######## block 1 ########
Block 1, the clock network:
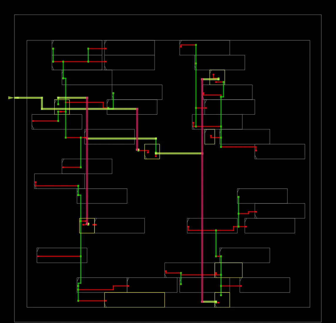
Block 1, wiring by layer:
Two of the layers only.
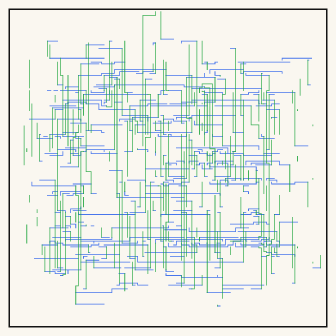
Block 1, sequential cells grouped by signal name:
The bar under the picture is 20 um long. Other sequential cells in the stronger gray, the rest of the logic in the fainter gray.
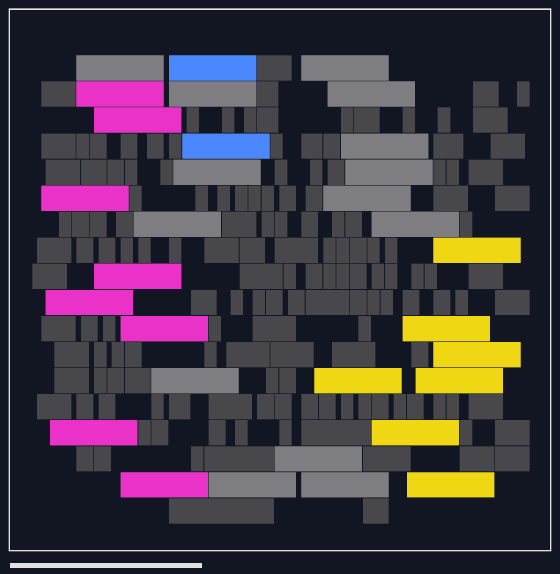
### config.mk
export PLATFORM = sky130hd
export DESIGN_NAME = bcd2hex_flat
export DESIGN_NICKNAME = d
export VERILOG_FILES = /design/src/rtl/bcd_pkg.sv /design/src/rtl/bcd2hex_if.sv /design/src/rtl/start_edge_det.sv /design/src/rtl/bcd2hex.sv /design/src/flat_wrapper.sv
export SDC_FILE = /design/constraint.sdc
export NUM_CORES = 1
export LEC_CHECK = 0
export ABC_AREA = 1
export CAP_MARGIN = 25
export CORE_MARGIN = 2
export CORE_UTILIZATION = 52
export DETAILED_ROUTE_END_ITERATION = 8
export PLACE_DENSITY = 0.86
export SYNTH_ARGS = -nofsm -noshare
export SYNTH_HDL_FRONTEND = slang
export SYNTH_SLANG_ARGS = --single-unit
### constraint.sdc
create_clock -name clk -period 3 [get_ports clk]
set_clock_uncertainty 0.2 [all_clocks]
set_input_delay 0.75 -clock clk [delete_from_list [all_inputs] [get_ports clk]]
set_output_delay 0.75 -clock clk [all_outputs]
set_load 0.05 [all_outputs]
### src/rtl/bcd_pkg.sv
// Shared definitions for the BCD conversion blocks: FSM encoding, digit limit
// and the output-width helper used for elaboration-time parameter checks.
package bcd_pkg;

    typedef enum logic [1:0] {
        IDLE = 2'd0,
        CONV = 2'd1,
        FIN  = 2'd2
    } state_t;

    localparam int BCD_MAX = 9;

    // Smallest width able to hold every value 0 .. 10^n - 1.
    function automatic int bw_for_digits(input int n);
        longint lim;
        longint pow2;
        int     bits;
        lim  = 1;
        for (int i = 0; i < n; i++) lim = lim * 10;
        pow2 = 1;
        bits = 0;
        while (pow2 < lim) begin
            pow2 = pow2 * 2;
            bits++;
        end
        return bits;
    endfunction

endpackage

### src/rtl/bcd2hex_if.sv
// Request/result bundle between a BCD source and the bcd2hex converter.
interface bcd2hex_if #(
    parameter int DIGITS = 2,
    parameter int BW     = 7
);
    // start is a level; its sampled rising edge requests one conversion and is
    // ignored while busy. done pulses for one cycle when bin_out/err update;
    // bin_out/err then hold until the next done.
    logic                  start;
    logic [4*DIGITS-1:0]   bcd_in;
    logic                  busy;
    logic                  done;
    logic [BW-1:0]         bin_out;
    logic                  err;

    modport master (output start, bcd_in, input busy, done, bin_out, err);
    modport slave  (input start, bcd_in, output busy, done, bin_out, err);
endinterface

### src/rtl/start_edge_det.sv
// Two-flop sampler on an asynchronous level request plus a one-cycle
// rising-edge pulse.
module start_edge_det (
    input  logic clk,
    input  logic rst,
    input  logic level,
    output logic pulse
);
    logic st0;
    logic st1;

    always_ff @(posedge clk or posedge rst) begin
        if (rst) begin
            st0 <= 1'b0;
            st1 <= 1'b0;
        end else begin
            st0 <= level;
            st1 <= st0;
        end
    end

    assign pulse = st0 & ~st1;
endmodule

### src/rtl/bcd2hex.sv
// Packed BCD to binary converter: multiply-by-ten accumulator stepping one
// digit per clock, most significant digit first.
module bcd2hex
    import bcd_pkg::*;
#(
    parameter int DIGITS = 2,
    parameter int BW     = 7
) (
    input  logic       clk,
    input  logic       rst,
    bcd2hex_if.slave   bus,
    output state_t     dbg_state
);
    localparam int CW = (DIGITS > 1) ? $clog2(DIGITS) : 1;

    if (DIGITS < 1 || DIGITS > 4) begin : g_bad_digits
        $error("bcd2hex: DIGITS must be 1..4");
    end
    if (BW < bw_for_digits(DIGITS)) begin : g_bad_bw
        $error("bcd2hex: BW too narrow for DIGITS");
    end

    state_t              state;
    state_t              state_n;
    logic                edge_p;
    logic [4*DIGITS-1:0] dreg;
    logic [BW-1:0]       acc;
    logic [CW-1:0]       cnt;
    logic                eflag;
    logic                busy_r;
    logic                done_r;
    logic [BW-1:0]       bin_r;
    logic                err_r;

    logic [3:0]          d;
    logic [BW+3:0]       acc_w;
    logic [BW+3:0]       acc_next;
    logic                last;

    start_edge_det u_start (
        .clk   (clk),
        .rst   (rst),
        .level (bus.start),
        .pulse (edge_p)
    );

    assign d        = dreg[4*DIGITS-1 -: 4];
    assign acc_w    = {4'b0000, acc};
    assign acc_next = (acc_w << 3) + (acc_w << 1) + {{BW{1'b0}}, d};
    assign last     = (cnt == CW'(DIGITS - 1));

    always_ff @(posedge clk or posedge rst) begin
        if (rst) state <= IDLE;
        else     state <= state_n;
    end

    always_comb begin
        state_n = state;
        case (state)
            IDLE:    if (edge_p) state_n = CONV;
            CONV:    if (last)   state_n = FIN;
            FIN:     state_n = IDLE;
            default: state_n = IDLE;
        endcase
    end

    always_ff @(posedge clk or posedge rst) begin
        if (rst) begin
            dreg   <= '0;
            acc    <= '0;
            cnt    <= '0;
            eflag  <= 1'b0;
            busy_r <= 1'b0;
            done_r <= 1'b0;
            bin_r  <= '0;
            err_r  <= 1'b0;
        end else begin
            done_r <= 1'b0;
            case (state)
                IDLE: begin
                    if (edge_p) begin
                        dreg   <= bus.bcd_in;
                        acc    <= '0;
                        cnt    <= '0;
                        eflag  <= 1'b0;
                        busy_r <= 1'b1;
                    end
                end
                CONV: begin
                    acc  <= acc_next[BW-1:0];
                    dreg <= dreg << 4;
                    cnt  <= cnt + 1'b1;
                    // Invalid digits keep stepping so latency never depends on data.
                    if (d > 4'(BCD_MAX)) eflag <= 1'b1;
                end
                FIN: begin
                    bin_r  <= eflag ? '0 : acc;
                    err_r  <= eflag;
                    done_r <= 1'b1;
                    busy_r <= 1'b0;
                end
                default: ;
            endcase
        end
    end

    assign bus.busy    = busy_r;
    assign bus.done    = done_r;
    assign bus.bin_out = bin_r;
    assign bus.err     = err_r;
    assign dbg_state   = state;
endmodule

### src/flat_wrapper.sv
// flat-port wrapper written by rule: the top's interface ports become plain ports
module bcd2hex_flat import bcd_pkg::*;
#(
    parameter int DIGITS = 2,
    parameter int BW     = 7
)
  (clk, rst, dbg_state, bus_start, bus_bcd_in, bus_busy, bus_done, bus_bin_out, bus_err);
  bcd2hex_if #(.DIGITS(DIGITS), .BW(BW)) bus_i ();
  input  logic clk;
  input  logic rst;
  output state_t dbg_state;
  input wire logic [$bits(bus_i.start)-1:0] bus_start;
  input wire logic [$bits(bus_i.bcd_in)-1:0] bus_bcd_in;
  output wire logic [$bits(bus_i.busy)-1:0] bus_busy;
  output wire logic [$bits(bus_i.done)-1:0] bus_done;
  output wire logic [$bits(bus_i.bin_out)-1:0] bus_bin_out;
  output wire logic [$bits(bus_i.err)-1:0] bus_err;
  assign bus_i.start = bus_start;
  assign bus_i.bcd_in = bus_bcd_in;
  assign bus_busy = bus_i.busy;
  assign bus_done = bus_i.done;
  assign bus_bin_out = bus_i.bin_out;
  assign bus_err = bus_i.err;
  bcd2hex #(.DIGITS(DIGITS), .BW(BW)) u_core (.clk(clk), .rst(rst), .bus(bus_i), .dbg_state(dbg_state));
endmodule
==> results_slide.txt <==
Physical Implementation Snapshot

Clock network
  • Clock Path Buffers: 2
  • Number of hold buffers added after cts: 0
  • Clk root buf: clkbuf_4

Drt
  • DRT antenna net count: 0

Cells and area
  • Comb gates: around 96
  • Sequential Area: 776 um^2
  • Flop share of the area: 44.1%

Outcome
  • Status: completed

Synth
  • Basic Gates by Area: 18.2%
  • Floorplan net count: approximately 180
  • XOR/XNOR Area Share: 0%
  • Yosys warning tally: 0
  • Yosys reg bits: 31
  • Distinct cell type count after synthesis: 20
  • Flip-flops with a built-in enable: 0
  • Ao+oa area frac: 9.65%

Power
  • LEAKAGE: 0.881 nW

Critical path
  • CP max-delay cell: clkdlybuf4s50_1
  • Worst stage delay on the critical path: between 0.8 and 0.9 ns
  • Req. time, crit path: 2.05 ns
  • Setup slack, reg-to-reg: 0.76 ns
  • Register-to-Register Path Depth: 10
  • CP Launch Type: register
  • Kind of critical path: reg -> out
  • Worst setup endpoint: dbg_state[0]

GRT
  • Met2 usage: 34.6%
  • Remaining Overflow, GRT: 0

Timing
  • Max_slew headroom: 65.6%

Hold path
  • Hold path start: u_core.u_start.st0$_DFF_PP0_
## Picture notes: 'the clock network' of block 1
CLK BUF: 6
clock distribution power: 0.341 mW
Latency at later pin: 0.34 ns
Clock Sinks: 31
CTS Buf Count: 5

## Picture notes: 'wiring by layer' of block 1
| color | layer | wire length |
|---|---|---|
| blue | metal 1 | 1,080 um |
| green | metal 2 | 1,330 um |

## Picture notes: 'sequential cells grouped by signal name' of block 1
| color | name in the netlist | placed flops |
|---|---|---|
| magenta | u_core.dreg | 8 |
| yellow | u_core.bus.bin_out | 7 |
| blue | u_core.dbg_state | 2 |
not colored: 14

-- where the power goes --
part	internal, mW	switching [mW]
clock network	0.197	0.144
logic	0.353	0.677
registers	0.587	0.0949
total	1.14	0.915
-- metal layers --
metal | vias up | wire length [um]
li1 | 547 | -
met1 | 510 | 1080
met2 | 33 | 1330
met3 | 8 | 138
met4 | 0 | 71
met5 | - | 0
-- per-stage QoR --
step	util, %	setup slack, ns
2_1_floorplan	-	0.912
3_3_place_gp	65.7	0.848
3_5_place_dp	65.7	0.761
4_1_cts	69.1	0.458
5_1_grt	69.1	0.430
6_report	69.1	0.474
-- synth_stat cells (2+ instances only) --
cell | count | area, um^2
dfrtp_1 | 31 | 776
nand2_1 | 31 | 116
inv_1 | 24 | 90.1
nand3_1 | 12 | 60.1
o21ai_0 | 12 | 60.1
nor2_1 | 9 | 33.8
o21ai_1 | 9 | 45.0
ha_1 | 8 | 100
nor3_1 | 4 | 20.0
a21oi_1 | 2 | 10.0
buf_4 | 2 | 15.0
fa_1 | 2 | 40.0
nand2_2 | 2 | 12.5
-- logic make-up (layout without fill, tap and decap cells) --
kind of cell,after synthesis,in the layout
compound gates,26,26
fa+ha+maj,10,10
buf+inv,28,56
flops,31,31
simple gates,60,60

######## block 2 ########
Block 2, wiring by layer:
Two of the layers only.
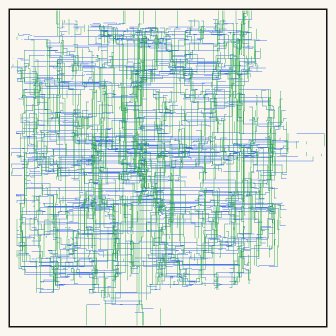
Block 2, the clock network:
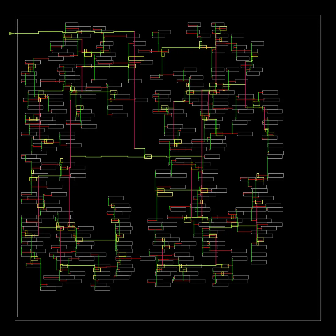
Block 2, layout detail:
Region (35, 145) to (75, 185) um. Cells in gray, sequential cells in the stronger gray; small squares are vias.
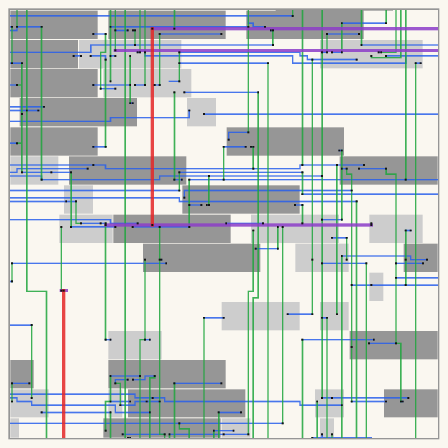
`src/rtl/minibyte_bus_responder_if.sv`:
```
// ---------------------------------------------------------------------------
// minibyte_bus_responder_if
//   CPU-side bus of the minibyte responder.
//   addr_in  : 7-bit CPU address
//   we_in    : 1 = write cycle, 0 = read cycle
//   data_in  : write data
//   data_out : read data, 0x00 whenever data_oe is low
//   data_oe  : read data valid (read cycle to a mapped address)
//   master modport drives the address/control/write data; slave answers.
// ---------------------------------------------------------------------------
interface minibyte_bus_responder_if;
   logic [6:0] addr_in;
   logic       we_in;
   logic [7:0] data_in;
   logic [7:0] data_out;
   logic       data_oe;

   modport master (
      output addr_in, we_in, data_in,
      input  data_out, data_oe
   );

   modport slave (
      input  addr_in, we_in, data_in,
      output data_out, data_oe
   );
endinterface

```
`src/rtl/minibyte_bus_responder.sv`:
```
// ---------------------------------------------------------------------------
// minibyte_bus_responder
//   Small memory-mapped peripheral: 32x8 RAM, GPIO output register,
//   synchronized GPIO input, 8-bit timer with compare/auto-reload and a
//   sticky match flag that can raise an interrupt.
//
//   clk_in   : system clock, rising edge
//   rst_in   : asynchronous active-high reset
//   bus      : CPU bus (slave modport), zero-wait-state reads
//   gpio_in  : asynchronous external inputs (2-flop synchronized)
//   gpio_out : GPIO_OUT register
//   irq_out  : STAT.match AND CTRL.irq_en, purely from registers
//
//   Map: 0x00-0x1F RAM, 0x60 GPIO_OUT, 0x61 GPIO_IN (ro), 0x62 TCNT,
//        0x63 TCMP, 0x64 CTRL[2:0] = {irq_en, auto_reload, enable},
//        0x65 STAT[0] = match, write-1-to-clear.
// ---------------------------------------------------------------------------
module minibyte_bus_responder (
   input  logic                           clk_in,
   input  logic                           rst_in,
   minibyte_bus_responder_if.slave        bus,
   input  logic [7:0]                     gpio_in,
   output logic [7:0]                     gpio_out,
   output logic                           irq_out
);

   localparam logic [6:0] ADDR_GPIO_OUT = 7'h60;
   localparam logic [6:0] ADDR_GPIO_IN  = 7'h61;
   localparam logic [6:0] ADDR_TCNT     = 7'h62;
   localparam logic [6:0] ADDR_TCMP     = 7'h63;
   localparam logic [6:0] ADDR_CTRL     = 7'h64;
   localparam logic [6:0] ADDR_STAT     = 7'h65;

   logic [7:0] ram_q [32];
   logic [7:0] gpio_out_q, gpio_out_d;
   logic [7:0] sync1_q, sync2_q;
   logic [7:0] tcnt_q, tcnt_d;
   logic [7:0] tcmp_q, tcmp_d;
   logic [2:0] ctrl_q, ctrl_d;
   logic       stat_q, stat_d;

   logic       ram_hit;
   logic       ram_we;
   logic       timer_match;
   logic       hit;
   logic [7:0] rdata;

   assign ram_hit     = (bus.addr_in[6:5] == 2'b00);
   // A write presented while reset is asserted is dropped, RAM included.
   assign ram_we      = bus.we_in & ram_hit & ~rst_in;
   assign timer_match = ctrl_q[0] && (tcnt_q == tcmp_q);

   // ---------------- next-state logic ----------------
   always_comb begin
      // NOTE: every always_comb output gets a default first so no path leaves it unassigned (no latch).
      gpio_out_d = gpio_out_q;
      tcnt_d     = tcnt_q;
      tcmp_d     = tcmp_q;
      ctrl_d     = ctrl_q;
      stat_d     = stat_q;

      if (ctrl_q[0]) begin
         tcnt_d = (timer_match && ctrl_q[1]) ? 8'h00 : tcnt_q + 8'd1;
      end

      // Set beats a same-edge write-1-to-clear.
      if (timer_match) begin
         stat_d = 1'b1;
      end else if (bus.we_in && (bus.addr_in == ADDR_STAT) && bus.data_in[0]) begin
         stat_d = 1'b0;
      end

      // CPU writes come last so a TCNT write overrides count/reload.
      if (bus.we_in) begin
         case (bus.addr_in)
            ADDR_GPIO_OUT: gpio_out_d = bus.data_in;
            ADDR_TCNT:     tcnt_d     = bus.data_in;
            ADDR_TCMP:     tcmp_d     = bus.data_in;
            ADDR_CTRL:     ctrl_d     = bus.data_in[2:0];
            default:       ;
         endcase
      end
   end

   // ---------------- registers ----------------
   always_ff @(posedge clk_in or posedge rst_in) begin
      if (rst_in) begin
         gpio_out_q <= 8'h00;
         sync1_q    <= 8'h00;
         sync2_q    <= 8'h00;
         tcnt_q     <= 8'h00;
         tcmp_q     <= 8'h00;
         ctrl_q     <= 3'b000;
         stat_q     <= 1'b0;
      end else begin
         // NOTE: sequential state uses non-blocking assignments so all flops see pre-edge values.
         gpio_out_q <= gpio_out_d;
         sync1_q    <= gpio_in;
         sync2_q    <= sync1_q;
         tcnt_q     <= tcnt_d;
         tcmp_q     <= tcmp_d;
         ctrl_q     <= ctrl_d;
         stat_q     <= stat_d;
      end
   end

   // NOTE: the RAM array has no reset; its contents are undefined until written, which keeps it a plain memory.
   always_ff @(posedge clk_in) begin
      if (ram_we) begin
         ram_q[bus.addr_in[4:0]] <= bus.data_in;
      end
   end

   // ---------------- zero-wait-state read mux ----------------
   always_comb begin
      hit   = 1'b1;
      rdata = 8'h00;
      if (ram_hit) begin
         rdata = ram_q[bus.addr_in[4:0]];
      end else begin
         case (bus.addr_in)
            ADDR_GPIO_OUT: rdata = gpio_out_q;
            ADDR_GPIO_IN:  rdata = sync2_q;
            ADDR_TCNT:     rdata = tcnt_q;
            ADDR_TCMP:     rdata = tcmp_q;
            ADDR_CTRL:     rdata = {5'b00000, ctrl_q};
            ADDR_STAT:     rdata = {7'b0000000, stat_q};
            default:       hit   = 1'b0;
         endcase
      end
   end

   assign bus.data_oe  = hit & ~bus.we_in;
   assign bus.data_out = bus.data_oe ? rdata : 8'h00;

   assign gpio_out = gpio_out_q;
   assign irq_out  = stat_q & ctrl_q[2];

endmodule

```
`src/flat_wrapper.sv`:
```
// flat-port wrapper written by rule: the top's interface ports become plain ports
module minibyte_bus_responder_flat 
  (clk_in, rst_in, gpio_in, gpio_out, irq_out, bus_addr_in, bus_we_in, bus_data_in, bus_data_out, bus_data_oe);
  minibyte_bus_responder_if bus_i ();
  input  logic clk_in;
  input  logic rst_in;
  input  logic [7:0] gpio_in;
  output logic [7:0] gpio_out;
  output logic irq_out;
  input wire logic [$bits(bus_i.addr_in)-1:0] bus_addr_in;
  input wire logic [$bits(bus_i.we_in)-1:0] bus_we_in;
  input wire logic [$bits(bus_i.data_in)-1:0] bus_data_in;
  output wire logic [$bits(bus_i.data_out)-1:0] bus_data_out;
  output wire logic [$bits(bus_i.data_oe)-1:0] bus_data_oe;
  assign bus_i.addr_in = bus_addr_in;
  assign bus_i.we_in = bus_we_in;
  assign bus_i.data_in = bus_data_in;
  assign bus_data_out = bus_i.data_out;
  assign bus_data_oe = bus_i.data_oe;
  minibyte_bus_responder u_core (.clk_in(clk_in), .rst_in(rst_in), .bus(bus_i), .gpio_in(gpio_in), .gpio_out(gpio_out), .irq_out(irq_out));
endmodule
```
`config.mk`:
```
export PLATFORM = sky130hd
export DESIGN_NAME = minibyte_bus_responder_flat
export DESIGN_NICKNAME = d
export VERILOG_FILES = /design/src/rtl/minibyte_bus_responder_if.sv /design/src/rtl/minibyte_bus_responder.sv /design/src/flat_wrapper.sv
export SDC_FILE = /design/constraint.sdc
export NUM_CORES = 1
export LEC_CHECK = 0
export ABC_CLOCK_PERIOD_IN_PS = 3250
export CELL_PAD_IN_SITES_DETAIL_PLACEMENT = 0
export CELL_PAD_IN_SITES_GLOBAL_PLACEMENT = 1
export CORE_MARGIN = 1.5
export CORE_UTILIZATION = 26
export CTS_BUF_LIST = sky130_fd_sc_hd__clkbuf_8
export DETAILED_ROUTE_END_ITERATION = 8
export PLACE_DENSITY = 0.42
export SETUP_SLACK_MARGIN = 0.05
export SKIP_CTS_REPAIR_TIMING = 1
export SLEW_MARGIN = 10
export SYNTH_ARGS = -nofsm -noshare
export SYNTH_HDL_FRONTEND = slang
export SYNTH_SLANG_ARGS = --single-unit
export TNS_END_PERCENT = 100
```
`constraint.sdc`:
```
create_clock -name clk_in -period 3.25 [get_ports clk_in]
set_input_delay 0.65 -clock clk_in [delete_from_list [all_inputs] [get_ports clk_in]]
set_output_delay 0.65 -clock clk_in [all_outputs]
set_load 0.1 [all_outputs]
```
==> results_slide.txt <==
Physical Implementation Snapshot

Outcome
  • Status: completed

Critical path
  • Kind of critical path: in -> out
  • Crit. End Element: primary output
  • Delay-heaviest family, CP: multiplexers

Run
  • MaxCap Viol Count: 0

Timing
  • Peak Freq: between 300 and 400 MHz
  • Setup Skew: 0.0250 ns
  • Fin. max-slew vios: 0

Drt
  • DRC viols: 0
  • Top sig layer: met4
  • Final wirelength: 34,100 um

Synth
  • Yosys chip area: around 0.012 mm^2
  • Ao+oa area frac: 3.23%
  • Yosys stat cell total: 659
  • Flip-flops with a built-in enable: roughly 260

Power
  • Pwr Total: 8.50 mW
  • Sw frac: 25.1%
  • Seq pwr: 4.36 mW

Cells and area
  • ANT cells: 0
  • Comb gates: 321
  • Commonest Layout Cell: edfxtp_1
  • Share of layout cells above drive strength 1: 36.1%

Hold path
  • HP Class: reg -> reg

GRT
  • Initial antenna violation count: 0
  • Gr usage total: roughly 14%
  • GR Util met3: 2.38%
  • Met1 Use GR: 19.0%

Floorplan
  • FP Rows: 79
  • Starting Density: roughly a quarter

Clock network
  • CTS tree: built
About 'wiring by layer' of block 2:
| color | layer | wire length |
|---|---|---|
| green | metal 2 | 17,000 um |
| blue | metal 1 | 15,300 um |

About 'the clock network' of block 2:
Clock Sinks: 300
Latency at later pin: 0.61 ns
CTS Buf Count: 53

About 'layout detail' of block 2:
| color | layer |
|---|---|
| blue | metal 1 |
| red | metal 4 |
| purple | metal 3 |
| green | metal 2 |
sequential cells in the window: 17
cells with their middle in the window: 35
most frequent: edfxtp_1 (17), clkbuf_8 (4), buf_4 (4)
netlist names of flops here include: u_core.ram_q (17)

[Yosys cell counts, drive strengths merged (4+ instances only)]
master	count
o221ai	5
nand2b	6
edfxtp	256
nand3	18
buf	30
dfrtp	44
nor3	18
xnor2	11
a22o	6
o31ai	9
nor2b	6
a21oi	19
clkbuf	5
mux4	62
a31oi	7
nor2	40
nand2	27
mux2i	26
a22oi	4
mux2	22
nand4	6
[per-stage QoR]
step / util, % / setup TNS, ns / area (um^2) / hold slack [ns]
final: 33.2 / 0 / 15500 / 0.347
after global routing: 33.2 / 0 / 15500 / 0.354
after CTS: 32.8 / -1.60 / 15300 / 0.349
after detailed placement: 30.7 / -1.53 / 14300 / 0.339
after global placement: 30.7 / -1.60 / 14300 / 0.335
after floorplan: - / -0.101 / 12400 / 0.331
[state kept, by name, indices dropped and copies added, names as in the netlist]
| name | count |
|---|---|
| u_core.gpio_out | 8 |
| u_core.ctrl_q | 3 |
| u_core.tcnt_q | 8 |
| u_core.sync2_q | 8 |
| u_core.stat_q | 1 |
| u_core.tcmp_q | 8 |
| u_core.ram_q | 256 |
| u_core.sync1_q | 8 |

######## block 3 ########
Block 3, the clock network:
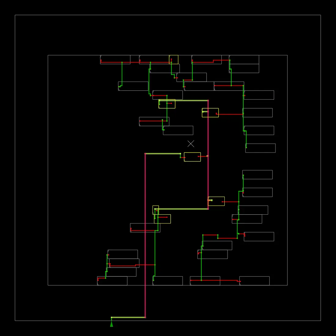
Block 3, nets reached from selected ports:
The bar under the picture is 20 um long.
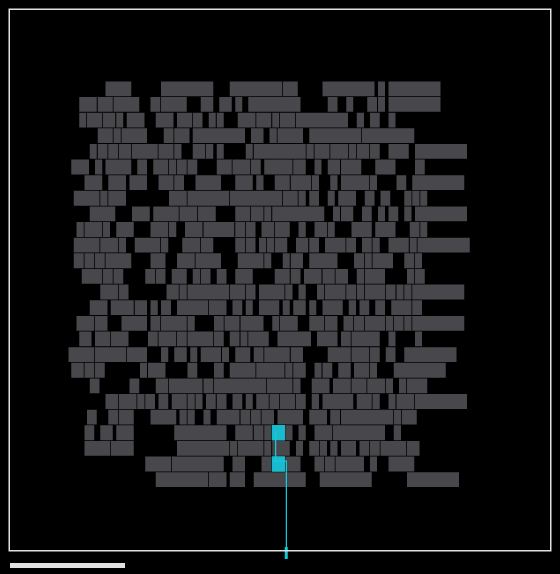
## src/rtl/alu_pkg.sv

```systemverilog
// Shared definitions for the sequential ALU: op codes, flag bit positions, FSM states.
package alu_pkg;

    localparam logic [3:0] FS_A    = 4'h0;
    localparam logic [3:0] FS_B    = 4'h1;
    localparam logic [3:0] FS_NOTA = 4'h2;
    localparam logic [3:0] FS_NOTB = 4'h3;
    localparam logic [3:0] FS_ADD  = 4'h4;
    localparam logic [3:0] FS_ADC  = 4'h5;
    localparam logic [3:0] FS_CMP  = 4'h6;
    localparam logic [3:0] FS_AND  = 4'h7;
    localparam logic [3:0] FS_OR   = 4'h8;
    localparam logic [3:0] FS_XOR  = 4'h9;
    localparam logic [3:0] FS_LSL  = 4'hA;
    localparam logic [3:0] FS_LSR  = 4'hB;
    localparam logic [3:0] FS_ASL  = 4'hC;
    localparam logic [3:0] FS_ASR  = 4'hD;
    localparam logic [3:0] FS_CSL  = 4'hE;
    localparam logic [3:0] FS_CSR  = 4'hF;

    localparam int unsigned FLG_Z = 3;
    localparam int unsigned FLG_C = 2;
    localparam int unsigned FLG_N = 1;
    localparam int unsigned FLG_O = 0;

    typedef enum logic [1:0] {
        ST_IDLE  = 2'd0,
        ST_SHIFT = 2'd1,
        ST_DONE  = 2'd2
    } state_t;

    // Shift and rotate ops occupy the top six codes
    function automatic logic is_shift(input logic [3:0] fs);
        return fs >= FS_LSL;
    endfunction

endpackage

```

## src/rtl/alu_seq_shift_step.sv

```systemverilog
// One-bit shift/rotate step shared by all iterative shift cycles.
module alu_shift_step
    import alu_pkg::*;
#(
    parameter int unsigned WIDTH = 8
) (
    input  logic [WIDTH-1:0] val,
    input  logic [3:0]       op,
    output logic [WIDTH-1:0] nxt,
    output logic             bit_out,
    output logic             sign_chg
);

    // Single-bit move; sign_chg reports an ASL step that flips the MSB
    always_comb begin
        nxt      = val;
        bit_out  = 1'b0;
        sign_chg = 1'b0;
        case (op)
            FS_LSL: begin
                nxt     = {val[WIDTH-2:0], 1'b0};
                bit_out = val[WIDTH-1];
            end
            FS_LSR: begin
                nxt     = {1'b0, val[WIDTH-1:1]};
                bit_out = val[0];
            end
            FS_ASL: begin
                nxt      = {val[WIDTH-2:0], 1'b0};
                bit_out  = val[WIDTH-1];
                sign_chg = val[WIDTH-1] ^ val[WIDTH-2];
            end
            FS_ASR: begin
                nxt     = {val[WIDTH-1], val[WIDTH-1:1]};
                bit_out = val[0];
            end
            FS_CSL: begin
                nxt     = {val[WIDTH-2:0], val[WIDTH-1]};
                bit_out = val[WIDTH-1];
            end
            FS_CSR: begin
                nxt     = {val[0], val[WIDTH-1:1]};
                bit_out = val[0];
            end
            default: ;
        endcase
    end

endmodule

```

## src/rtl/alu_seq.sv

```systemverilog
// Registered ALU with iterative shifts under a START/BUSY/DONE handshake.
// Optional build macro ALU_SAT_EN: add/adc/compare saturate on signed overflow.
module alu_seq
    import alu_pkg::*;
#(
    parameter int unsigned WIDTH = 8
) (
    input  logic             CLK,
    input  logic             RSTn,
    input  logic             START,
    input  logic [WIDTH-1:0] A,
    input  logic [WIDTH-1:0] B,
    input  logic [3:0]       FunSel,
    output logic [WIDTH-1:0] OutALU,
    output logic [3:0]       ZCNO,
    output logic             BUSY,
    output logic             DONE
);

    localparam int unsigned SHAMT_W = $clog2(WIDTH);

    state_t             state_q, state_d;
    logic [WIDTH-1:0]   a_q, a_d;
    logic [3:0]         fs_q, fs_d;
    logic [SHAMT_W-1:0] cnt_q, cnt_d;
    logic               chg_q, chg_d;
    logic [WIDTH-1:0]   out_q, out_d;
    logic [3:0]         flags_q, flags_d;
    logic               busy_q, busy_d;
    logic               done_q, done_d;

    logic [SHAMT_W-1:0] amt;
    logic               in_shift;
    logic [WIDTH-1:0]   step_in, step_nxt;
    logic [3:0]         step_op;
    logic               step_out, step_chg, fin_chg;

    logic [WIDTH-1:0]   opb, ar_res, alu_res;
    logic               cin, ovf;
    logic [WIDTH:0]     sum;
    logic [3:0]         alu_flags, sh_flags, z0_flags;

    assign amt      = B[SHAMT_W-1:0];
    assign in_shift = (state_q == ST_SHIFT);

    // The first step runs on the accept edge from the live inputs, later steps from the work register
    assign step_in  = in_shift ? a_q : A;
    assign step_op  = in_shift ? fs_q : FunSel;
    assign fin_chg  = step_chg | (in_shift & chg_q);

    alu_shift_step #(.WIDTH(WIDTH)) u_step (
        .val      (step_in),
        .op       (step_op),
        .nxt      (step_nxt),
        .bit_out  (step_out),
        .sign_chg (step_chg)
    );

    // Single-cycle result and flags; add/sub evaluated at WIDTH+1 bits
    always_comb begin
        opb    = (FunSel == FS_CMP) ? ~B : B;
        cin    = (FunSel == FS_CMP) ? 1'b1 :
                 (FunSel == FS_ADC) ? flags_q[FLG_C] : 1'b0;
        sum    = {1'b0, A} + {1'b0, opb} + {{WIDTH{1'b0}}, cin};
        ar_res = sum[WIDTH-1:0];
        ovf    = (A[WIDTH-1] == opb[WIDTH-1]) && (sum[WIDTH-1] != A[WIDTH-1]);
`ifdef ALU_SAT_EN
        if (ovf) begin
            ar_res = A[WIDTH-1] ? {1'b1, {(WIDTH-1){1'b0}}} : {1'b0, {(WIDTH-1){1'b1}}};
        end
`endif
        alu_res   = A;
        alu_flags = flags_q;
        case (FunSel)
            FS_A:    alu_res = A;
            FS_B:    alu_res = B;
            FS_NOTA: alu_res = ~A;
            FS_NOTB: alu_res = ~B;
            FS_ADD, FS_ADC, FS_CMP: begin
                alu_res          = ar_res;
                alu_flags[FLG_C] = sum[WIDTH];
                alu_flags[FLG_O] = ovf;
            end
            FS_AND:  alu_res = A & B;
            FS_OR:   alu_res = A | B;
            FS_XOR:  alu_res = A ^ B;
            default: alu_res = A;
        endcase
        alu_flags[FLG_Z] = (alu_res == '0);
        alu_flags[FLG_N] = alu_res[WIDTH-1];
    end

    // Flags for a finishing shift step and for a zero-amount shift
    always_comb begin
        sh_flags        = flags_q;
        sh_flags[FLG_Z] = (step_nxt == '0);
        sh_flags[FLG_C] = step_out;
        sh_flags[FLG_N] = step_nxt[WIDTH-1];
        if ((step_op == FS_ASL) && fin_chg) begin
            sh_flags[FLG_O] = 1'b1;
        end
        z0_flags        = flags_q;
        z0_flags[FLG_Z] = (A == '0);
        z0_flags[FLG_N] = A[WIDTH-1];
    end

    // Next-state and registered-output logic
    always_comb begin
        state_d = state_q;
        a_d     = a_q;
        fs_d    = fs_q;
        cnt_d   = cnt_q;
        chg_d   = chg_q;
        out_d   = out_q;
        flags_d = flags_q;
        busy_d  = 1'b0;
        done_d  = 1'b0;
        case (state_q)
            ST_IDLE, ST_DONE: begin
                state_d = ST_IDLE;
                if (START) begin
                    fs_d  = FunSel;
                    a_d   = A;
                    cnt_d = amt;
                    chg_d = 1'b0;
                    if (!is_shift(FunSel)) begin
                        state_d = ST_DONE;
                        done_d  = 1'b1;
                        out_d   = (FunSel == FS_CMP) ? out_q : alu_res;
                        flags_d = alu_flags;
                    end else if (amt == '0) begin
                        state_d = ST_DONE;
                        done_d  = 1'b1;
                        out_d   = A;
                        flags_d = z0_flags;
                    end else if (amt == SHAMT_W'(1)) begin
                        state_d = ST_DONE;
                        done_d  = 1'b1;
                        out_d   = step_nxt;
                        flags_d = sh_flags;
                    end else begin
                        state_d = ST_SHIFT;
                        busy_d  = 1'b1;
                        a_d     = step_nxt;
                        chg_d   = step_chg;
                        cnt_d   = amt - SHAMT_W'(1);
                    end
                end
            end
            ST_SHIFT: begin
                a_d   = step_nxt;
                chg_d = fin_chg;
                cnt_d = cnt_q - SHAMT_W'(1);
                if (cnt_q == SHAMT_W'(1)) begin
                    state_d = ST_DONE;
                    done_d  = 1'b1;
                    out_d   = step_nxt;
                    flags_d = sh_flags;
                end else begin
                    busy_d  = 1'b1;
                end
            end
            default: state_d = ST_IDLE;
        endcase
    end

    // State and output registers; reset discards any op in flight
    always_ff @(posedge CLK or negedge RSTn) begin
        if (!RSTn) begin
            state_q <= ST_IDLE;
            a_q     <= '0;
            fs_q    <= '0;
            cnt_q   <= '0;
            chg_q   <= 1'b0;
            out_q   <= '0;
            flags_q <= '0;
            busy_q  <= 1'b0;
            done_q  <= 1'b0;
        end else begin
            state_q <= state_d;
            a_q     <= a_d;
            fs_q    <= fs_d;
            cnt_q   <= cnt_d;
            chg_q   <= chg_d;
            out_q   <= out_d;
            flags_q <= flags_d;
            busy_q  <= busy_d;
            done_q  <= done_d;
        end
    end

    assign OutALU = out_q;
    assign ZCNO   = flags_q;
    assign BUSY   = busy_q;
    assign DONE   = done_q;

endmodule
```

## config.mk

```make
export PLATFORM = sky130hd
export DESIGN_NAME = alu_seq
export DESIGN_NICKNAME = d
export VERILOG_FILES = /design/src/rtl/alu_pkg.sv /design/src/rtl/alu_seq_shift_step.sv /design/src/rtl/alu_seq.sv
export SDC_FILE = /design/constraint.sdc
export NUM_CORES = 1
export LEC_CHECK = 0
export CORE_MARGIN = 10
export CORE_UTILIZATION = 65
export CTS_BUF_LIST = sky130_fd_sc_hd__clkbuf_4 sky130_fd_sc_hd__clkbuf_8
export CTS_CLUSTER_DIAMETER = 100
export CTS_CLUSTER_SIZE = 8
export DETAILED_ROUTE_END_ITERATION = 6
export DONT_BUFFER_PORTS = 1
export PLACE_DENSITY = 0.89
export SYNTH_ARGS = -nofsm -noshare
export SYNTH_HDL_FRONTEND = slang
export SYNTH_HIERARCHICAL = 1
export SYNTH_SLANG_ARGS = --single-unit
```

## constraint.sdc

```tcl
create_clock -name CLK -period 6.23 [get_ports CLK]
set_clock_uncertainty 0.15 [all_clocks]
set_input_delay 0.9345 -clock CLK [delete_from_list [all_inputs] [get_ports CLK]]
set_output_delay 0.9345 -clock CLK [all_outputs]
set_load 0.05 [all_outputs]
```

==> results_slide.txt <==
Physical Implementation Snapshot

Cells and area
  • ANT cells: 0
  • Logic area: 0.00246 mm^2

Clock network
  • CTS clk-pin slew, worst paths: 0.06 ns
  • Post_cts resized: 0

Drt
  • DRC viols: 1
  • Vias: about 3,500

GRT
  • First-pass GRT wire length: 16,300 um

Synth
  • Yosys chip area: 0.00355 mm^2
  • Post-synth ARST share: 100%
  • Ao+oa area frac: 29.5%
  • Post-Syn Area: 0.00355 mm^2

Critical path
  • Data arrival, critical path: between 4 and 5 ns

Power
  • Switch Pwr: 0.662 mW
  • LEAKAGE: approximately 1.5 nW
  • Power Dens Cells: 359 mW/mm^2

Place
  • # port buffers: 0

Floorplan
  • FP Rows: 26
  • Die width: 94.0 um

Timing
  • Tmin final: 4.06 ns

Outcome
  • Failing checks: DRC
  • Status: finished, violations left

Run
  • MaxCap Viol Count: 0
## Picture notes: 'the clock network' of block 3
CLK BUF: 6
Latency at later pin: 0.28 ns
CTS Buf Count: 5
Flop Count: 32

## Picture notes: 'nets reached from selected ports' of block 3
| color | port | bits | direction | end cells | buffers | wire |
|---|---|---|---|---|---|---|
| cyan | START | 1 | input | 2 | 0 | 22.5 um |

layer usage:
metal	part of all wire (%)	track usage (%)	vias up
li1	-	-	1559
met1	38	27.7	1622
met2	45	36.1	243
met3	12	6.39	51
met4	5.3	12.8	0
met5	0	0	-
registers in the layout, summed over array words and instances (netlist names):
signal	cells
fs_q	4
DONE	1
a_q	8
cnt_q	3
OutALU	8
state_q	2
ZCNO	4
BUSY	1
chg_q	1
cell type report:
cell class	count	share of cell area [%]
Multi-Input combinational cell	355	69.5
Inverter	27	2.87
Clock inverter	1	0.142
Sequential cell	32	22.6
Tap cell	70	2.48
Clock buffer	6	2.16
Timing Repair Buffer	1	0.212
metrics by stage:
| step | util (%) | hold WS [ns] | power, mW | cell area [um^2] | setup slack, ns |
|---|---|---|---|---|---|
| after global placement | 66.4 | 0.316 | 1.08 | 3450 | 2.05 |
| after detailed placement | 66.4 | 0.328 | 1.10 | 3450 | 1.95 |
| final | 67.9 | 0.191 | 1.27 | 3540 | 2.17 |
| after global routing | 67.9 | 0.181 | 1.36 | 3540 | 1.92 |
| after floorplan | - | 0.294 | 0.992 | 3550 | 2.15 |
| after CTS | 67.9 | 0.189 | 1.26 | 3540 | 2.21 |

######## block 4 ########
Block 4, the clock network:
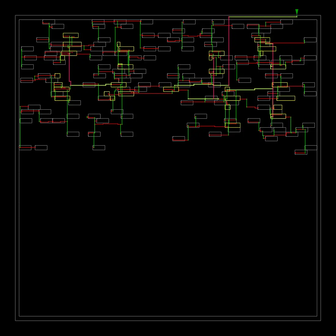
Block 4, layout detail:
Region (26, 119) to (66, 159) um. Cells in gray, sequential cells in the stronger gray; small squares are vias.
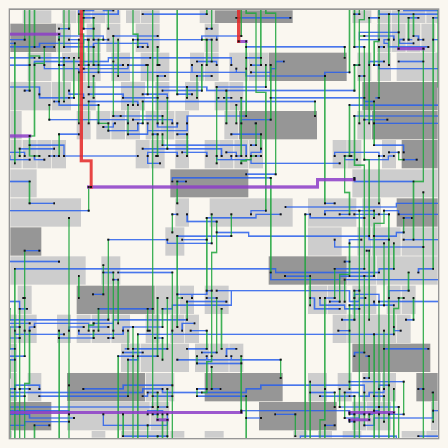
`config.mk`:
```
export PLATFORM = sky130hd
export DESIGN_NAME = adc_window_event_ctrl
export DESIGN_NICKNAME = d
export VERILOG_FILES = /design/src/rtl/adc_window_event_ctrl.sv
export SDC_FILE = /design/constraint.sdc
export NUM_CORES = 1
export LEC_CHECK = 0
export ABC_AREA = 1
export CAP_MARGIN = 20
export CORE_MARGIN = 2
export CORE_UTILIZATION = 49
export CTS_CLUSTER_SIZE = 24
export DETAILED_ROUTE_END_ITERATION = 16
export DONT_BUFFER_PORTS = 1
export GPL_ROUTABILITY_DRIVEN = 0
export PLACE_DENSITY = 0.64
export SKIP_LAST_GASP = 1
export SYNTH_ARGS = -nofsm -noshare
export SYNTH_HDL_FRONTEND = slang
export SYNTH_SLANG_ARGS = --single-unit
```
`constraint.sdc`:
```
create_clock -name adc_wclk -period 9.4 [get_ports adc_wclk]
set_input_delay 2.82 -clock adc_wclk [delete_from_list [all_inputs] [get_ports adc_wclk]]
set_output_delay 2.82 -clock adc_wclk [all_outputs]
set_load 0.01 [all_outputs]
```
`src/rtl/adc_window_event_ctrl.sv`:
```
// rtl/adc_window_event_ctrl.sv - per-channel ADC threshold window with hysteresis, debounce, edge events
// Sticky W1C status, masked interrupt and saturating event counters on the ADC word clock.
module adc_window_event_ctrl #(
  parameter int N       = 10,
  parameter int DATA_W  = 10,
  parameter int PERSIST = 2,
  parameter int CNT_W   = 8
) (
  input  logic                  adc_wclk,
  input  logic                  adc_wclk_rst,
  input  logic [DATA_W-1:0]     data_in,
  input  logic                  data_valid,
  input  logic [N*DATA_W-1:0]   thr_bus,
  input  logic [DATA_W-1:0]     hyst,
  input  logic [2*N-1:0]        mode_bus,
  input  logic [N-1:0]          event_en,
  input  logic [N-1:0]          event_mask,
  input  logic [N-1:0]          intr_clr,
  output logic [N-1:0]          above,
  output logic [N-1:0]          event_pulse,
  output logic [N-1:0]          intr_status,
  output logic                  intr,
  output logic [N*CNT_W-1:0]    evt_cnt_bus
);

  localparam int PW = (PERSIST < 2) ? 1 : $clog2(PERSIST + 1);

  logic                 armed_q, armed_d;
  logic [N-1:0]         above_q, above_d;
  logic [N-1:0]         pulse_q, pulse_d;
  logic [N-1:0]         status_q, status_d;
  logic                 intr_q, intr_d;
  logic [N*CNT_W-1:0]   cnt_q, cnt_d;
  logic [PW-1:0]        pcnt_q [N];
  logic [PW-1:0]        pcnt_d [N];

  logic [DATA_W-1:0]    thr_w [N];
  logic [DATA_W-1:0]    lo_w  [N];
  logic [PW-1:0]        pcnt_inc [N];
  logic [N-1:0]         cand, fire, qual;

  for (genvar g = 0; g < N; g++) begin : g_ch
    assign thr_w[g]    = thr_bus[g*DATA_W +: DATA_W];
    assign lo_w[g]     = (thr_w[g] > hyst) ? (thr_w[g] - hyst) : '0;
    // Only the side of the window opposite the current level can produce a candidate.
    assign cand[g]     = above_q[g] ? (data_in < lo_w[g]) : (data_in >= thr_w[g]);
    assign pcnt_inc[g] = pcnt_q[g] + 1'b1;
    assign fire[g]     = armed_q & data_valid & cand[g] & (pcnt_inc[g] == PW'(PERSIST));
    assign qual[g]     = fire[g] & (above_q[g] ? mode_bus[2*g+1] : mode_bus[2*g]);
  end

  always_comb begin
    armed_d  = armed_q;
    above_d  = above_q;
    pcnt_d   = pcnt_q;
    pulse_d  = qual;
    status_d = (status_q & ~intr_clr) | (qual & event_en);
    cnt_d    = cnt_q;
    intr_d   = |(status_q & ~event_mask);
    if (data_valid) begin
      if (!armed_q) begin
        armed_d = 1'b1;
        for (int i = 0; i < N; i++) begin
          above_d[i] = (data_in >= thr_w[i]);
          pcnt_d[i]  = '0;
        end
      end else begin
        for (int i = 0; i < N; i++) begin
          if (fire[i]) begin
            above_d[i] = ~above_q[i];
            pcnt_d[i]  = '0;
          end else if (cand[i]) begin
            pcnt_d[i]  = pcnt_inc[i];
          end else begin
            pcnt_d[i]  = '0;
          end
        end
      end
    end
    for (int i = 0; i < N; i++) begin
      if (qual[i] && event_en[i] && (cnt_q[i*CNT_W +: CNT_W] != {CNT_W{1'b1}}))
        cnt_d[i*CNT_W +: CNT_W] = cnt_q[i*CNT_W +: CNT_W] + 1'b1;
    end
  end

  always_ff @(posedge adc_wclk) begin
    if (adc_wclk_rst) begin
      armed_q  <= 1'b0;
      above_q  <= '0;
      pulse_q  <= '0;
      status_q <= '0;
      intr_q   <= 1'b0;
      cnt_q    <= '0;
      for (int i = 0; i < N; i++) pcnt_q[i] <= '0;
    end else begin
      armed_q  <= armed_d;
      above_q  <= above_d;
      pulse_q  <= pulse_d;
      status_q <= status_d;
      intr_q   <= intr_d;
      cnt_q    <= cnt_d;
      for (int i = 0; i < N; i++) pcnt_q[i] <= pcnt_d[i];
    end
  end

  assign above       = above_q;
  assign event_pulse = pulse_q;
  assign intr_status = status_q;
  assign intr        = intr_q;
  assign evt_cnt_bus = cnt_q;

endmodule

```
==> results_slide.txt <==
Physical Implementation Snapshot

Critical path
  • Critical R2R Launch: above[7]$_SDFFE_PP0P_
  • Number of buffer and inverter stages on the critical path: 2
  • Req. time, crit path: 9.71 ns

Floorplan
  • Die width: 185 um
  • Core outline area: 0.0324 mm^2

Timing
  • Slew @ Worst Pin: 1.01 ns
  • Setup Skew: 0.0123 ns
  • Tmin final: 6.45 ns
  • Final worst slack: 2.95 ns
  • Fin. max-slew vios: 0

Power
  • Clock distribution power: 0.687 mW
  • Switch Pwr: 0.670 mW
  • Main power group: the clock network
  • Power Dens Cells: 112 mW/mm^2
  • Reg power frac: 30.2%

Synth
  • Yosys chip area: 0.0160 mm^2

Outcome
  • Status: completed

GRT
  • First-pass GRT wire length: 77,700 um

Clock network
  • Clk root buf: clkbuf_16
  • Htree depth: 4

Hold path
  • HP Class: reg -> reg
Notes on 'the clock network' of block 4 above:
CTS Buf Count: 17
Latency at later pin: 0.42 ns
CLK BUF: 19

Notes on 'layout detail' of block 4 above:
| color | layer |
|---|---|
| red | metal 4 |
| blue | metal 1 |
| purple | metal 3 |
| green | metal 2 |
netlist names of flops here include: pcnt_q (6), evt_cnt_bus (5), event_pulse (2)
sequential cells in the window: 14
cells with their middle in the window: 115
most frequent: nand2_1 (26), nor2_1 (24), dfxtp_1 (14)

flip-flops by register name (all words and copies together) (netlist names):
name         cells
armed_q          1
intr_status     10
evt_cnt_bus     80
pcnt_q          20
event_pulse     10
above           10
intr             1
cells in the final DEF (no fill, tap or decap), types with 6 or more instances in the layout:
master	instances
inv_1	343
o211ai_1	10
nor2_2	6
a31oi_1	16
nand4_4	6
nand3_1	132
nand4_1	37
o21bai_1	17
xor2_1	18
nand2_1	558
nand2_2	7
fa_1	10
dfxtp_1	132
a21o_1	6
nor4_1	11
nor3b_1	8
or2_2	28
o21ai_0	131
nor2_1	311
ha_1	310
o21ai_1	7
clkbuf_16	17
a21oi_1	273
a211oi_1	14
nor3_1	27
logic make-up (layout without fill, tap and decap cells):
family                   after synthesis  after routing  share of synthesized area [%]
AND/OR/NAND/NOR                     1150           1150                           31.2
AND-OR/OR-AND                        496            496                           16.7
XOR/XNOR                              23             23                           1.26
adder cells (fa/ha/maj)              320            320                           25.4
flip-flops                           132            132                           16.5
buffers and inverters                372            378                           8.86
area by class of cell:
class,count,area share (%)
multi-input combinational,1989,70.1
sequential,132,15.5
inverter,344,7.56
tap,442,3.24
clock buffer,19,2.65
clock inverter,12,0.901
timing repair buffer,3,0.132

######## block 5 ########
Block 5, routed metal per tile:
11 x 11 tiles, from dark blue (low) to red (high), scaled to the fullest tile. Values are wire area over tile area, all layers added.
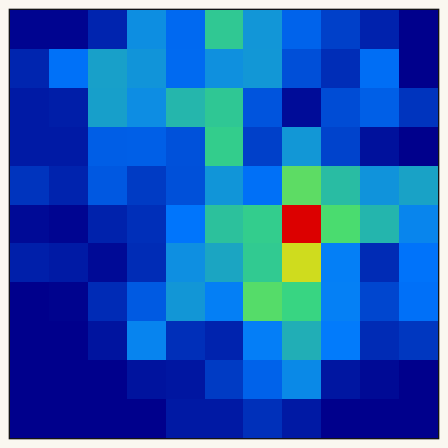
--- config.mk ---
export PLATFORM = sky130hd
export DESIGN_NAME = fetch_unit
export DESIGN_NICKNAME = d
export VERILOG_FILES = /design/src/rtl/fetch_unit.sv
export SDC_FILE = /design/constraint.sdc
export NUM_CORES = 1
export LEC_CHECK = 0
export CELL_PAD_IN_SITES_DETAIL_PLACEMENT = 1
export CELL_PAD_IN_SITES_GLOBAL_PLACEMENT = 1
export CORE_MARGIN = 2
export CORE_UTILIZATION = 30
export DETAILED_ROUTE_END_ITERATION = 12
export PLACE_DENSITY = 0.77
export SETUP_SLACK_MARGIN = 0.05
export SLEW_MARGIN = 20
export SYNTH_ARGS = -nofsm -noshare
export SYNTH_HDL_FRONTEND = slang
export SYNTH_SLANG_ARGS = --single-unit
--- constraint.sdc ---
create_clock -name i_clk -period 2.8 [get_ports i_clk]
set_input_delay 0.84 -clock i_clk [delete_from_list [all_inputs] [get_ports i_clk]]
set_output_delay 0.84 -clock i_clk [all_outputs]
set_load 0.02 [all_outputs]
--- src/rtl/fetch_unit.sv ---
// Instruction-fetch initiator: owns the PC, sequences one registered ROM read per
// instruction and presents the captured byte to the control unit via valid/ack.
module fetch_unit #(
   parameter int unsigned ADDR_W   = 4,
   parameter int unsigned DATA_W   = 8,
   parameter int unsigned RESET_PC = 0
) (
   input  logic              i_clk,
   input  logic              i_rst,
   input  logic              i_halt,
   input  logic              i_jump,
   input  logic [ADDR_W-1:0] i_jump_addr,
   output logic [ADDR_W-1:0] o_rom_addr,
   output logic              o_rom_enable,
   input  logic [DATA_W-1:0] i_rom_data,
   output logic [DATA_W-1:0] o_instr,
   output logic              o_instr_valid,
   input  logic              i_instr_ack,
   output logic [ADDR_W-1:0] o_pc
);

   typedef enum logic [1:0] {
      S_IDLE  = 2'd0,
      S_ADDR  = 2'd1,
      S_READ  = 2'd2,
      S_VALID = 2'd3
   } state_t;

   localparam logic [ADDR_W-1:0] PC_INIT = ADDR_W'(RESET_PC);
   localparam logic [ADDR_W-1:0] PC_ONE  = {{(ADDR_W-1){1'b0}}, 1'b1};

   state_t              state_q, state_d;
   logic [ADDR_W-1:0]   pc_q, pc_d;
   logic [DATA_W-1:0]   instr_q, instr_d;
   logic                valid_q, valid_d;
   logic                enable_q, enable_d;

   // State and output registers; reset clears enable/valid immediately.
   always_ff @(posedge i_clk or posedge i_rst) begin
      if (i_rst) begin
         state_q  <= S_IDLE;
         pc_q     <= PC_INIT;
         instr_q  <= '0;
         valid_q  <= 1'b0;
         enable_q <= 1'b0;
      end else begin
         state_q  <= state_d;
         pc_q     <= pc_d;
         instr_q  <= instr_d;
         valid_q  <= valid_d;
         enable_q <= enable_d;
      end
   end

   // Next-state logic; the ROM bus is only looked at in READ so a floating bus is harmless.
   always_comb begin
      state_d = state_q;
      pc_d    = pc_q;
      instr_d = instr_q;
      case (state_q)
         S_IDLE: begin
            if (!i_halt) begin
               state_d = S_ADDR;
            end else begin
               state_d = S_IDLE;
            end
         end
         S_ADDR: begin
            state_d = S_READ;
         end
         S_READ: begin
            instr_d = i_rom_data;
            pc_d    = pc_q + PC_ONE;
            state_d = S_VALID;
         end
         S_VALID: begin
            if (i_instr_ack) begin
               if (i_jump) begin
                  pc_d = i_jump_addr;
               end else begin
                  pc_d = pc_q;
               end
               if (i_halt) begin
                  state_d = S_IDLE;
               end else begin
                  state_d = S_ADDR;
               end
            end else begin
               state_d = S_VALID;
            end
         end
         default: begin
            state_d = S_IDLE;
         end
      endcase
      enable_d = (state_d == S_ADDR) || (state_d == S_READ);
      valid_d  = (state_d == S_VALID);
   end

   assign o_rom_addr    = pc_q;
   assign o_pc          = pc_q;
   assign o_rom_enable  = enable_q;
   assign o_instr       = instr_q;
   assign o_instr_valid = valid_q;

endmodule
==> results_slide.txt <==
Physical Implementation Snapshot

Power
  • Switch Pwr: 0.552 mW

GRT
  • Busiest grt layer: met2
  • GR Util met3: roughly 1.9%
  • Vias in the first global route: roughly 590

Timing
  • Max_slew headroom: 58.8%
  • Final worst slack: 0.576 ns
  • Setup Skew: 0.000676 ns
  • Peak Freq: 450 MHz

Cells and area
  • Non-Filler Instances: 125

Outcome
  • Status: completed

Drt
  • Final wirelength: 1770 um

Clock network
  • CTS tree: built
  • CTS Buf Count: 3
  • Number of hold buffers added after cts: 0

Critical path
  • CP Launch Type: register
  • Data arrival, critical path: between 1 and 1.5 ns
  • Critical Path Stages: 1

Hold path
  • HP Class: reg -> reg

Floorplan
  • Core outline area: 0.00243 mm^2

Synth
  • Post-synth ARST share: 100%
## Picture notes: 'routed metal per tile' of block 5
emptiest ninth of the die: bottom left
nearly empty tiles: 17%
mean over tiles: 0.095

[kinds of logic (layout without fill, tap and decap cells)]
logic type                 count (synthesis)  count (layout)  synth area share, %
buffers and inverters                      9              40                 8.54
muxes                                      8               8                 11.8
DFF                                       16              16                 52.5
and+or+nand+nor                           17              17                 13.0
AOI/OAI and AO/OA                         12              12                 10.8
adders and majority gates                  2               2                 3.28
[cell usage in the layout, fill, tap and decap left out]
master	Yosys	routed
a211o_1	1	1
a21o_1	1	1
a21oi_1	3	3
a222oi_1	1	1
a2bb2oi_1	1	1
and2_1	2	2
and4_4	1	1
clkbuf_4	0	3
clkbuf_8	0	1
clkdlybuf4s50_1	0	34
dfrtp_1	16	16
ha_1	2	2
inv_1	2	2
mux2_2	8	8
nand2_1	5	5
nand2b_1	1	1
nand2b_2	1	1
nand3_1	3	3
nand3b_1	1	1
nor2b_1	2	2
o21a_1	1	1
o22ai_1	4	4
or3_1	1	1
[cell type report]
| class | count | area (um^2) |
|---|---|---|
| clock buffer | 4 | 36.3 |
| fill | 281 | 1310 |
| inverter | 2 | 7.51 |
| multi-input combinational | 39 | 297 |
| sequential | 16 | 400 |
| tap | 30 | 37.5 |
| timing repair buffer | 34 | 340 |

######## block 6 ########
[config.mk]
export PLATFORM = sky130hd
export DESIGN_NAME = simd_dot_accumulator
export DESIGN_NICKNAME = d
export VERILOG_FILES = /design/src/rtl/simd_dot_accumulator.sv
export SDC_FILE = /design/constraint.sdc
export NUM_CORES = 1
export LEC_CHECK = 0
export CORE_MARGIN = 3
export CORE_UTILIZATION = 59
export CTS_CLUSTER_SIZE = 12
export DETAILED_ROUTE_END_ITERATION = 10
export PLACE_DENSITY_LB_ADDON = 0.15
export SYNTH_ARGS = -nofsm -noshare
export SYNTH_HDL_FRONTEND = slang
export SYNTH_SLANG_ARGS = --single-unit
[constraint.sdc]
create_clock -name clk -period 6 [get_ports clk]
set_input_delay 1.2 -clock clk [delete_from_list [all_inputs] [get_ports clk]]
set_output_delay 1.2 -clock clk [all_outputs]
set_load 0.05 [all_outputs]
[src/rtl/simd_dot_accumulator.sv]
// Saturating dot-product accumulator behind the dual 9x9 SIMD multiplier.
// Sums a stream of signed terms per vector and emits the result with a sticky overflow flag.
module simd_dot_accumulator #(
    parameter int IN_W      = 36,
    parameter int ACC_W     = 48,
    parameter int MAX_TERMS = 256,
    parameter int CNT_W     = 9
) (
    input  logic             clk,
    input  logic             rst_n,
    input  logic             clr,
    input  logic             in_valid,
    output logic             in_ready,
    input  logic [IN_W-1:0]  in_data,
    input  logic             in_last,
    output logic             out_valid,
    input  logic             out_ready,
    output logic [ACC_W-1:0] out_data,
    output logic [CNT_W-1:0] out_count,
    output logic             out_overflow
);

    typedef enum logic [1:0] {
        IDLE,
        ACCUM,
        HOLD
    } state_t;

    localparam logic [ACC_W-1:0] POS_MAX = {1'b0, {(ACC_W-1){1'b1}}};
    localparam logic [ACC_W-1:0] NEG_MIN = {1'b1, {(ACC_W-1){1'b0}}};

    state_t           state;
    logic [ACC_W-1:0] acc;
    logic [CNT_W-1:0] count;
    logic             ovf;

    logic             accept;
    logic             close;
    logic [ACC_W:0]   sum;
    logic [ACC_W-1:0] acc_nxt;
    logic             ovf_nxt;
    logic [CNT_W-1:0] cnt_nxt;

    assign in_ready = (state != HOLD) & ~clr;
    assign accept   = in_valid & in_ready;
    assign cnt_nxt  = count + 1'b1;
    assign close    = in_last | (cnt_nxt == CNT_W'(MAX_TERMS));

    // One guard bit: top two bits disagree exactly when the add overflowed.
    always_comb begin
        sum     = {acc[ACC_W-1], acc}
                + {{(ACC_W+1-IN_W){in_data[IN_W-1]}}, in_data};
        acc_nxt = sum[ACC_W-1:0];
        ovf_nxt = ovf;
        if (sum[ACC_W] != sum[ACC_W-1]) begin
            acc_nxt = sum[ACC_W] ? NEG_MIN : POS_MAX;
            ovf_nxt = 1'b1;
        end
    end

    always_ff @(posedge clk or negedge rst_n) begin
        if (!rst_n) begin
            state        <= IDLE;
            acc          <= '0;
            count        <= '0;
            ovf          <= 1'b0;
            out_valid    <= 1'b0;
            out_data     <= '0;
            out_count    <= '0;
            out_overflow <= 1'b0;
        end else if (clr) begin
            state     <= IDLE;
            acc       <= '0;
            count     <= '0;
            ovf       <= 1'b0;
            out_valid <= 1'b0;
        end else begin
            unique case (state)
                IDLE, ACCUM: begin
                    if (accept) begin
                        if (close) begin
                            out_data     <= acc_nxt;
                            out_count    <= cnt_nxt;
                            out_overflow <= ovf_nxt;
                            out_valid    <= 1'b1;
                            acc          <= '0;
                            count        <= '0;
                            ovf          <= 1'b0;
                            state        <= HOLD;
                        end else begin
                            acc   <= acc_nxt;
                            count <= cnt_nxt;
                            ovf   <= ovf_nxt;
                            state <= ACCUM;
                        end
                    end
                end
                HOLD: begin
                    if (out_ready) begin
                        out_valid <= 1'b0;
                        state     <= IDLE;
                    end
                end
                default: state <= IDLE;
            endcase
        end
    end

endmodule

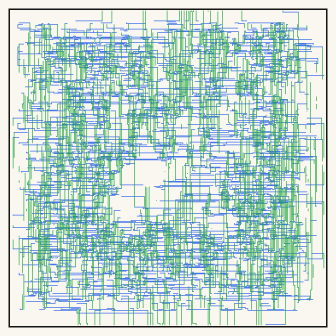
Block 6: wiring by layer
Two of the layers only.
| color | layer | wire length |
|---|---|---|
| blue | metal 1 | 9,420 um |
| green | metal 2 | 10,500 um |

==> results_slide.txt <==
Physical Implementation Snapshot

Drt
  • Vias: between 7,000 and 8,000
  • Metal3 WL: ~1600 um

Hold path
  • HP Class: reg -> reg

Synth
  • Synth logic family: AND-OR/OR-AND gates
  • Distinct cell type count after synthesis: 64
  • Basic Gates by Area: 13.4%

Place
  • # port buffers: 101

Critical path
  • Data arrival, critical path: 5.31 ns
  • Kind of critical path: in -> reg
  • Critical R2R Launch: acc[13]$_DFFE_PN0P_
  • Crit. End Element: register

Clock network
  • Post_cts resized: 0

Power
  • Pwr Total: approximately 3.3 mW

Cells and area
  • Layout Area Growth over Synthesis: 21.7%
  • Non-Filler Instances: ~1,100

Floorplan
  • Die Y: 121 um

Outcome
  • Status: completed

GRT
  • Gr usage total: 31.2%
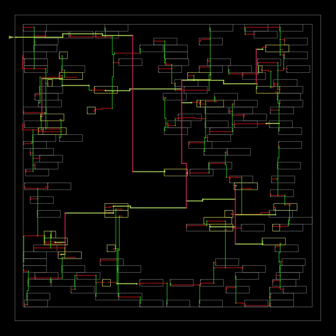
Block 6: the clock network
Flop Count: 119
CTS Buf Count: 17
Setup Skew: 0.00574 ns

worst max-delay path, stage by stage:
cell and delay [ns]:
clkdlybuf4s50_1 0.44, ha_1 0.40, nand2_1 0.17, or4_1 0.55, a211o_1 0.32, a2111oi_2 0.46, o2111ai_1 0.18, and4_1 0.26
a211oi_4 0.44, nor3_2 0.09, buf_4 0.21, o31ai_1 0.39, mux2_1 0.21
power groups by stage:
stage	combinational (mW)	clock (mW)	sequential (mW)
6_report	1.33	0.938	1.03
2_1_floorplan	0.455	0	1.46
3_5_place_dp	1.32	0	1.04
4_1_cts	1.33	0.949	1.03
3_3_place_gp	1.30	0	1.03
5_1_grt	1.41	0.990	1.05
layout make-up:
| cell class | count | share of cell area [%] |
|---|---|---|
| inverter | 15 | 0.597 |
| tap | 172 | 2.28 |
| clock inverter | 11 | 1.10 |
| clock buffer | 19 | 4.59 |
| multi-input combinational | 671 | 48.0 |
| timing repair buffer | 116 | 11.9 |
| sequential | 119 | 31.6 |
state kept, by name, indices dropped and copies added, names as in the netlist:
register,cells
out_count,9
out_data,48
acc,48
ovf,1
out_overflow,1
state,2
out_valid,1
count,9

######## block 7 ########
[config.mk]
export PLATFORM = sky130hd
export DESIGN_NAME = wave_analyzer_flat
export DESIGN_NICKNAME = d
export VERILOG_FILES = /design/src/rtl/wave_analyzer_if.sv /design/src/rtl/wave_analyzer.sv /design/src/flat_wrapper.sv
export SDC_FILE = /design/constraint.sdc
export NUM_CORES = 1
export LEC_CHECK = 0
export CAP_MARGIN = 20
export CORE_MARGIN = 2
export CORE_UTILIZATION = 36
export CTS_CLUSTER_SIZE = 25
export DETAILED_ROUTE_END_ITERATION = 12
export DONT_BUFFER_PORTS = 1
export SYNTH_ARGS = -nofsm -noshare
export SYNTH_HDL_FRONTEND = slang
export SYNTH_SLANG_ARGS = --single-unit
[constraint.sdc]
create_clock -name CLK -period 6.5 [get_ports CLK]
set_input_delay 0.975 -clock CLK [delete_from_list [all_inputs] [get_ports CLK]]
set_output_delay 0.975 -clock CLK [all_outputs]
set_load 0.01 [all_outputs]
[src/rtl/wave_analyzer_if.sv]
// Sample stream into the wave analyzer and the measurement results coming back out.
interface wave_analyzer_if;
    logic        SAMPLE_VALID;
    logic [7:0]  SAMPLE;
    logic [2:0]  FORM;
    logic [23:0] PERIOD;
    logic [23:0] HIGH_CNT;
    logic        RESULT_VALID;
    logic        LOCKED;

    modport master (
        output SAMPLE_VALID,
        output SAMPLE,
        input  FORM,
        input  PERIOD,
        input  HIGH_CNT,
        input  RESULT_VALID,
        input  LOCKED
    );

    modport slave (
        input  SAMPLE_VALID,
        input  SAMPLE,
        output FORM,
        output PERIOD,
        output HIGH_CNT,
        output RESULT_VALID,
        output LOCKED
    );
endinterface

[src/rtl/wave_analyzer.sv]
// Measures period and high time of an 8-bit DDS sample stream, classifies the waveform
// into the former's form encoding and tracks how stable that classification is.
module wave_analyzer #(
    parameter int          MID        = 128,
    parameter int          JUMP_TH    = 64,
    parameter int          LOCK_CNT   = 4,
    parameter int          MIN_PERIOD = 4,
    // Period length at which an unfinished period is abandoned as a timeout.
    parameter logic [23:0] TIMEOUT    = 24'hFFFFFF
) (
    input  logic           CLK,
    input  logic           RESET,
    wave_analyzer_if.slave bus
);

    localparam logic [7:0]        MID_V    = 8'(MID);
    localparam logic signed [8:0] JUMP_POS = 9'(JUMP_TH);
    localparam logic signed [8:0] JUMP_NEG = 9'(-JUMP_TH);
    localparam logic [23:0]       MIN_P    = 24'(MIN_PERIOD);
    localparam logic [7:0]        LOCK_V   = 8'(LOCK_CNT);

    localparam logic [2:0] F_SAW  = 3'b000;
    localparam logic [2:0] F_RSAW = 3'b001;
    localparam logic [2:0] F_TRI  = 3'b010;
    localparam logic [2:0] F_M50  = 3'b011;
    localparam logic [2:0] F_M25  = 3'b100;
    localparam logic [2:0] F_UNK  = 3'b111;

    typedef enum logic [1:0] {
        IDLE,
        SYNC,
        MEASURE
    } state_t;

    state_t state, state_nxt;

    function automatic logic [1:0] sat_inc2(input logic [1:0] cnt, input logic en);
        if (en && (cnt != 2'd3))
            return cnt + 2'd1;
        return cnt;
    endfunction

    function automatic logic [7:0] lock_next(input logic [7:0] cnt,
                                             input logic [2:0] f_new,
                                             input logic [2:0] f_old);
        if (f_new == F_UNK)
            return 8'd0;
        if (f_new != f_old)
            return 8'd1;
        if (cnt >= LOCK_V)
            return LOCK_V;
        return cnt + 8'd1;
    endfunction

    function automatic logic [2:0] classify(input logic [23:0] p,
                                            input logic [23:0] h,
                                            input logic [1:0]  u,
                                            input logic [1:0]  d,
                                            input logic        su,
                                            input logic        sd);
        logic [26:0] p1, p3, p5, h8;
        p1 = {3'b000, p};
        p3 = p1 + {2'b00, p, 1'b0};
        p5 = p1 + {1'b0, p, 2'b00};
        h8 = {h, 3'b000};
        if (p < MIN_P)
            return F_UNK;
        if ((u == 2'd0) && (d == 2'd1) && su)
            return F_SAW;
        if ((u == 2'd1) && (d == 2'd0) && sd)
            return F_RSAW;
        if ((u == 2'd0) && (d == 2'd0) && su && sd)
            return F_TRI;
        if ((u == 2'd1) && (d == 2'd1) && !su && !sd) begin
            if ((h8 >= p3) && (h8 <= p5))
                return F_M50;
            if ((h8 >= p1) && (h8 < p3))
                return F_M25;
        end
        return F_UNK;
    endfunction

    logic [7:0]        prev_p0;
    logic signed [8:0] delta;
    logic              up_jump, dn_jump, step_up, step_dn, is_high, boundary;

    logic [23:0] per_cnt, high_cnt, per_inc;
    logic [1:0]  up_cnt, dn_cnt;
    logic        su_flag, sd_flag;

    logic        clr, acc, rpt, tmo;
    logic [2:0]  form_new;
    logic [7:0]  match_cnt, match_new;

    logic [2:0]  form_p1;
    logic [23:0] period_p1, high_p1;
    logic        vld_p1, locked_p1;

    // Stage 0: per-sample features against the previously accepted sample
    assign delta    = $signed({1'b0, bus.SAMPLE}) - $signed({1'b0, prev_p0});
    assign up_jump  = (delta >= JUMP_POS);
    assign dn_jump  = (delta <= JUMP_NEG);
    assign step_up  = (delta > 9'sd0) && (delta < JUMP_POS);
    assign step_dn  = (delta < 9'sd0) && (delta > JUMP_NEG);
    assign is_high  = (bus.SAMPLE >= MID_V);
    assign boundary = (prev_p0 < MID_V) && is_high;
    assign per_inc  = per_cnt + 24'd1;

    always_ff @(posedge CLK or posedge RESET) begin
        if (RESET) begin
            state   <= IDLE;
            prev_p0 <= 8'd0;
        end else begin
            state <= state_nxt;
            if (bus.SAMPLE_VALID)
                prev_p0 <= bus.SAMPLE;
        end
    end

    always_comb begin
        state_nxt = state;
        clr       = 1'b0;
        acc       = 1'b0;
        rpt       = 1'b0;
        tmo       = 1'b0;
        if (bus.SAMPLE_VALID) begin
            case (state)
                IDLE: state_nxt = SYNC;
                SYNC: begin
                    if (boundary) begin
                        clr       = 1'b1;
                        state_nxt = MEASURE;
                    end
                end
                MEASURE: begin
                    if (boundary) begin
                        rpt = 1'b1;
                        clr = 1'b1;
                    end else if (per_inc == TIMEOUT) begin
                        tmo       = 1'b1;
                        state_nxt = SYNC;
                    end else begin
                        acc = 1'b1;
                    end
                end
                default: state_nxt = IDLE;
            endcase
        end
    end

    // The boundary sample opens the new period, so its own contribution seeds the clear.
    always_ff @(posedge CLK) begin
        if (clr) begin
            per_cnt  <= 24'd1;
            high_cnt <= {23'd0, is_high};
            up_cnt   <= sat_inc2(2'd0, up_jump);
            dn_cnt   <= sat_inc2(2'd0, dn_jump);
            su_flag  <= step_up;
            sd_flag  <= step_dn;
        end else if (acc) begin
            per_cnt  <= per_inc;
            high_cnt <= high_cnt + {23'd0, is_high};
            up_cnt   <= sat_inc2(up_cnt, up_jump);
            dn_cnt   <= sat_inc2(dn_cnt, dn_jump);
            su_flag  <= su_flag | step_up;
            sd_flag  <= sd_flag | step_dn;
        end
    end

    assign form_new  = classify(per_cnt, high_cnt, up_cnt, dn_cnt, su_flag, sd_flag);
    assign match_new = lock_next(match_cnt, form_new, form_p1);

    // Stage 1: registered results, held until the next report
    always_ff @(posedge CLK or posedge RESET) begin
        if (RESET) begin
            form_p1   <= F_UNK;
            period_p1 <= 24'd0;
            high_p1   <= 24'd0;
            vld_p1    <= 1'b0;
            locked_p1 <= 1'b0;
            match_cnt <= 8'd0;
        end else begin
            vld_p1 <= 1'b0;
            if (rpt) begin
                form_p1   <= form_new;
                period_p1 <= per_cnt;
                high_p1   <= high_cnt;
                vld_p1    <= 1'b1;
                match_cnt <= match_new;
                locked_p1 <= (match_new >= LOCK_V);
            end else if (tmo) begin
                form_p1   <= F_UNK;
                period_p1 <= 24'd0;
                high_p1   <= 24'd0;
                vld_p1    <= 1'b1;
                match_cnt <= 8'd0;
                locked_p1 <= 1'b0;
            end
        end
    end

    assign bus.FORM         = form_p1;
    assign bus.PERIOD       = period_p1;
    assign bus.HIGH_CNT     = high_p1;
    assign bus.RESULT_VALID = vld_p1;
    assign bus.LOCKED       = locked_p1;

endmodule

[src/flat_wrapper.sv]
// flat-port wrapper written by rule: the top's interface ports become plain ports
module wave_analyzer_flat 
#(
    parameter int          MID        = 128,
    parameter int          JUMP_TH    = 64,
    parameter int          LOCK_CNT   = 4,
    parameter int          MIN_PERIOD = 4,
                                                                             
    parameter logic [23:0] TIMEOUT    = 24'hFFFFFF
)
  (CLK, RESET, bus_SAMPLE_VALID, bus_SAMPLE, bus_FORM, bus_PERIOD, bus_HIGH_CNT, bus_RESULT_VALID, bus_LOCKED);
  wave_analyzer_if bus_i ();
  input  logic CLK;
  input  logic RESET;
  input wire logic [$bits(bus_i.SAMPLE_VALID)-1:0] bus_SAMPLE_VALID;
  input wire logic [$bits(bus_i.SAMPLE)-1:0] bus_SAMPLE;
  output wire logic [$bits(bus_i.FORM)-1:0] bus_FORM;
  output wire logic [$bits(bus_i.PERIOD)-1:0] bus_PERIOD;
  output wire logic [$bits(bus_i.HIGH_CNT)-1:0] bus_HIGH_CNT;
  output wire logic [$bits(bus_i.RESULT_VALID)-1:0] bus_RESULT_VALID;
  output wire logic [$bits(bus_i.LOCKED)-1:0] bus_LOCKED;
  assign bus_i.SAMPLE_VALID = bus_SAMPLE_VALID;
  assign bus_i.SAMPLE = bus_SAMPLE;
  assign bus_FORM = bus_i.FORM;
  assign bus_PERIOD = bus_i.PERIOD;
  assign bus_HIGH_CNT = bus_i.HIGH_CNT;
  assign bus_RESULT_VALID = bus_i.RESULT_VALID;
  assign bus_LOCKED = bus_i.LOCKED;
  wave_analyzer #(.MID(MID), .JUMP_TH(JUMP_TH), .LOCK_CNT(LOCK_CNT), .MIN_PERIOD(MIN_PERIOD), .TIMEOUT(TIMEOUT)) u_core (.CLK(CLK), .RESET(RESET), .bus(bus_i));
endmodule
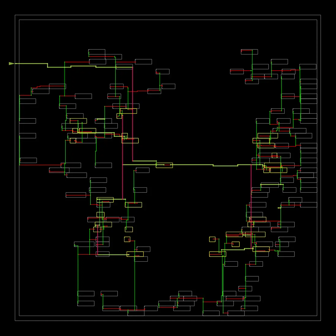
Block 7: the clock network
Latency at later pin: 0.43 ns
Setup Skew: 0.0122 ns
CTS Buf Count: 17
clock distribution power: 0.983 mW
Flop Count: 125

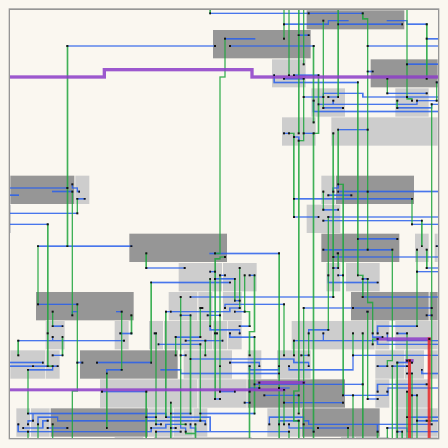
Block 7: layout detail
Region (22, 106) to (62, 146) um. Cells in gray, sequential cells in the stronger gray; small squares are vias.
| color | layer |
|---|---|
| purple | metal 3 |
| red | metal 4 |
| green | metal 2 |
| blue | metal 1 |
cells with their middle in the window: 55
sequential cells in the window: 13
most frequent: dfrtp_1 (9), nor2_1 (6)
netlist names of flops here include: u_core.bus.PERIOD (4), u_core.per_cnt (4), u_core.prev_p0 (3)

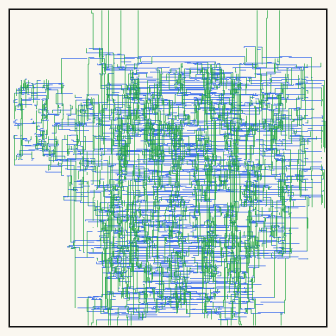
Block 7: wiring by layer
Two of the layers only.
| color | layer | wire length |
|---|---|---|
| blue | metal 1 | 12,600 um |
| green | metal 2 | 11,700 um |

==> results_slide.txt <==
Physical Implementation Snapshot

Outcome
  • Status: completed

Timing
  • Setup-failing EPs final: 0

Power
  • Pwr Total: 3.03 mW
  • LEAKAGE: between 4 and 5 nW

Cells and area
  • Flop share of the area: 27.3%
  • Fin util: 40.1%
  • Layout Area Growth over Synthesis: 10.3%

Synth
  • Mux area share: 0.655%
  • Basic Gates by Area: 17.0%
  • XOR/XNOR Area Share: roughly 9.3%
  • Post-Syn Instances: 1,069

Drt
  • DRC viols: 0
  • Final wirelength: 26,300 um

Critical path
  • Data arrival, critical path: 6.21 ns
  • Delay-heaviest family, CP: AND-OR/OR-AND gates

GRT
  • Remaining Overflow, GRT: 0

Floorplan
  • Die width: 169 um
[power by group]
part	switching (mW)	internal [mW]
Clock	0.404	0.579
Sequential	0.162	0.891
Combinational	0.586	0.412
[layer usage]
metal / share of wire (%) / vias up / track usage [%]
li1: - / 3889 / -
met1: 48 / 3795 / 25.3
met2: 45 / 151 / 30.1
met3: 5.4 / 31 / 4.82
met4: 2.2 / 0 / 5.73
met5: 0 / - / 0
[path summary, 6_finish.rpt]
| path | start | cells after the start | end |
|---|---|---|---|
| max | u_core.per_cnt[1]$_SDFFE_PP0P_ | 23 | u_core.match_cnt[0]$_DFFE_PP0P_ |
| min | u_core.match_cnt[6]$_DFFE_PP0P_ | 1 | u_core.match_cnt[6]$_DFFE_PP0P_ |
| max reg2reg | u_core.per_cnt[1]$_SDFFE_PP0P_ | 23 | u_core.match_cnt[0]$_DFFE_PP0P_ |
| min reg2reg | u_core.match_cnt[6]$_DFFE_PP0P_ | 1 | u_core.match_cnt[6]$_DFFE_PP0P_ |
| max in group asynchronous | RESET | 2 | u_core.prev_p0[6]$_DFFE_PP0P_ |
| min in group asynchronous | RESET | 2 | u_core.bus.HIGH_CNT[3]$_DFFE_PP0P_ |

######## block 8 ########
$ cat src/rtl/loader_pkg.sv
// Shared state encoding and protocol constants for the instruction loader.
// The CHECK state exists only when LOADER_CHECKSUM_EN is defined.
package loader_pkg;

   typedef enum logic [2:0] {
      S_IDLE,
      S_COUNT,
      S_DATA,
      S_DONE,
      S_ERROR
`ifdef LOADER_CHECKSUM_EN
      , S_CHECK
`endif
   } state_t;

   localparam int MIN_COUNT      = 1;
   localparam int BYTES_PER_WORD = 4;
   localparam int BYTE_IDX_W     = $clog2(BYTES_PER_WORD);

endpackage

$ cat src/rtl/word_assembler.sv
// Packs received bytes into instruction words, most significant byte first.
// o_complete/o_word are combinational so the top can register the write on the 4th byte's edge.
module word_assembler
   import loader_pkg::*;
#(
   parameter int SIZE = 32
) (
   input  logic            i_clk,
   input  logic            i_rst_n,
   input  logic            i_clear,
   input  logic            i_valid,
   input  logic [7:0]      i_byte,
   output logic            o_complete,
   output logic [SIZE-1:0] o_word
);

   // Only the earlier bytes are stored; the final byte is taken straight from the input.
   logic [SIZE-9:0]       shift_q;
   logic [BYTE_IDX_W-1:0] idx;

   assign o_complete = i_valid && (int'(idx) == BYTES_PER_WORD - 1);
   assign o_word     = {shift_q, i_byte};

   always_ff @(posedge i_clk) begin
      if (!i_rst_n || i_clear) begin
         idx     <= '0;
         shift_q <= '0;
      end else if (i_valid) begin
         shift_q <= {shift_q[SIZE-17:0], i_byte};
         idx     <= o_complete ? '0 : idx + BYTE_IDX_W'(1);
      end
   end

endmodule

$ cat src/rtl/instruction_loader.sv
// Loads N instruction words from the UART byte stream into instruction memory.
// Define LOADER_CHECKSUM_EN to require a trailing XOR checksum byte before DONE.
module instruction_loader
   import loader_pkg::*;
#(
   parameter int SIZE           = 32,
   parameter int MEM_SIZE       = 64,
   parameter int ADDR_WIDTH     = $clog2(MEM_SIZE),
   parameter int TIMEOUT_CYCLES = 1000000
) (
   input  logic                  i_clk,
   input  logic                  i_rst_n,
   input  logic                  i_start,
   input  logic [7:0]            i_rx_data,
   input  logic                  i_rx_done,
   output logic                  o_inst_write_enable,
   output logic [ADDR_WIDTH-1:0] o_write_addr,
   output logic [SIZE-1:0]       o_write_data,
   output logic                  o_loading,
   output logic                  o_done,
   output logic                  o_error,
   output state_t                o_state
);

   localparam int CNT_W = $clog2(MEM_SIZE + 1);
   localparam int TO_W  = $clog2(TIMEOUT_CYCLES + 1);

   state_t           state;
   logic [CNT_W-1:0] word_cnt;
   logic [7:0]       n_words;
   logic [TO_W-1:0]  timeout_cnt;
   logic             busy;
   logic             start_ok;
   logic             asm_valid;
   logic             asm_complete;
   logic             timeout_hit;
   logic [SIZE-1:0]  asm_word;
`ifdef LOADER_CHECKSUM_EN
   logic [7:0]       checksum;
`endif

   always_comb begin
      busy = 1'b0;
      case (state)
         S_COUNT, S_DATA: busy = 1'b1;
`ifdef LOADER_CHECKSUM_EN
         S_CHECK:         busy = 1'b1;
`endif
         default:         busy = 1'b0;
      endcase
   end

   assign start_ok    = i_start && !busy;
   assign asm_valid   = i_rx_done && (state == S_DATA);
   assign timeout_hit = busy && !i_rx_done && (int'(timeout_cnt) + 1 >= TIMEOUT_CYCLES);
   assign o_state     = state;

   word_assembler #(.SIZE(SIZE)) u_asm (
      .i_clk      (i_clk),
      .i_rst_n    (i_rst_n),
      .i_clear    (start_ok),
      .i_valid    (asm_valid),
      .i_byte     (i_rx_data),
      .o_complete (asm_complete),
      .o_word     (asm_word)
   );

   always_ff @(posedge i_clk) begin
      if (!i_rst_n) begin
         state               <= S_IDLE;
         word_cnt            <= '0;
         n_words             <= '0;
         timeout_cnt         <= '0;
         o_inst_write_enable <= 1'b0;
         o_write_addr        <= '0;
         o_write_data        <= '0;
         o_loading           <= 1'b0;
         o_done              <= 1'b0;
         o_error             <= 1'b0;
`ifdef LOADER_CHECKSUM_EN
         checksum            <= '0;
`endif
      end else begin
         o_inst_write_enable <= 1'b0;
         if (busy) timeout_cnt <= i_rx_done ? '0 : timeout_cnt + TO_W'(1);
         if (timeout_hit) begin
            // A partially assembled word is simply dropped; earlier writes stay in memory.
            state     <= S_ERROR;
            o_error   <= 1'b1;
            o_loading <= 1'b0;
         end else begin
            case (state)
               S_IDLE, S_DONE, S_ERROR: begin
                  if (i_start) begin
                     state       <= S_COUNT;
                     o_done      <= 1'b0;
                     o_error     <= 1'b0;
                     o_loading   <= 1'b1;
                     timeout_cnt <= '0;
                     word_cnt    <= '0;
`ifdef LOADER_CHECKSUM_EN
                     checksum    <= '0;
`endif
                  end
               end
               S_COUNT: begin
                  if (i_rx_done) begin
                     if (int'(i_rx_data) < MIN_COUNT || int'(i_rx_data) > MEM_SIZE) begin
                        state     <= S_ERROR;
                        o_error   <= 1'b1;
                        o_loading <= 1'b0;
                     end else begin
                        n_words  <= i_rx_data;
                        word_cnt <= '0;
                        state    <= S_DATA;
                     end
                  end
               end
               S_DATA: begin
                  if (i_rx_done) begin
`ifdef LOADER_CHECKSUM_EN
                     checksum <= checksum ^ i_rx_data;
`endif
                     if (asm_complete) begin
                        o_inst_write_enable <= 1'b1;
                        o_write_addr        <= word_cnt[ADDR_WIDTH-1:0];
                        o_write_data        <= asm_word;
                        word_cnt            <= word_cnt + CNT_W'(1);
                        if (int'(word_cnt) + 1 == int'(n_words)) begin
`ifdef LOADER_CHECKSUM_EN
                           state     <= S_CHECK;
`else
                           state     <= S_DONE;
                           o_done    <= 1'b1;
                           o_loading <= 1'b0;
`endif
                        end
                     end
                  end
               end
`ifdef LOADER_CHECKSUM_EN
               S_CHECK: begin
                  if (i_rx_done) begin
                     o_loading <= 1'b0;
                     if (i_rx_data == checksum) begin
                        state  <= S_DONE;
                        o_done <= 1'b1;
                     end else begin
                        state   <= S_ERROR;
                        o_error <= 1'b1;
                     end
                  end
               end
`endif
               default: state <= S_IDLE;
            endcase
         end
      end
   end

endmodule

$ cat config.mk
export PLATFORM = sky130hd
export DESIGN_NAME = instruction_loader
export DESIGN_NICKNAME = d
export VERILOG_FILES = /design/src/rtl/loader_pkg.sv /design/src/rtl/word_assembler.sv /design/src/rtl/instruction_loader.sv
export SDC_FILE = /design/constraint.sdc
export NUM_CORES = 1
export LEC_CHECK = 0
export CORE_MARGIN = 2
export CORE_UTILIZATION = 40
export DETAILED_ROUTE_END_ITERATION = 8
export PLACE_DENSITY = 0.62
export SYNTH_ARGS = -nofsm -noshare
export SYNTH_HDL_FRONTEND = slang
export SYNTH_SLANG_ARGS = --single-unit
$ cat constraint.sdc
create_clock -name i_clk -period 2.55 [get_ports i_clk]
set_input_delay 0.51 -clock i_clk [delete_from_list [all_inputs] [get_ports i_clk]]
set_output_delay 0.51 -clock i_clk [all_outputs]
set_load 0.02 [all_outputs]
==> results_slide.txt <==
Physical Implementation Snapshot

Drt
  • DRC viols: 0
  • 1st-iter DRT viols: roughly 230

Floorplan
  • Die width: 116 um
  • FP Rows: 40
  • Number of I/O pins: between 50 and 60
  • Chip area: 0.0134 mm^2

Hold path
  • Worst Hold Endpoint: u_asm.shift_q[19]$_SDFFE_PP0P_

Outcome
  • Status: completed

Clock network
  • CTS clk-pin slew, worst paths: 0.07 ns

Synth
  • Post-synth ARST share: 0%
  • XOR/XNOR Area Share: 1.75%
  • Yosys reg bits: 106
  • Synth top cells by count: nand2_1, dfxtp_1, a21oi_1
  • Floorplan net count: approximately 640
  • Dominant Register Cell: dfxtp_1

Critical path
  • Critical path origin: timeout_cnt[3]$_SDFF_PN0_
  • Setup slack, reg-to-reg: 0.15 ns

Timing
  • Final worst slack: roughly 0.15 ns
  • Final hold viol count: 0
  • Max_slew headroom: 54.3%
  • Hold WS: 0.460 ns

Run
  • MaxCap Viol Count: 0
  • Tool warnings: 26

Power
  • Worst VDD drop: roughly 270 uV

Place
  • # port buffers: around 56
==> critical path: cells and delay by family, from the launching register on <==
kind,cells,cell delay (ns)
compound gates,4,1.13
flops,1,0.48
simple gates,2,0.67
==> repair_timing <==
item | in CTS | in global routing
gates resized | 0 | 10
hold buffers | 0 | 0
endpoints found under the setup margin | 0 | 3
==> routing by layer <==
| layer | vias up | wire length (um) | track usage [%] |
|---|---|---|---|
| met1 | 2185 | 5840 | 25.5 |
| met5 | - | 0 | 0 |
| met4 | 0 | 310 | 8.73 |
| li1 | 2301 | - | - |
| met3 | 20 | 446 | 2.72 |
| met2 | 107 | 6220 | 33.0 |
==> power by group through the flow <==
stage | sequential (mW) | clock (mW) | combinational [mW]
5_1_grt | 1.68 | 1.56 | 0.457
2_1_floorplan | 1.73 | 0 | 0.237
4_1_cts | 1.68 | 1.49 | 0.412
3_3_place_gp | 1.72 | 0 | 0.404
6_report | 1.68 | 1.45 | 0.421
3_5_place_dp | 1.72 | 0 | 0.411
==> area by class of cell <==
class / count / share of cell area, %
clock buffer: 10 / 3.81
timing repair buffer: 100 / 14.8
tap: 168 / 3.35
clock inverter: 6 / 1.12
inverter: 6 / 0.359
multi-input combinational: 465 / 42.8
sequential: 106 / 33.8
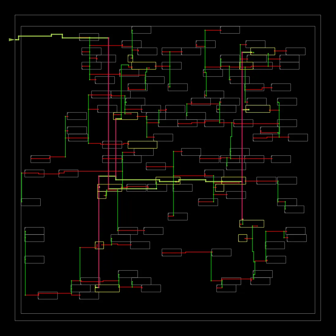
Block 8: the clock network
Setup Skew: 0.00711 ns
CTS Buf Count: 9
Clock Sinks: 106

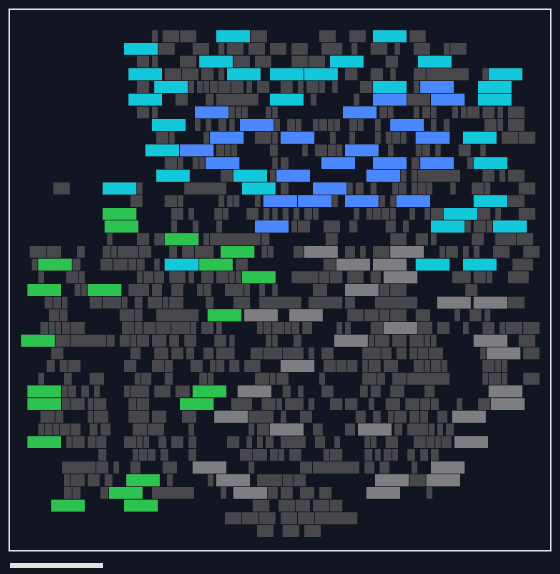
Block 8: sequential cells grouped by signal name
The bar under the picture is 20 um long. Other sequential cells in the stronger gray, the rest of the logic in the fainter gray.
| color | name in the netlist | placed flops |
|---|---|---|
| blue | u_asm.shift_q | 24 |
| cyan | o_write_data | 32 |
| green | timeout_cnt | 20 |

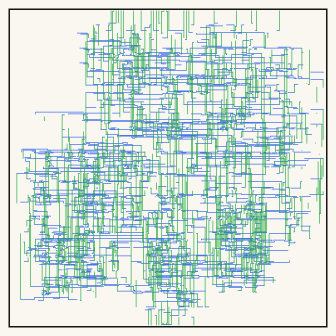
Block 8: wiring by layer
Two of the layers only.
| color | layer | wire length |
|---|---|---|
| green | metal 2 | 6,220 um |
| blue | metal 1 | 5,840 um |


######## block 9 ########
Block 9, layout detail:
Region (3, 50) to (43, 90) um. Cells in gray, sequential cells in the stronger gray; small squares are vias.
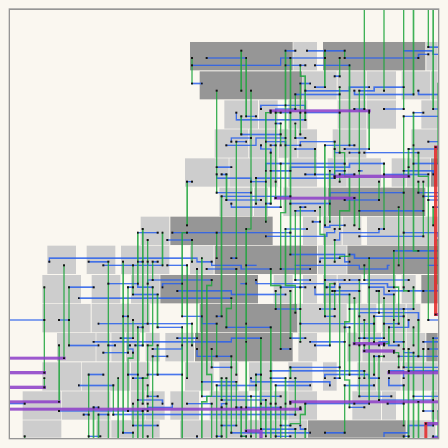
Block 9, sequential cells grouped by signal name:
The bar under the picture is 20 um long. Other sequential cells in the stronger gray, the rest of the logic in the fainter gray.
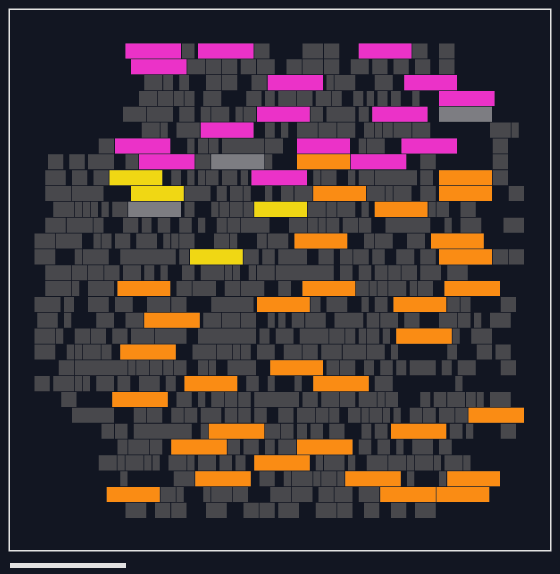
===== config.mk =====
export PLATFORM = sky130hd
export DESIGN_NAME = branch_resolve
export DESIGN_NICKNAME = d
export VERILOG_FILES = /design/src/rtl/proc_pkg.sv /design/src/rtl/branch_cond.sv /design/src/rtl/branch_resolve.sv
export SDC_FILE = /design/constraint.sdc
export NUM_CORES = 1
export LEC_CHECK = 0
export CAP_MARGIN = 20
export CORE_MARGIN = 4
export CORE_UTILIZATION = 49
export DETAILED_ROUTE_END_ITERATION = 10
export PLACE_DENSITY = 0.85
export SLEW_MARGIN = 10
export SYNTH_ARGS = -nofsm -noshare
export SYNTH_HDL_FRONTEND = slang
export SYNTH_SLANG_ARGS = --single-unit

===== constraint.sdc =====
create_clock -name clk -period 2.44 [get_ports clk]
set_input_delay 0.366 -clock clk [delete_from_list [all_inputs] [get_ports clk]]
set_output_delay 0.366 -clock clk [all_outputs]
set_load 0.1 [all_outputs]

===== src/rtl/proc_pkg.sv =====
// Shared branch-unit definitions: branch kinds, compare-flag codes, FSM states.
// Latency: none (constants and types only).
// Backpressure: not applicable.
package proc_pkg;

  // Branch kinds carried on br_type
  localparam logic [2:0] BR_BEQ = 3'b000;
  localparam logic [2:0] BR_BNE = 3'b001;
  localparam logic [2:0] BR_BLT = 3'b010;
  localparam logic [2:0] BR_BGE = 3'b011;
  localparam logic [2:0] BR_BGT = 3'b100;
  localparam logic [2:0] BR_BLE = 3'b101;
  localparam logic [2:0] BR_JMP = 3'b110;
  localparam logic [2:0] BR_RSV = 3'b111;

  // Compare-unit result codes on {c1,c0}
  localparam logic [1:0] CMP_EQ  = 2'b11;
  localparam logic [1:0] CMP_GT  = 2'b10;
  localparam logic [1:0] CMP_LT  = 2'b01;
  localparam logic [1:0] CMP_INV = 2'b00;

  // Sequential fetch increment
  localparam logic [31:0] PC_STEP = 32'd4;

  typedef enum logic {
    ST_RUN   = 1'b0,
    ST_FLUSH = 1'b1
  } br_state_t;

endpackage


===== src/rtl/branch_cond.sv =====
// Branch condition decode: maps branch kind and compare flags to taken/error.
// Latency: purely combinational.
// Backpressure: none; evaluated every cycle, the caller decides when to use it.
module branch_cond
  import proc_pkg::*;
(
  input  logic [2:0] br_type,
  input  logic [1:0] flags,
  output logic       cond_true,
  output logic       cond_err
);

  logic is_eq;
  logic is_gt;
  logic is_lt;
  logic is_inv;

  assign is_eq  = (flags == CMP_EQ);
  assign is_gt  = (flags == CMP_GT);
  assign is_lt  = (flags == CMP_LT);
  assign is_inv = (flags == CMP_INV);

  // Decode table; invalid flags only matter for the flag-driven kinds
  always_comb begin
    cond_true = 1'b0;
    cond_err  = 1'b0;
    case (br_type)
      BR_BEQ: cond_true = is_eq;
      BR_BNE: cond_true = is_gt | is_lt;
      BR_BLT: cond_true = is_lt;
      BR_BGE: cond_true = is_eq | is_gt;
      BR_BGT: cond_true = is_gt;
      BR_BLE: cond_true = is_eq | is_lt;
      BR_JMP: cond_true = 1'b1;
      default: cond_err = 1'b1;
    endcase
    if (is_inv && (br_type != BR_JMP) && (br_type != BR_RSV)) begin
      cond_err = 1'b1;
    end
  end

endmodule


===== src/rtl/branch_resolve.sv =====
// Branch resolution and fetch-PC owner: redirects PC on taken branches, then flushes.
// Latency: one cycle from br_valid to pc/taken/flush; flush lasts FLUSH_CYCLES unstalled cycles.
// Backpressure: stall freezes PC, FSM and counters; a stalled branch is not evaluated and must be held.
module branch_resolve
  import proc_pkg::*;
#(
  parameter logic [31:0] RESET_PC     = 32'h0000_0000,
  parameter int          FLUSH_CYCLES = 2,
  parameter int          CNT_W        = 16
) (
  input  logic             clk,
  input  logic             reset,
  input  logic             stall,
  input  logic             br_valid,
  input  logic [2:0]       br_type,
  input  logic             c1,
  input  logic             c0,
  input  logic [31:0]      br_target,
  output logic [31:0]      pc,
  output logic             taken,
  output logic             flush,
  output logic             busy,
  output logic [CNT_W-1:0] taken_cnt,
  output logic             err
);

  localparam logic [3:0]       FLUSH_LOAD = 4'(FLUSH_CYCLES - 1);
  localparam logic [CNT_W-1:0] CNT_MAX    = '1;
  localparam logic [CNT_W-1:0] CNT_ONE    = CNT_W'(1);

  br_state_t        state_q, state_d;
  logic [3:0]       fcnt_q, fcnt_d;
  logic [31:0]      pc_q, pc_d;
  logic             taken_q, taken_d;
  logic [CNT_W-1:0] tcnt_q, tcnt_d;
  logic             err_q, err_d;

  logic cond_true;
  logic cond_err;
  logic misaligned;
  logic br_go;

  branch_cond u_cond (
    .br_type   (br_type),
    .flags     ({c1, c0}),
    .cond_true (cond_true),
    .cond_err  (cond_err)
  );

  // A taken branch to a non-word target is refused and reported instead
  assign misaligned = (br_target[1:0] != 2'b00);
  assign br_go      = cond_true & ~misaligned;

  // State, PC and debug registers; reset abandons any flush in progress
  always_ff @(posedge clk or posedge reset) begin
    if (reset) begin
      state_q <= ST_RUN;
      fcnt_q  <= 4'd0;
      pc_q    <= RESET_PC;
      taken_q <= 1'b0;
      tcnt_q  <= '0;
      err_q   <= 1'b0;
    end else begin
      state_q <= state_d;
      fcnt_q  <= fcnt_d;
      pc_q    <= pc_d;
      taken_q <= taken_d;
      tcnt_q  <= tcnt_d;
      err_q   <= err_d;
    end
  end

  // Next-state logic: hold everything by default, taken never stretches
  always_comb begin
    state_d = state_q;
    fcnt_d  = fcnt_q;
    pc_d    = pc_q;
    taken_d = 1'b0;
    tcnt_d  = tcnt_q;
    err_d   = err_q;
    if (!stall) begin
      case (state_q)
        ST_RUN: begin
          if (br_valid && br_go) begin
            pc_d    = br_target;
            taken_d = 1'b1;
            fcnt_d  = FLUSH_LOAD;
            state_d = ST_FLUSH;
            if (tcnt_q != CNT_MAX) begin
              tcnt_d = tcnt_q + CNT_ONE;
            end
          end else begin
            pc_d = pc_q + PC_STEP;
          end
          if (br_valid && (cond_err || (cond_true && misaligned))) begin
            err_d = 1'b1;
          end
        end
        ST_FLUSH: begin
          pc_d = pc_q + PC_STEP;
          if (fcnt_q == 4'd0) begin
            state_d = ST_RUN;
          end else begin
            fcnt_d = fcnt_q - 4'd1;
          end
        end
      endcase
    end
  end

  // Flush and busy both mirror the registered FSM state
  assign flush     = (state_q == ST_FLUSH);
  assign busy      = (state_q == ST_FLUSH);
  assign pc        = pc_q;
  assign taken     = taken_q;
  assign taken_cnt = tcnt_q;
  assign err       = err_q;

endmodule


==> results_slide.txt <==
Physical Implementation Snapshot

Outcome
  • Status: completed

Cells and area
  • Sequential Area: around 0.0014 mm^2
  • Flop Count: about 55
  • CLK BUF: 7
  • Share of layout cells above drive strength 1: 28.5%
  • Nonclk inv count: 30

Timing
  • Max_slew headroom: 62.1%
  • Slew @ Worst Pin: 0.563 ns
  • Tcrit/Tclk final: 95.8%

Place
  • Global placer's final weighted congestion: 0.893
  • DP Wirelength: 7510 um

Synth
  • Yosys stat cell total: 390
  • Post-synth ARST share: 100%
  • Post-Syn Area: 0.00352 mm^2

Drt
  • DRT antenna net count: 0
  • 1st-pass router iterations: 5

Power
  • Power Dens Cells: between 900 and 1000 mW/mm^2

Critical path
  • Worst setup endpoint: pc[17]$_DFFE_PP0N_
  • Delay-heaviest family, CP: AND-OR/OR-AND gates
  • Critical path origin: br_type[0]
  • Critical R2R Launch: pc[11]$_DFFE_PP0N_

GRT
  • Gr usage total: 23.0%
  • GR Util met3: 3.33%
  • Largest net degree at the start of global routing: 38
## Picture notes: 'layout detail' of block 9
| color | layer |
|---|---|
| purple | metal 3 |
| blue | metal 1 |
| red | metal 4 |
| green | metal 2 |
sequential cells in the window: 11
most frequent: buf_4 (18)
cells with their middle in the window: 102
netlist names of flops here include: taken_cnt (6), fcnt_q (3)

## Picture notes: 'sequential cells grouped by signal name' of block 9
| color | name in the netlist | placed flops |
|---|---|---|
| orange | pc | 32 |
| yellow | fcnt_q | 4 |
| magenta | taken_cnt | 16 |
not colored: 3

synth_stat cells (3+ instances only):
cell,number
nor3_1,17
nor2b_1,4
a311o_1,3
nand3_1,22
dfrtp_1,55
clkbuf_1,11
inv_1,29
o21ai_0,12
a211oi_1,4
o311ai_0,14
buf_2,4
and3_1,11
o41ai_1,6
nor2_1,17
nor4_1,11
o22ai_1,11
o31ai_1,4
o221ai_1,4
and4_1,5
ha_1,8
nand4_1,11
buf_4,4
and2_1,10
xor2_1,13
nand2_1,40
a31oi_1,6
cells by family after synthesis:
logic type | Yosys count | share of synthesized area, %
muxes | 2 | 0.641
buffers and inverters | 53 | 6.48
xor gates and xnor gates | 15 | 3.74
adders and majority gates | 8 | 2.85
DFF | 55 | 39.1
AOI/OAI and AO/OA | 91 | 21.2
and+or+nand+nor | 166 | 26.0
repair_timing:
| item | CTS | global route |
|---|---|---|
| endpoints found under the setup margin | 11 | 40 |
| pin swaps | 1 | 8 |
| cloned | 0 | 1 |
| resized | 1 | 18 |
power by group:
part | switching [mW] | internal, mW
Combinational | 2.03 | 0.700
Clock | 0.319 | 0.234
Sequential | 0.317 | 1.14

######## block 10 ########
**src/rtl/seq_mult_param.sv**
```systemverilog
// seq_mult_param
//   Sequential shift-add multiplier, one partial-product step per clock.
//   Handles unsigned or two's-complement operands, chosen per operation.
//   Operands and mode are captured when start is accepted. The product
//   register holds its value until the next operation completes.
//
// Ports
//   clk      rising-edge clock
//   reset    asynchronous, active-high; clears all state
//   start    request; only sampled in IDLE
//   tc       1 = two's-complement operands, 0 = unsigned (captured with start)
//   mcand    multiplicand (captured with start)
//   mplier   multiplier (captured with start)
//   busy     high in RUN and DONE
//   done     one-cycle pulse; product is valid
//   product  2*WIDTH-bit result register
//
// state | meaning
// IDLE  | waiting for start
// RUN   | WIDTH shift-add steps, one per clock
// DONE  | product just updated, done pulse, back to IDLE next clock
module seq_mult_param #(
  parameter int WIDTH = 8
) (
  input  logic                 clk,
  input  logic                 reset,
  input  logic                 start,
  input  logic                 tc,
  input  logic [WIDTH-1:0]     mcand,
  input  logic [WIDTH-1:0]     mplier,
  output logic                 busy,
  output logic                 done,
  output logic [2*WIDTH-1:0]   product
);

  localparam int CW = $clog2(WIDTH) + 1;

  typedef enum logic [1:0] {IDLE, RUN, DONE} state_t;

  state_t             state;
  logic [WIDTH-1:0]   mcand_r;
  logic               tc_r;
  logic [2*WIDTH-1:0] acc;
  logic [CW-1:0]      count;

  logic               last;
  logic [WIDTH:0]     hi_x;
  logic [WIDTH:0]     mc_x;
  logic [WIDTH:0]     addend;
  logic [WIDTH:0]     sum;
  logic [2*WIDTH-1:0] acc_nxt;

  // The add is done at W+1 bits. Sign-extend in signed mode and
  // zero-extend in unsigned mode. The extra bit becomes the new
  // accumulator MSB: it is the carry for unsigned operands and the
  // sign for signed operands. Negating the most-negative multiplicand
  // is exact at W+1 bits.
  always_comb begin
    last    = (count == CW'(WIDTH - 1));
    hi_x    = {tc_r & acc[2*WIDTH-1], acc[2*WIDTH-1:WIDTH]};
    mc_x    = {tc_r & mcand_r[WIDTH-1], mcand_r};
    addend  = '0;
    if (acc[0]) begin
      // In signed mode the multiplier sign bit has negative weight.
      addend = (tc_r && last) ? -mc_x : mc_x;
    end
    sum     = hi_x + addend;
    acc_nxt = {sum, acc[WIDTH-1:1]};
  end

  always_ff @(posedge clk or posedge reset) begin
    if (reset) begin
      state   <= IDLE;
      mcand_r <= '0;
      tc_r    <= 1'b0;
      acc     <= '0;
      count   <= '0;
      busy    <= 1'b0;
      done    <= 1'b0;
      product <= '0;
    end else begin
      case (state)
        IDLE: begin
          done <= 1'b0;
          if (start) begin
            mcand_r <= mcand;
            tc_r    <= tc;
            acc     <= {{WIDTH{1'b0}}, mplier};
            count   <= '0;
            busy    <= 1'b1;
            state   <= RUN;
          end
        end
        RUN: begin
          acc   <= acc_nxt;
          count <= count + CW'(1);
          if (last) begin
            product <= acc_nxt;
            done    <= 1'b1;
            state   <= DONE;
          end
        end
        DONE: begin
          busy  <= 1'b0;
          done  <= 1'b0;
          state <= IDLE;
        end
        default: state <= IDLE;
      endcase
    end
  end

endmodule

```
**config.mk**
```make
export PLATFORM = sky130hd
export DESIGN_NAME = seq_mult_param
export DESIGN_NICKNAME = d
export VERILOG_FILES = /design/src/rtl/seq_mult_param.sv
export SDC_FILE = /design/constraint.sdc
export NUM_CORES = 1
export LEC_CHECK = 0
export CAP_MARGIN = 20
export CORE_MARGIN = 4
export CORE_UTILIZATION = 50
export DETAILED_ROUTE_END_ITERATION = 8
export PLACE_DENSITY = 0.75
export SYNTH_ARGS = -nofsm -noshare
export SYNTH_HDL_FRONTEND = slang
export SYNTH_SLANG_ARGS = --single-unit
```
**constraint.sdc**
```tcl
create_clock -name clk -period 6.1 [get_ports clk]
set_input_delay 0.915 -clock clk [delete_from_list [all_inputs] [get_ports clk]]
set_output_delay 0.915 -clock clk [all_outputs]
set_load 0.02 [all_outputs]
```
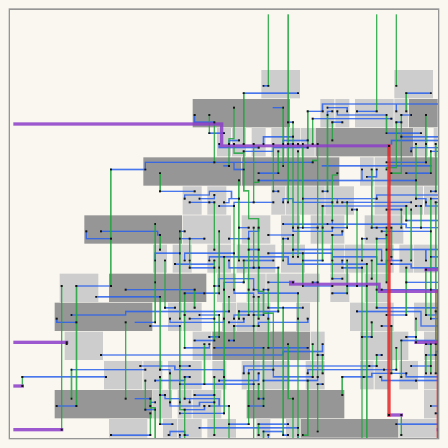
Block 10: layout detail
Region (0, 39) to (40, 79) um. Cells in gray, sequential cells in the stronger gray; small squares are vias.
| color | layer |
|---|---|
| green | metal 2 |
| red | metal 4 |
| blue | metal 1 |
| purple | metal 3 |
netlist names of flops here include: count (4), mcand_r (4)
cells with their middle in the window: 86
most frequent: nand2_1 (23), dfrtp_1 (11)
sequential cells in the window: 11

==> results_slide.txt <==
Physical Implementation Snapshot

Place
  • # port buffers: 37

Drt
  • Vias: a little over 2,000
  • Vias per cell: between 5 and 6

GRT
  • GR Util met3: 4.42%
  • Initial antenna violation count: 0
  • Largest net degree at the start of global routing: 50

Run
  • MaxCap Viol Count: 0
  • Tool warnings: 26

Cells and area
  • Post-route cell area: 0.00305 mm^2
  • Bufs w/o clock: 39
  • Logic area: 0.00119 mm^2
  • CLK BUF: 5
  • ANT cells: 0
  • Top Layout Cells: nand2_1, dfrtp_1, clkdlybuf4s50_1, o21ai_0, nor2_1
  • Clock buf/inv share: 3.78%

Outcome
  • Status: completed

Critical path
  • Worst stage delay on the critical path: 0.44 ns
  • Kind of critical path: reg -> reg
  • Critical Path Fanout Max: 10
  • Register-to-Register Path Depth: 11
  • Worst r2r dst: acc[13]$_DFFE_PP0P_

Power
  • Pwr Total: 1.66 mW
  • Int Pwr: 0.963 mW
  • LEAKAGE: 1.38 nW
  • Clock power frac: 14.1%

Timing
  • Fin. max-slew vios: 0

Clock network
  • Clock Path Buffers: 2

Floorplan
  • Chip area: a little over 0.006 mm^2

Synth
  • Yosys chip area: 0.00252 mm^2
-- cell usage after synthesis, types with 2 or more instances --
| master | n |
|---|---|
| nand2_1 | 73 |
| dfrtp_1 | 49 |
| o21ai_0 | 26 |
| nor2_1 | 24 |
| nand3_1 | 12 |
| a21oi_1 | 10 |
| ha_1 | 10 |
| o22ai_1 | 9 |
| inv_1 | 8 |
| xor2_1 | 7 |
| clkbuf_1 | 6 |
| and2_1 | 4 |
| a21boi_0 | 3 |
| nor3_1 | 3 |
| nor4_1 | 3 |
| o21a_1 | 3 |
| buf_1 | 2 |
| nand3b_1 | 2 |
| o21ai_1 | 2 |
| o31ai_1 | 2 |
| or3_1 | 2 |
-- cells by family (layout without fill, tap and decap cells) --
group | after synthesis | count (layout) | share of synthesized area, %
and+or+nand+nor | 134 | 134 | 24.2
AOI/OAI and AO/OA | 61 | 61 | 14.1
DFF | 49 | 49 | 48.7
buffers and inverters | 21 | 56 | 4.07
adders and majority gates | 11 | 11 | 5.76
xor gates and xnor gates | 8 | 8 | 2.78
muxes | 1 | 1 | 0.447
-- registers in the layout, summed over array words and instances, names as in the netlist --
name and cells:
count 4, product 16, busy 1, mcand_r 8, state 2, acc 16
done 1, tc_r 1

######## block 11 ########
Block 11, the clock network:
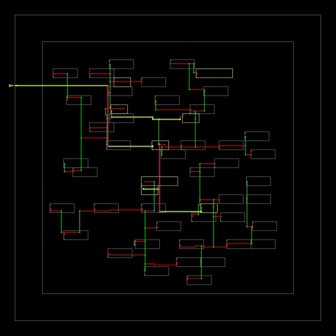
Block 11, wiring by layer:
Two of the layers only.
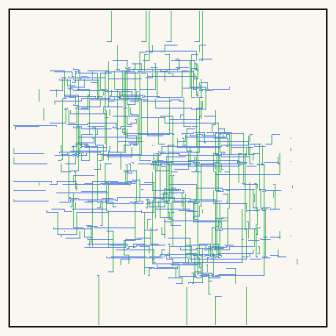
<file path="src/rtl/serial_subtractor_ctrl_pkg.sv">
// serial_subtractor_ctrl_pkg: state encodings and defaults shared by serial-arithmetic controllers
package serial_subtractor_ctrl_pkg;
  typedef enum logic [1:0] {ST_IDLE = 2'd0, ST_RUN = 2'd1, ST_DONE = 2'd2} state_t;
  localparam int DEF_WIDTH = 8;
endpackage

</file>
<file path="src/rtl/serial_subtractor_ctrl_if.sv">
// serial_subtractor_ctrl_if: start/done/ack request bus between requester and subtractor
interface serial_subtractor_ctrl_if import serial_subtractor_ctrl_pkg::*; #(parameter int WIDTH = DEF_WIDTH);
  logic start;
  logic [WIDTH-1:0] a;
  logic [WIDTH-1:0] b;
  logic ack;
  logic ready;
  logic busy;
  logic done;
  logic [WIDTH-1:0] diff;
  logic borrow_out;
  modport master (output start, a, b, ack, input ready, busy, done, diff, borrow_out);
  modport slave (input start, a, b, ack, output ready, busy, done, diff, borrow_out);
endinterface

</file>
<file path="src/rtl/serial_subtractor_ctrl_fs.sv">
// serial_subtractor_ctrl_fs: 1-bit full subtractor built from two half subtractors
module half_subtractor (
  input  logic x,
  input  logic y,
  output logic d,
  output logic b
);
  assign d = x ^ y;
  assign b = ~x & y;
endmodule

module full_subtractor (
  input  logic x,
  input  logic y,
  input  logic bin,
  output logic d,
  output logic bout
);
  logic d1, b1, b2;
  half_subtractor u_hs0 (.x(x), .y(y), .d(d1), .b(b1));
  half_subtractor u_hs1 (.x(d1), .y(bin), .d(d), .b(b2));
  assign bout = b1 | b2;
endmodule

</file>
<file path="src/rtl/serial_subtractor_ctrl.sv">
// serial_subtractor_ctrl: bit-serial a-b controller, one bit per clock, start/done/ack handshake
module serial_subtractor_ctrl import serial_subtractor_ctrl_pkg::*; #(
  parameter int WIDTH = DEF_WIDTH,
  localparam int CNT_W = $clog2(WIDTH + 1)
) (
  input logic clk,
  input logic rst,
  serial_subtractor_ctrl_if.slave bus
);
  state_t st;
  logic [WIDTH-1:0] a_sh, b_sh, diff_sh;
  logic [WIDTH:0] sh;
  logic [CNT_W-1:0] cnt;
  logic brw, d, bout, last;
  full_subtractor u_fs (.x(a_sh[0]), .y(b_sh[0]), .bin(brw), .d(d), .bout(bout));
  // new bit enters at the MSB so the LSB-first stream lands in place after WIDTH shifts
  assign sh = {d, diff_sh} >> 1;
  assign last = cnt == CNT_W'(WIDTH - 1);
  always_ff @(posedge clk) begin
    if (rst || st == state_t'(2'd3)) begin
      st <= ST_IDLE;
      bus.ready <= 1'b1;
      bus.busy <= 1'b0;
      bus.done <= 1'b0;
      bus.diff <= '0;
      bus.borrow_out <= 1'b0;
      a_sh <= '0;
      b_sh <= '0;
      diff_sh <= '0;
      brw <= 1'b0;
      cnt <= '0;
    end else begin
      case (st)
        ST_IDLE: if (bus.start) begin
          st <= ST_RUN;
          bus.ready <= 1'b0;
          bus.busy <= 1'b1;
          a_sh <= bus.a;
          b_sh <= bus.b;
          diff_sh <= '0;
          brw <= 1'b0;
          cnt <= '0;
        end
        ST_RUN: begin
          a_sh <= a_sh >> 1;
          b_sh <= b_sh >> 1;
          diff_sh <= sh[WIDTH-1:0];
          brw <= bout;
          cnt <= last ? '0 : cnt + CNT_W'(1);
          if (last) begin
            st <= ST_DONE;
            bus.busy <= 1'b0;
            bus.done <= 1'b1;
            bus.diff <= sh[WIDTH-1:0];
            bus.borrow_out <= bout;
          end
        end
        ST_DONE: if (bus.ack) begin
          st <= ST_IDLE;
          bus.done <= 1'b0;
          bus.ready <= 1'b1;
        end
        default: st <= ST_IDLE;
      endcase
    end
  end
endmodule

</file>
<file path="src/flat_wrapper.sv">
// flat-port wrapper written by rule: the top's interface ports become plain ports
module serial_subtractor_ctrl_flat import serial_subtractor_ctrl_pkg::*;
#(
  parameter int WIDTH = DEF_WIDTH,
  localparam int CNT_W = $clog2(WIDTH + 1)
)
  (clk, rst, bus_start, bus_a, bus_b, bus_ack, bus_ready, bus_busy, bus_done, bus_diff, bus_borrow_out);
  serial_subtractor_ctrl_if #(.WIDTH(WIDTH)) bus_i ();
  input logic clk;
  input logic rst;
  input wire logic [$bits(bus_i.start)-1:0] bus_start;
  input wire logic [$bits(bus_i.a)-1:0] bus_a;
  input wire logic [$bits(bus_i.b)-1:0] bus_b;
  input wire logic [$bits(bus_i.ack)-1:0] bus_ack;
  output wire logic [$bits(bus_i.ready)-1:0] bus_ready;
  output wire logic [$bits(bus_i.busy)-1:0] bus_busy;
  output wire logic [$bits(bus_i.done)-1:0] bus_done;
  output wire logic [$bits(bus_i.diff)-1:0] bus_diff;
  output wire logic [$bits(bus_i.borrow_out)-1:0] bus_borrow_out;
  assign bus_i.start = bus_start;
  assign bus_i.a = bus_a;
  assign bus_i.b = bus_b;
  assign bus_i.ack = bus_ack;
  assign bus_ready = bus_i.ready;
  assign bus_busy = bus_i.busy;
  assign bus_done = bus_i.done;
  assign bus_diff = bus_i.diff;
  assign bus_borrow_out = bus_i.borrow_out;
  serial_subtractor_ctrl #(.WIDTH(WIDTH)) u_core (.clk(clk), .rst(rst), .bus(bus_i));
endmodule
</file>
<file path="config.mk">
export PLATFORM = sky130hd
export DESIGN_NAME = serial_subtractor_ctrl_flat
export DESIGN_NICKNAME = d
export VERILOG_FILES = /design/src/rtl/serial_subtractor_ctrl_pkg.sv /design/src/rtl/serial_subtractor_ctrl_if.sv /design/src/rtl/serial_subtractor_ctrl_fs.sv /design/src/rtl/serial_subtractor_ctrl.sv /design/src/flat_wrapper.sv
export SDC_FILE = /design/constraint.sdc
export NUM_CORES = 1
export LEC_CHECK = 0
export ABC_CLOCK_PERIOD_IN_PS = 4400
export CORE_MARGIN = 8
export CORE_UTILIZATION = 30
export DETAILED_ROUTE_END_ITERATION = 8
export GPL_TIMING_DRIVEN = 0
export PLACE_DENSITY = 0.52
export SLEW_MARGIN = 20
export SYNTH_ARGS = -nofsm -noshare
export SYNTH_HDL_FRONTEND = slang
export SYNTH_SLANG_ARGS = --single-unit
</file>
<file path="constraint.sdc">
create_clock -name clk -period 4.4 [get_ports clk]
set_input_delay 0.88 -clock clk [delete_from_list [all_inputs] [get_ports clk]]
set_output_delay 0.88 -clock clk [all_outputs]
set_load 0.1 [all_outputs]
</file>
==> results_slide.txt <==
Physical Implementation Snapshot

Synth
  • Ao+oa area frac: a little over a fifth
  • Post-synth ARST share: 0%
  • Distinct cell type count after synthesis: 32

Drt
  • Vias: 1,535
  • 1st-iter DRT viols: 104

Critical path
  • CP max-delay cell: clkdlybuf4s50_1
  • Critical R2R Launch: u_core.cnt[0]$_SDFFE_PP0P_

Timing
  • Max_slew headroom: between 30 and 40%
  • Setup-failing EPs final: 0
  • Fin. max-slew vios: 0

Clock network
  • Clock Sinks: 42

Floorplan
  • Core outline area: between 0.005 and 0.006 mm^2
  • FP Rows: 28

Run
  • MaxCap Viol Count: 0
  • Tool warnings: 26

Power
  • Worst VDD drop: 143 uV

Outcome
  • Status: completed
About 'the clock network' of block 11:
Setup Skew: 0.00428 ns
CLK BUF: 6
Flop Count: 42
clock distribution power: 0.379 mW
CTS Buf Count: 5

About 'wiring by layer' of block 11:
| color | layer | wire length |
|---|---|---|
| green | metal 2 | 1,830 um |
| blue | metal 1 | 2,060 um |

[layout make-up]
cell class,count,area (um^2)
buffer,18,106
clock buffer,6,82.6
clock inverter,2,60.1
fill,598,3480
inverter,2,7.51
multi-input combinational,141,797
sequential,42,841
tap,75,93.8
timing repair buffer,31,310
[per-layer routing]
metal / GRT usage [%] / wire, um / vias to the layer above
met1: 13.3 / 2060 / 707
li1: - / - / 787
met4: 3.22 / 38 / 0
met2: 16.0 / 1830 / 36
met5: 0 / 0 / -
met3: 4.29 / 282 / 5
[how the worst max path moves through the flow]
stage	start	to	cells after the start
after global routing	u_core.bus.ready$_SDFFE_PP1P_	bus_ready	1
after floorplan	u_core.bus.ready$_SDFFE_PP1P_	bus_ready	0
final	u_core.bus.borrow_out$_SDFFE_PP0P_	bus_borrow_out	1
after CTS	u_core.bus.borrow_out$_SDFFE_PP0P_	bus_borrow_out	1
after global placement	rst	u_core.st[1]$_SDFFE_PP0P_	5
after detailed placement	rst	u_core.cnt[0]$_SDFFE_PP0P_	5
[where the power goes]
part           switching (mW)  internal [mW]  total (mW)
Clock                   0.137          0.242       0.379
Sequential            0.00971          0.397       0.407
Combinational          0.0655         0.0487       0.114
Total                   0.212          0.688       0.900

######## block 12 ########
Block 12, the clock network:
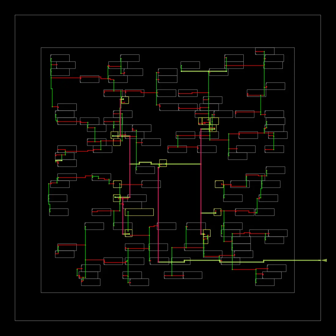
Block 12, sequential cells grouped by signal name:
The bar under the picture is 20 um long. Other sequential cells in the stronger gray, the rest of the logic in the fainter gray.
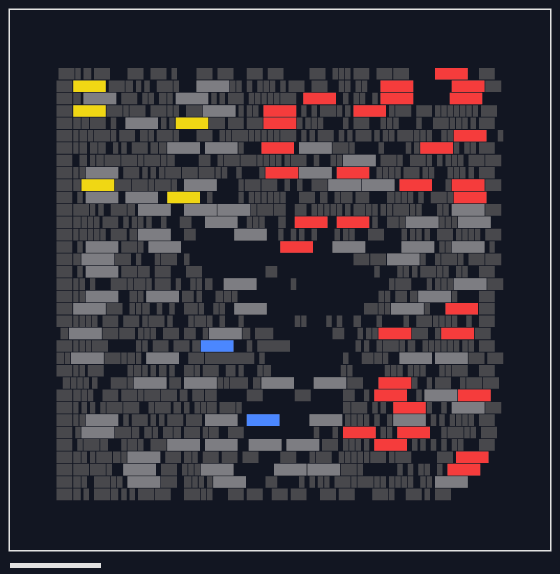
===== src/rtl/mem_arbiter_2port_if.sv =====
// mem_arbiter_2port_if: requester handshakes plus memory pin bundle
// for the two-port round-robin memory arbiter.
interface mem_arbiter_2port_if #(
  parameter int ADDR_W = 5,
  parameter int DATA_W = 32
);
  logic              req0;
  logic              req1;
  logic              we0;
  logic              we1;
  logic [ADDR_W-1:0] addr0;
  logic [ADDR_W-1:0] addr1;
  logic [DATA_W-1:0] wdata0;
  logic [DATA_W-1:0] wdata1;
  logic              ack0;
  logic              ack1;
  logic [DATA_W-1:0] rdata0;
  logic [DATA_W-1:0] rdata1;
  logic              busy;
  logic [DATA_W-1:0] mem_data;
  logic [ADDR_W-1:0] mem_address;
  logic              mem_rE;
  logic              mem_wE;
  logic              mem_reset;
  logic [DATA_W-1:0] mem_dataOut;

  modport slave (
    input  req0, req1, we0, we1,
    input  addr0, addr1, wdata0, wdata1,
    output ack0, ack1, rdata0, rdata1, busy,
    output mem_data, mem_address,
    output mem_rE, mem_wE, mem_reset,
    input  mem_dataOut
  );

  modport master (
    output req0, req1, we0, we1,
    output addr0, addr1, wdata0, wdata1,
    input  ack0, ack1, rdata0, rdata1, busy,
    input  mem_data, mem_address,
    input  mem_rE, mem_wE, mem_reset,
    output mem_dataOut
  );
endinterface


===== src/rtl/mem_arbiter_2port.sv =====
// mem_arbiter_2port: round-robin arbiter/sequencer serialising
// single-word reads/writes from two requesters onto one memory.
module mem_arbiter_2port #(
  parameter int ADDR_W = 5,
  parameter int DATA_W = 32
) (
  input  logic clock,
  input  logic reset,
  mem_arbiter_2port_if.slave bus
);

  typedef enum logic [1:0] {
    IDLE   = 2'd0,
    ACCESS = 2'd1,
    RESP   = 2'd2
  } state_t;

  state_t            state_q, state_d;
  logic              gnt_q, gnt_d;
  logic              last_q, last_d;
  logic              ack0_q, ack0_d;
  logic              ack1_q, ack1_d;
  logic [DATA_W-1:0] rdata0_q, rdata0_d;
  logic [DATA_W-1:0] rdata1_q, rdata1_d;
  logic [DATA_W-1:0] mdata_q, mdata_d;
  logic [ADDR_W-1:0] maddr_q, maddr_d;
  logic              mre_q, mre_d;
  logic              mwe_q, mwe_d;

  logic              win;
  logic              sel_we;
  logic [ADDR_W-1:0] sel_addr;
  logic [DATA_W-1:0] sel_wdata;

  // Tie goes to whoever did not win last.
  assign win = (bus.req0 & bus.req1) ? ~last_q
                                     : bus.req1;

  assign sel_we    = win ? bus.we1    : bus.we0;
  assign sel_addr  = win ? bus.addr1  : bus.addr0;
  assign sel_wdata = win ? bus.wdata1 : bus.wdata0;

  // Next state, grant latch, memory strobes and response.
  always_comb begin
    state_d  = state_q;
    gnt_d    = gnt_q;
    last_d   = last_q;
    ack0_d   = 1'b0;
    ack1_d   = 1'b0;
    rdata0_d = rdata0_q;
    rdata1_d = rdata1_q;
    mdata_d  = '0;
    maddr_d  = '0;
    mre_d    = 1'b0;
    mwe_d    = 1'b0;
    unique case (state_q)
      IDLE: begin
        if (bus.req0 | bus.req1) begin
          state_d = ACCESS;
          gnt_d   = win;
          last_d  = win;
          maddr_d = sel_addr;
          mwe_d   = sel_we;
          mre_d   = ~sel_we;
          mdata_d = sel_we ? sel_wdata : '0;
        end
      end
      ACCESS: begin
        state_d = RESP;
        ack0_d  = ~gnt_q;
        ack1_d  = gnt_q;
        if (mre_q) begin
          if (gnt_q) rdata1_d = bus.mem_dataOut;
          else       rdata0_d = bus.mem_dataOut;
        end
      end
      RESP: begin
        state_d = IDLE;
      end
      default: begin
        state_d = IDLE;
      end
    endcase
  end

  // State and output registers; reset aborts any transaction.
  always_ff @(posedge clock) begin
    if (reset) begin
      state_q  <= IDLE;
      gnt_q    <= 1'b0;
      last_q   <= 1'b1;
      ack0_q   <= 1'b0;
      ack1_q   <= 1'b0;
      rdata0_q <= '0;
      rdata1_q <= '0;
      mdata_q  <= '0;
      maddr_q  <= '0;
      mre_q    <= 1'b0;
      mwe_q    <= 1'b0;
    end else begin
      state_q  <= state_d;
      gnt_q    <= gnt_d;
      last_q   <= last_d;
      ack0_q   <= ack0_d;
      ack1_q   <= ack1_d;
      rdata0_q <= rdata0_d;
      rdata1_q <= rdata1_d;
      mdata_q  <= mdata_d;
      maddr_q  <= maddr_d;
      mre_q    <= mre_d;
      mwe_q    <= mwe_d;
    end
  end

  assign bus.ack0        = ack0_q;
  assign bus.ack1        = ack1_q;
  assign bus.rdata0      = rdata0_q;
  assign bus.rdata1      = rdata1_q;
  assign bus.busy        = (state_q != IDLE);
  assign bus.mem_data    = mdata_q;
  assign bus.mem_address = maddr_q;
  assign bus.mem_rE      = mre_q;
  assign bus.mem_wE      = mwe_q;
  assign bus.mem_reset   = reset;

endmodule


===== src/flat_wrapper.sv =====
// flat-port wrapper written by rule: the top's interface ports become plain ports
module mem_arbiter_2port_flat 
#(
  parameter int ADDR_W = 5,
  parameter int DATA_W = 32
)
  (clock, reset, bus_req0, bus_req1, bus_we0, bus_we1, bus_addr0, bus_addr1, bus_wdata0, bus_wdata1, bus_ack0, bus_ack1, bus_rdata0, bus_rdata1, bus_busy, bus_mem_data, bus_mem_address, bus_mem_rE, bus_mem_wE, bus_mem_reset, bus_mem_dataOut);
  mem_arbiter_2port_if #(.ADDR_W(ADDR_W), .DATA_W(DATA_W)) bus_i ();
  input  logic clock;
  input  logic reset;
  input wire logic [$bits(bus_i.req0)-1:0] bus_req0;
  input wire logic [$bits(bus_i.req1)-1:0] bus_req1;
  input wire logic [$bits(bus_i.we0)-1:0] bus_we0;
  input wire logic [$bits(bus_i.we1)-1:0] bus_we1;
  input wire logic [$bits(bus_i.addr0)-1:0] bus_addr0;
  input wire logic [$bits(bus_i.addr1)-1:0] bus_addr1;
  input wire logic [$bits(bus_i.wdata0)-1:0] bus_wdata0;
  input wire logic [$bits(bus_i.wdata1)-1:0] bus_wdata1;
  output wire logic [$bits(bus_i.ack0)-1:0] bus_ack0;
  output wire logic [$bits(bus_i.ack1)-1:0] bus_ack1;
  output wire logic [$bits(bus_i.rdata0)-1:0] bus_rdata0;
  output wire logic [$bits(bus_i.rdata1)-1:0] bus_rdata1;
  output wire logic [$bits(bus_i.busy)-1:0] bus_busy;
  output wire logic [$bits(bus_i.mem_data)-1:0] bus_mem_data;
  output wire logic [$bits(bus_i.mem_address)-1:0] bus_mem_address;
  output wire logic [$bits(bus_i.mem_rE)-1:0] bus_mem_rE;
  output wire logic [$bits(bus_i.mem_wE)-1:0] bus_mem_wE;
  output wire logic [$bits(bus_i.mem_reset)-1:0] bus_mem_reset;
  input wire logic [$bits(bus_i.mem_dataOut)-1:0] bus_mem_dataOut;
  assign bus_i.req0 = bus_req0;
  assign bus_i.req1 = bus_req1;
  assign bus_i.we0 = bus_we0;
  assign bus_i.we1 = bus_we1;
  assign bus_i.addr0 = bus_addr0;
  assign bus_i.addr1 = bus_addr1;
  assign bus_i.wdata0 = bus_wdata0;
  assign bus_i.wdata1 = bus_wdata1;
  assign bus_ack0 = bus_i.ack0;
  assign bus_ack1 = bus_i.ack1;
  assign bus_rdata0 = bus_i.rdata0;
  assign bus_rdata1 = bus_i.rdata1;
  assign bus_busy = bus_i.busy;
  assign bus_mem_data = bus_i.mem_data;
  assign bus_mem_address = bus_i.mem_address;
  assign bus_mem_rE = bus_i.mem_rE;
  assign bus_mem_wE = bus_i.mem_wE;
  assign bus_mem_reset = bus_i.mem_reset;
  assign bus_i.mem_dataOut = bus_mem_dataOut;
  mem_arbiter_2port #(.ADDR_W(ADDR_W), .DATA_W(DATA_W)) u_core (.clock(clock), .reset(reset), .bus(bus_i));
endmodule

===== config.mk =====
export PLATFORM = sky130hd
export DESIGN_NAME = mem_arbiter_2port_flat
export DESIGN_NICKNAME = d
export VERILOG_FILES = /design/src/rtl/mem_arbiter_2port_if.sv /design/src/rtl/mem_arbiter_2port.sv /design/src/flat_wrapper.sv
export SDC_FILE = /design/constraint.sdc
export NUM_CORES = 1
export LEC_CHECK = 0
export ABC_AREA = 1
export CORE_MARGIN = 10
export CORE_UTILIZATION = 45
export CTS_BUF_LIST = sky130_fd_sc_hd__clkbuf_4
export CTS_CLUSTER_SIZE = 10
export DETAILED_ROUTE_END_ITERATION = 16
export GPL_TIMING_DRIVEN = 0
export PLACE_DENSITY = 0.95
export RECOVER_POWER = 50
export SLEW_MARGIN = 0
export SYNTH_ARGS = -nofsm -noshare
export SYNTH_HDL_FRONTEND = slang
export SYNTH_SLANG_ARGS = --single-unit
export TNS_END_PERCENT = 20

===== constraint.sdc =====
create_clock -name clock -period 2.9 [get_ports clock]
set_input_delay 0.58 -clock clock [delete_from_list [all_inputs] [get_ports clock]]
set_output_delay 0.58 -clock clock [all_outputs]
set_load 0.01 [all_outputs]

==> results_slide.txt <==
Physical Implementation Snapshot

Timing
  • Setup Skew: 0.0225 ns
  • Fin. max-slew vios: 0
  • Setup-failing EPs final: 0

Cells and area
  • Non-Filler Instances: 1,004
  • Fin util: 72.8%

Floorplan
  • Core outline area: 0.00937 mm^2

Power
  • Switch Pwr: between 0.7 and 0.8 mW
  • Worst VDD drop: 210 uV
  • LEAKAGE: a little over 3 nW

Outcome
  • Status: completed

Place
  • Post-Place Cells: 986
  • Global placer's final weighted congestion: 0.852

Synth
  • Yosys chip area: 0.00439 mm^2
  • Dominant Register Cell: dfxtp_1
  • Post-synth seq share: roughly half

Clock network
  • Clock Path Buffers: 2
  • CTS clk-pin slew, worst paths: 0.16 ns

Critical path
  • Delay-heaviest family, CP: buffers and inverters

GRT
  • Initial antenna violation count: 1
Notes on 'the clock network' of block 12 above:
Clock Sinks: 109
clock distribution power: 0.767 mW

Notes on 'sequential cells grouped by signal name' of block 12 above:
| color | name in the netlist | placed flops |
|---|---|---|
| yellow | u_core.bus.mem_address | 5 |
| red | u_core.bus.rdata0 | 32 |
| blue | u_core.state_q | 2 |

-- cell type report --
cell class	instances	area share [%]
sequential	109	32.0
timing repair buffer	218	32.0
multi-input combinational	424	24.9
inverter	71	3.91
buffer	35	2.75
tap	129	2.37
clock inverter	7	1.06
clock buffer	9	0.990
antenna	2	0.0733
-- layer usage --
layer | vias to the layer above | wire (um) | global-route usage, %
met5 | - | 0 | 0
met4 | 0 | 251 | 6.49
met3 | 23 | 1720 | 9.19
met2 | 196 | 7430 | 36.4
met1 | 2043 | 5480 | 22.2
li1 | 2336 | - | -
-- final timing paths --
kind / from / end / depth (start not counted)
setup reg to reg: u_core.last_q$_SDFFE_PP1P_ / u_core.bus.mem_data[17]$_SDFF_PP0_ / 7
hold / removal: u_core.last_q$_SDFFE_PP1P_ / u_core.last_q$_SDFFE_PP1P_ / 2
hold reg to reg: u_core.last_q$_SDFFE_PP1P_ / u_core.last_q$_SDFFE_PP1P_ / 2
setup / recovery: reset / bus_mem_reset / 3
-- cells by family after synthesis --
family | share of synthesized area [%]
buf+inv | 11.2
compound gates | 0.684
simple gates | 38.4
flops | 49.7


==> notes/layouts.md <==
Pictures saved along the way, in no particular order.

Layout detail.
(a)
Region (10, 70) to (50, 110) um. Cells in gray, sequential cells in the stronger gray; small squares are vias.
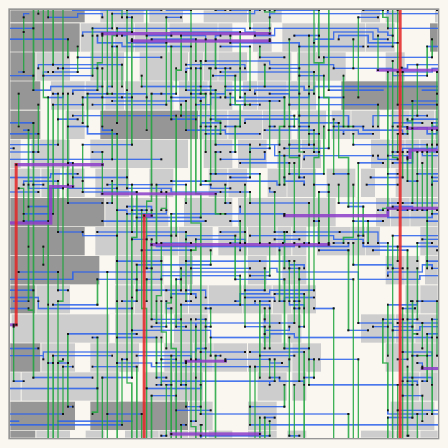
(b)
Region (3, 49) to (43, 89) um. Cells in gray, sequential cells in the stronger gray; small squares are vias.
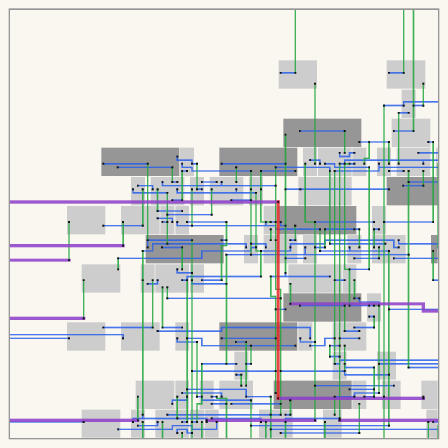
(c)
Region (3, 50) to (43, 90) um. Cells in gray, sequential cells in the stronger gray; small squares are vias.
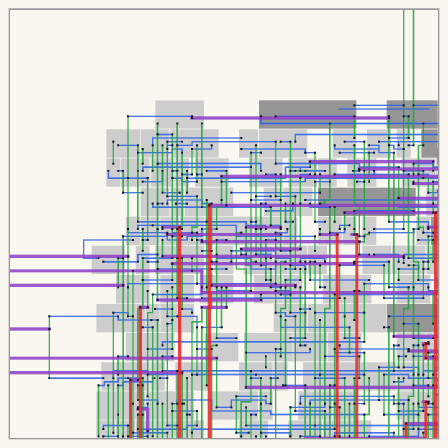
(d)
Region (9, 67) to (49, 107) um. Cells in gray, sequential cells in the stronger gray; small squares are vias.
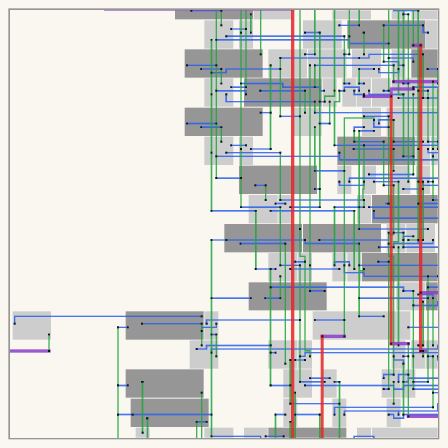
(e)
Region (10, 69) to (50, 109) um. Cells in gray, sequential cells in the stronger gray; small squares are vias.
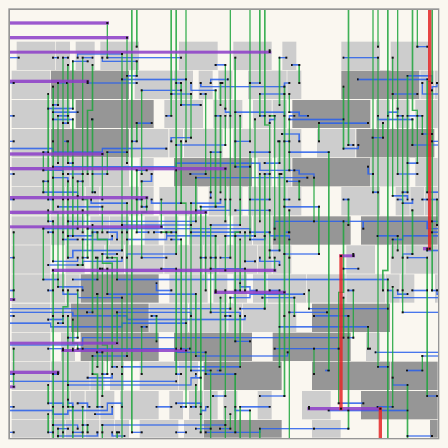
(b) -> block 11
(e) -> block 12
(c) -> block 3
(d) -> block 8
(a) -> block 6


==> gallery <==
Wiring by layer.
Two of the layers only.
panel A
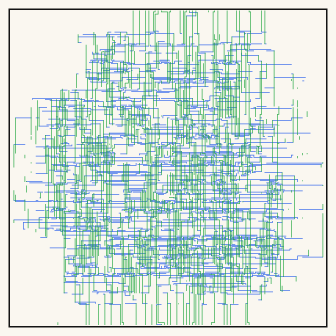
panel B
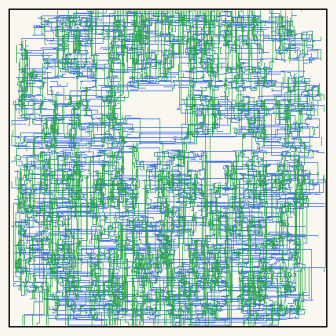
panel C
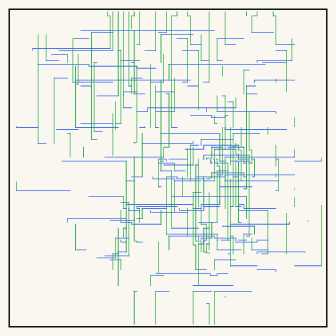
panel D
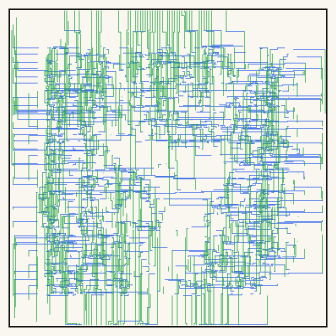
panel E
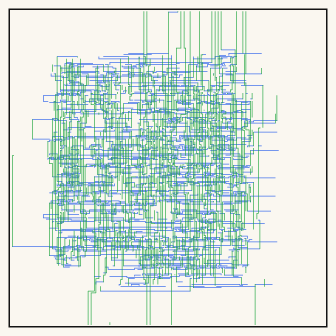
panel F
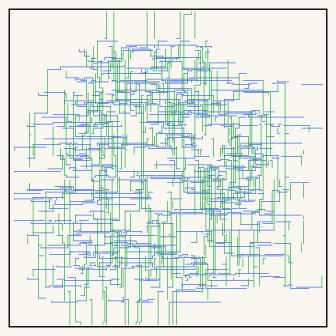
Of these, most wire: panel B
Of these, least wire: panel C
block 3 -> panel E
block 9 -> panel A
block 4 -> panel B
block 10 -> panel F
block 5 -> panel C
block 12 -> panel D

No activity file was given, so power comes from the tool's default toggle rates.
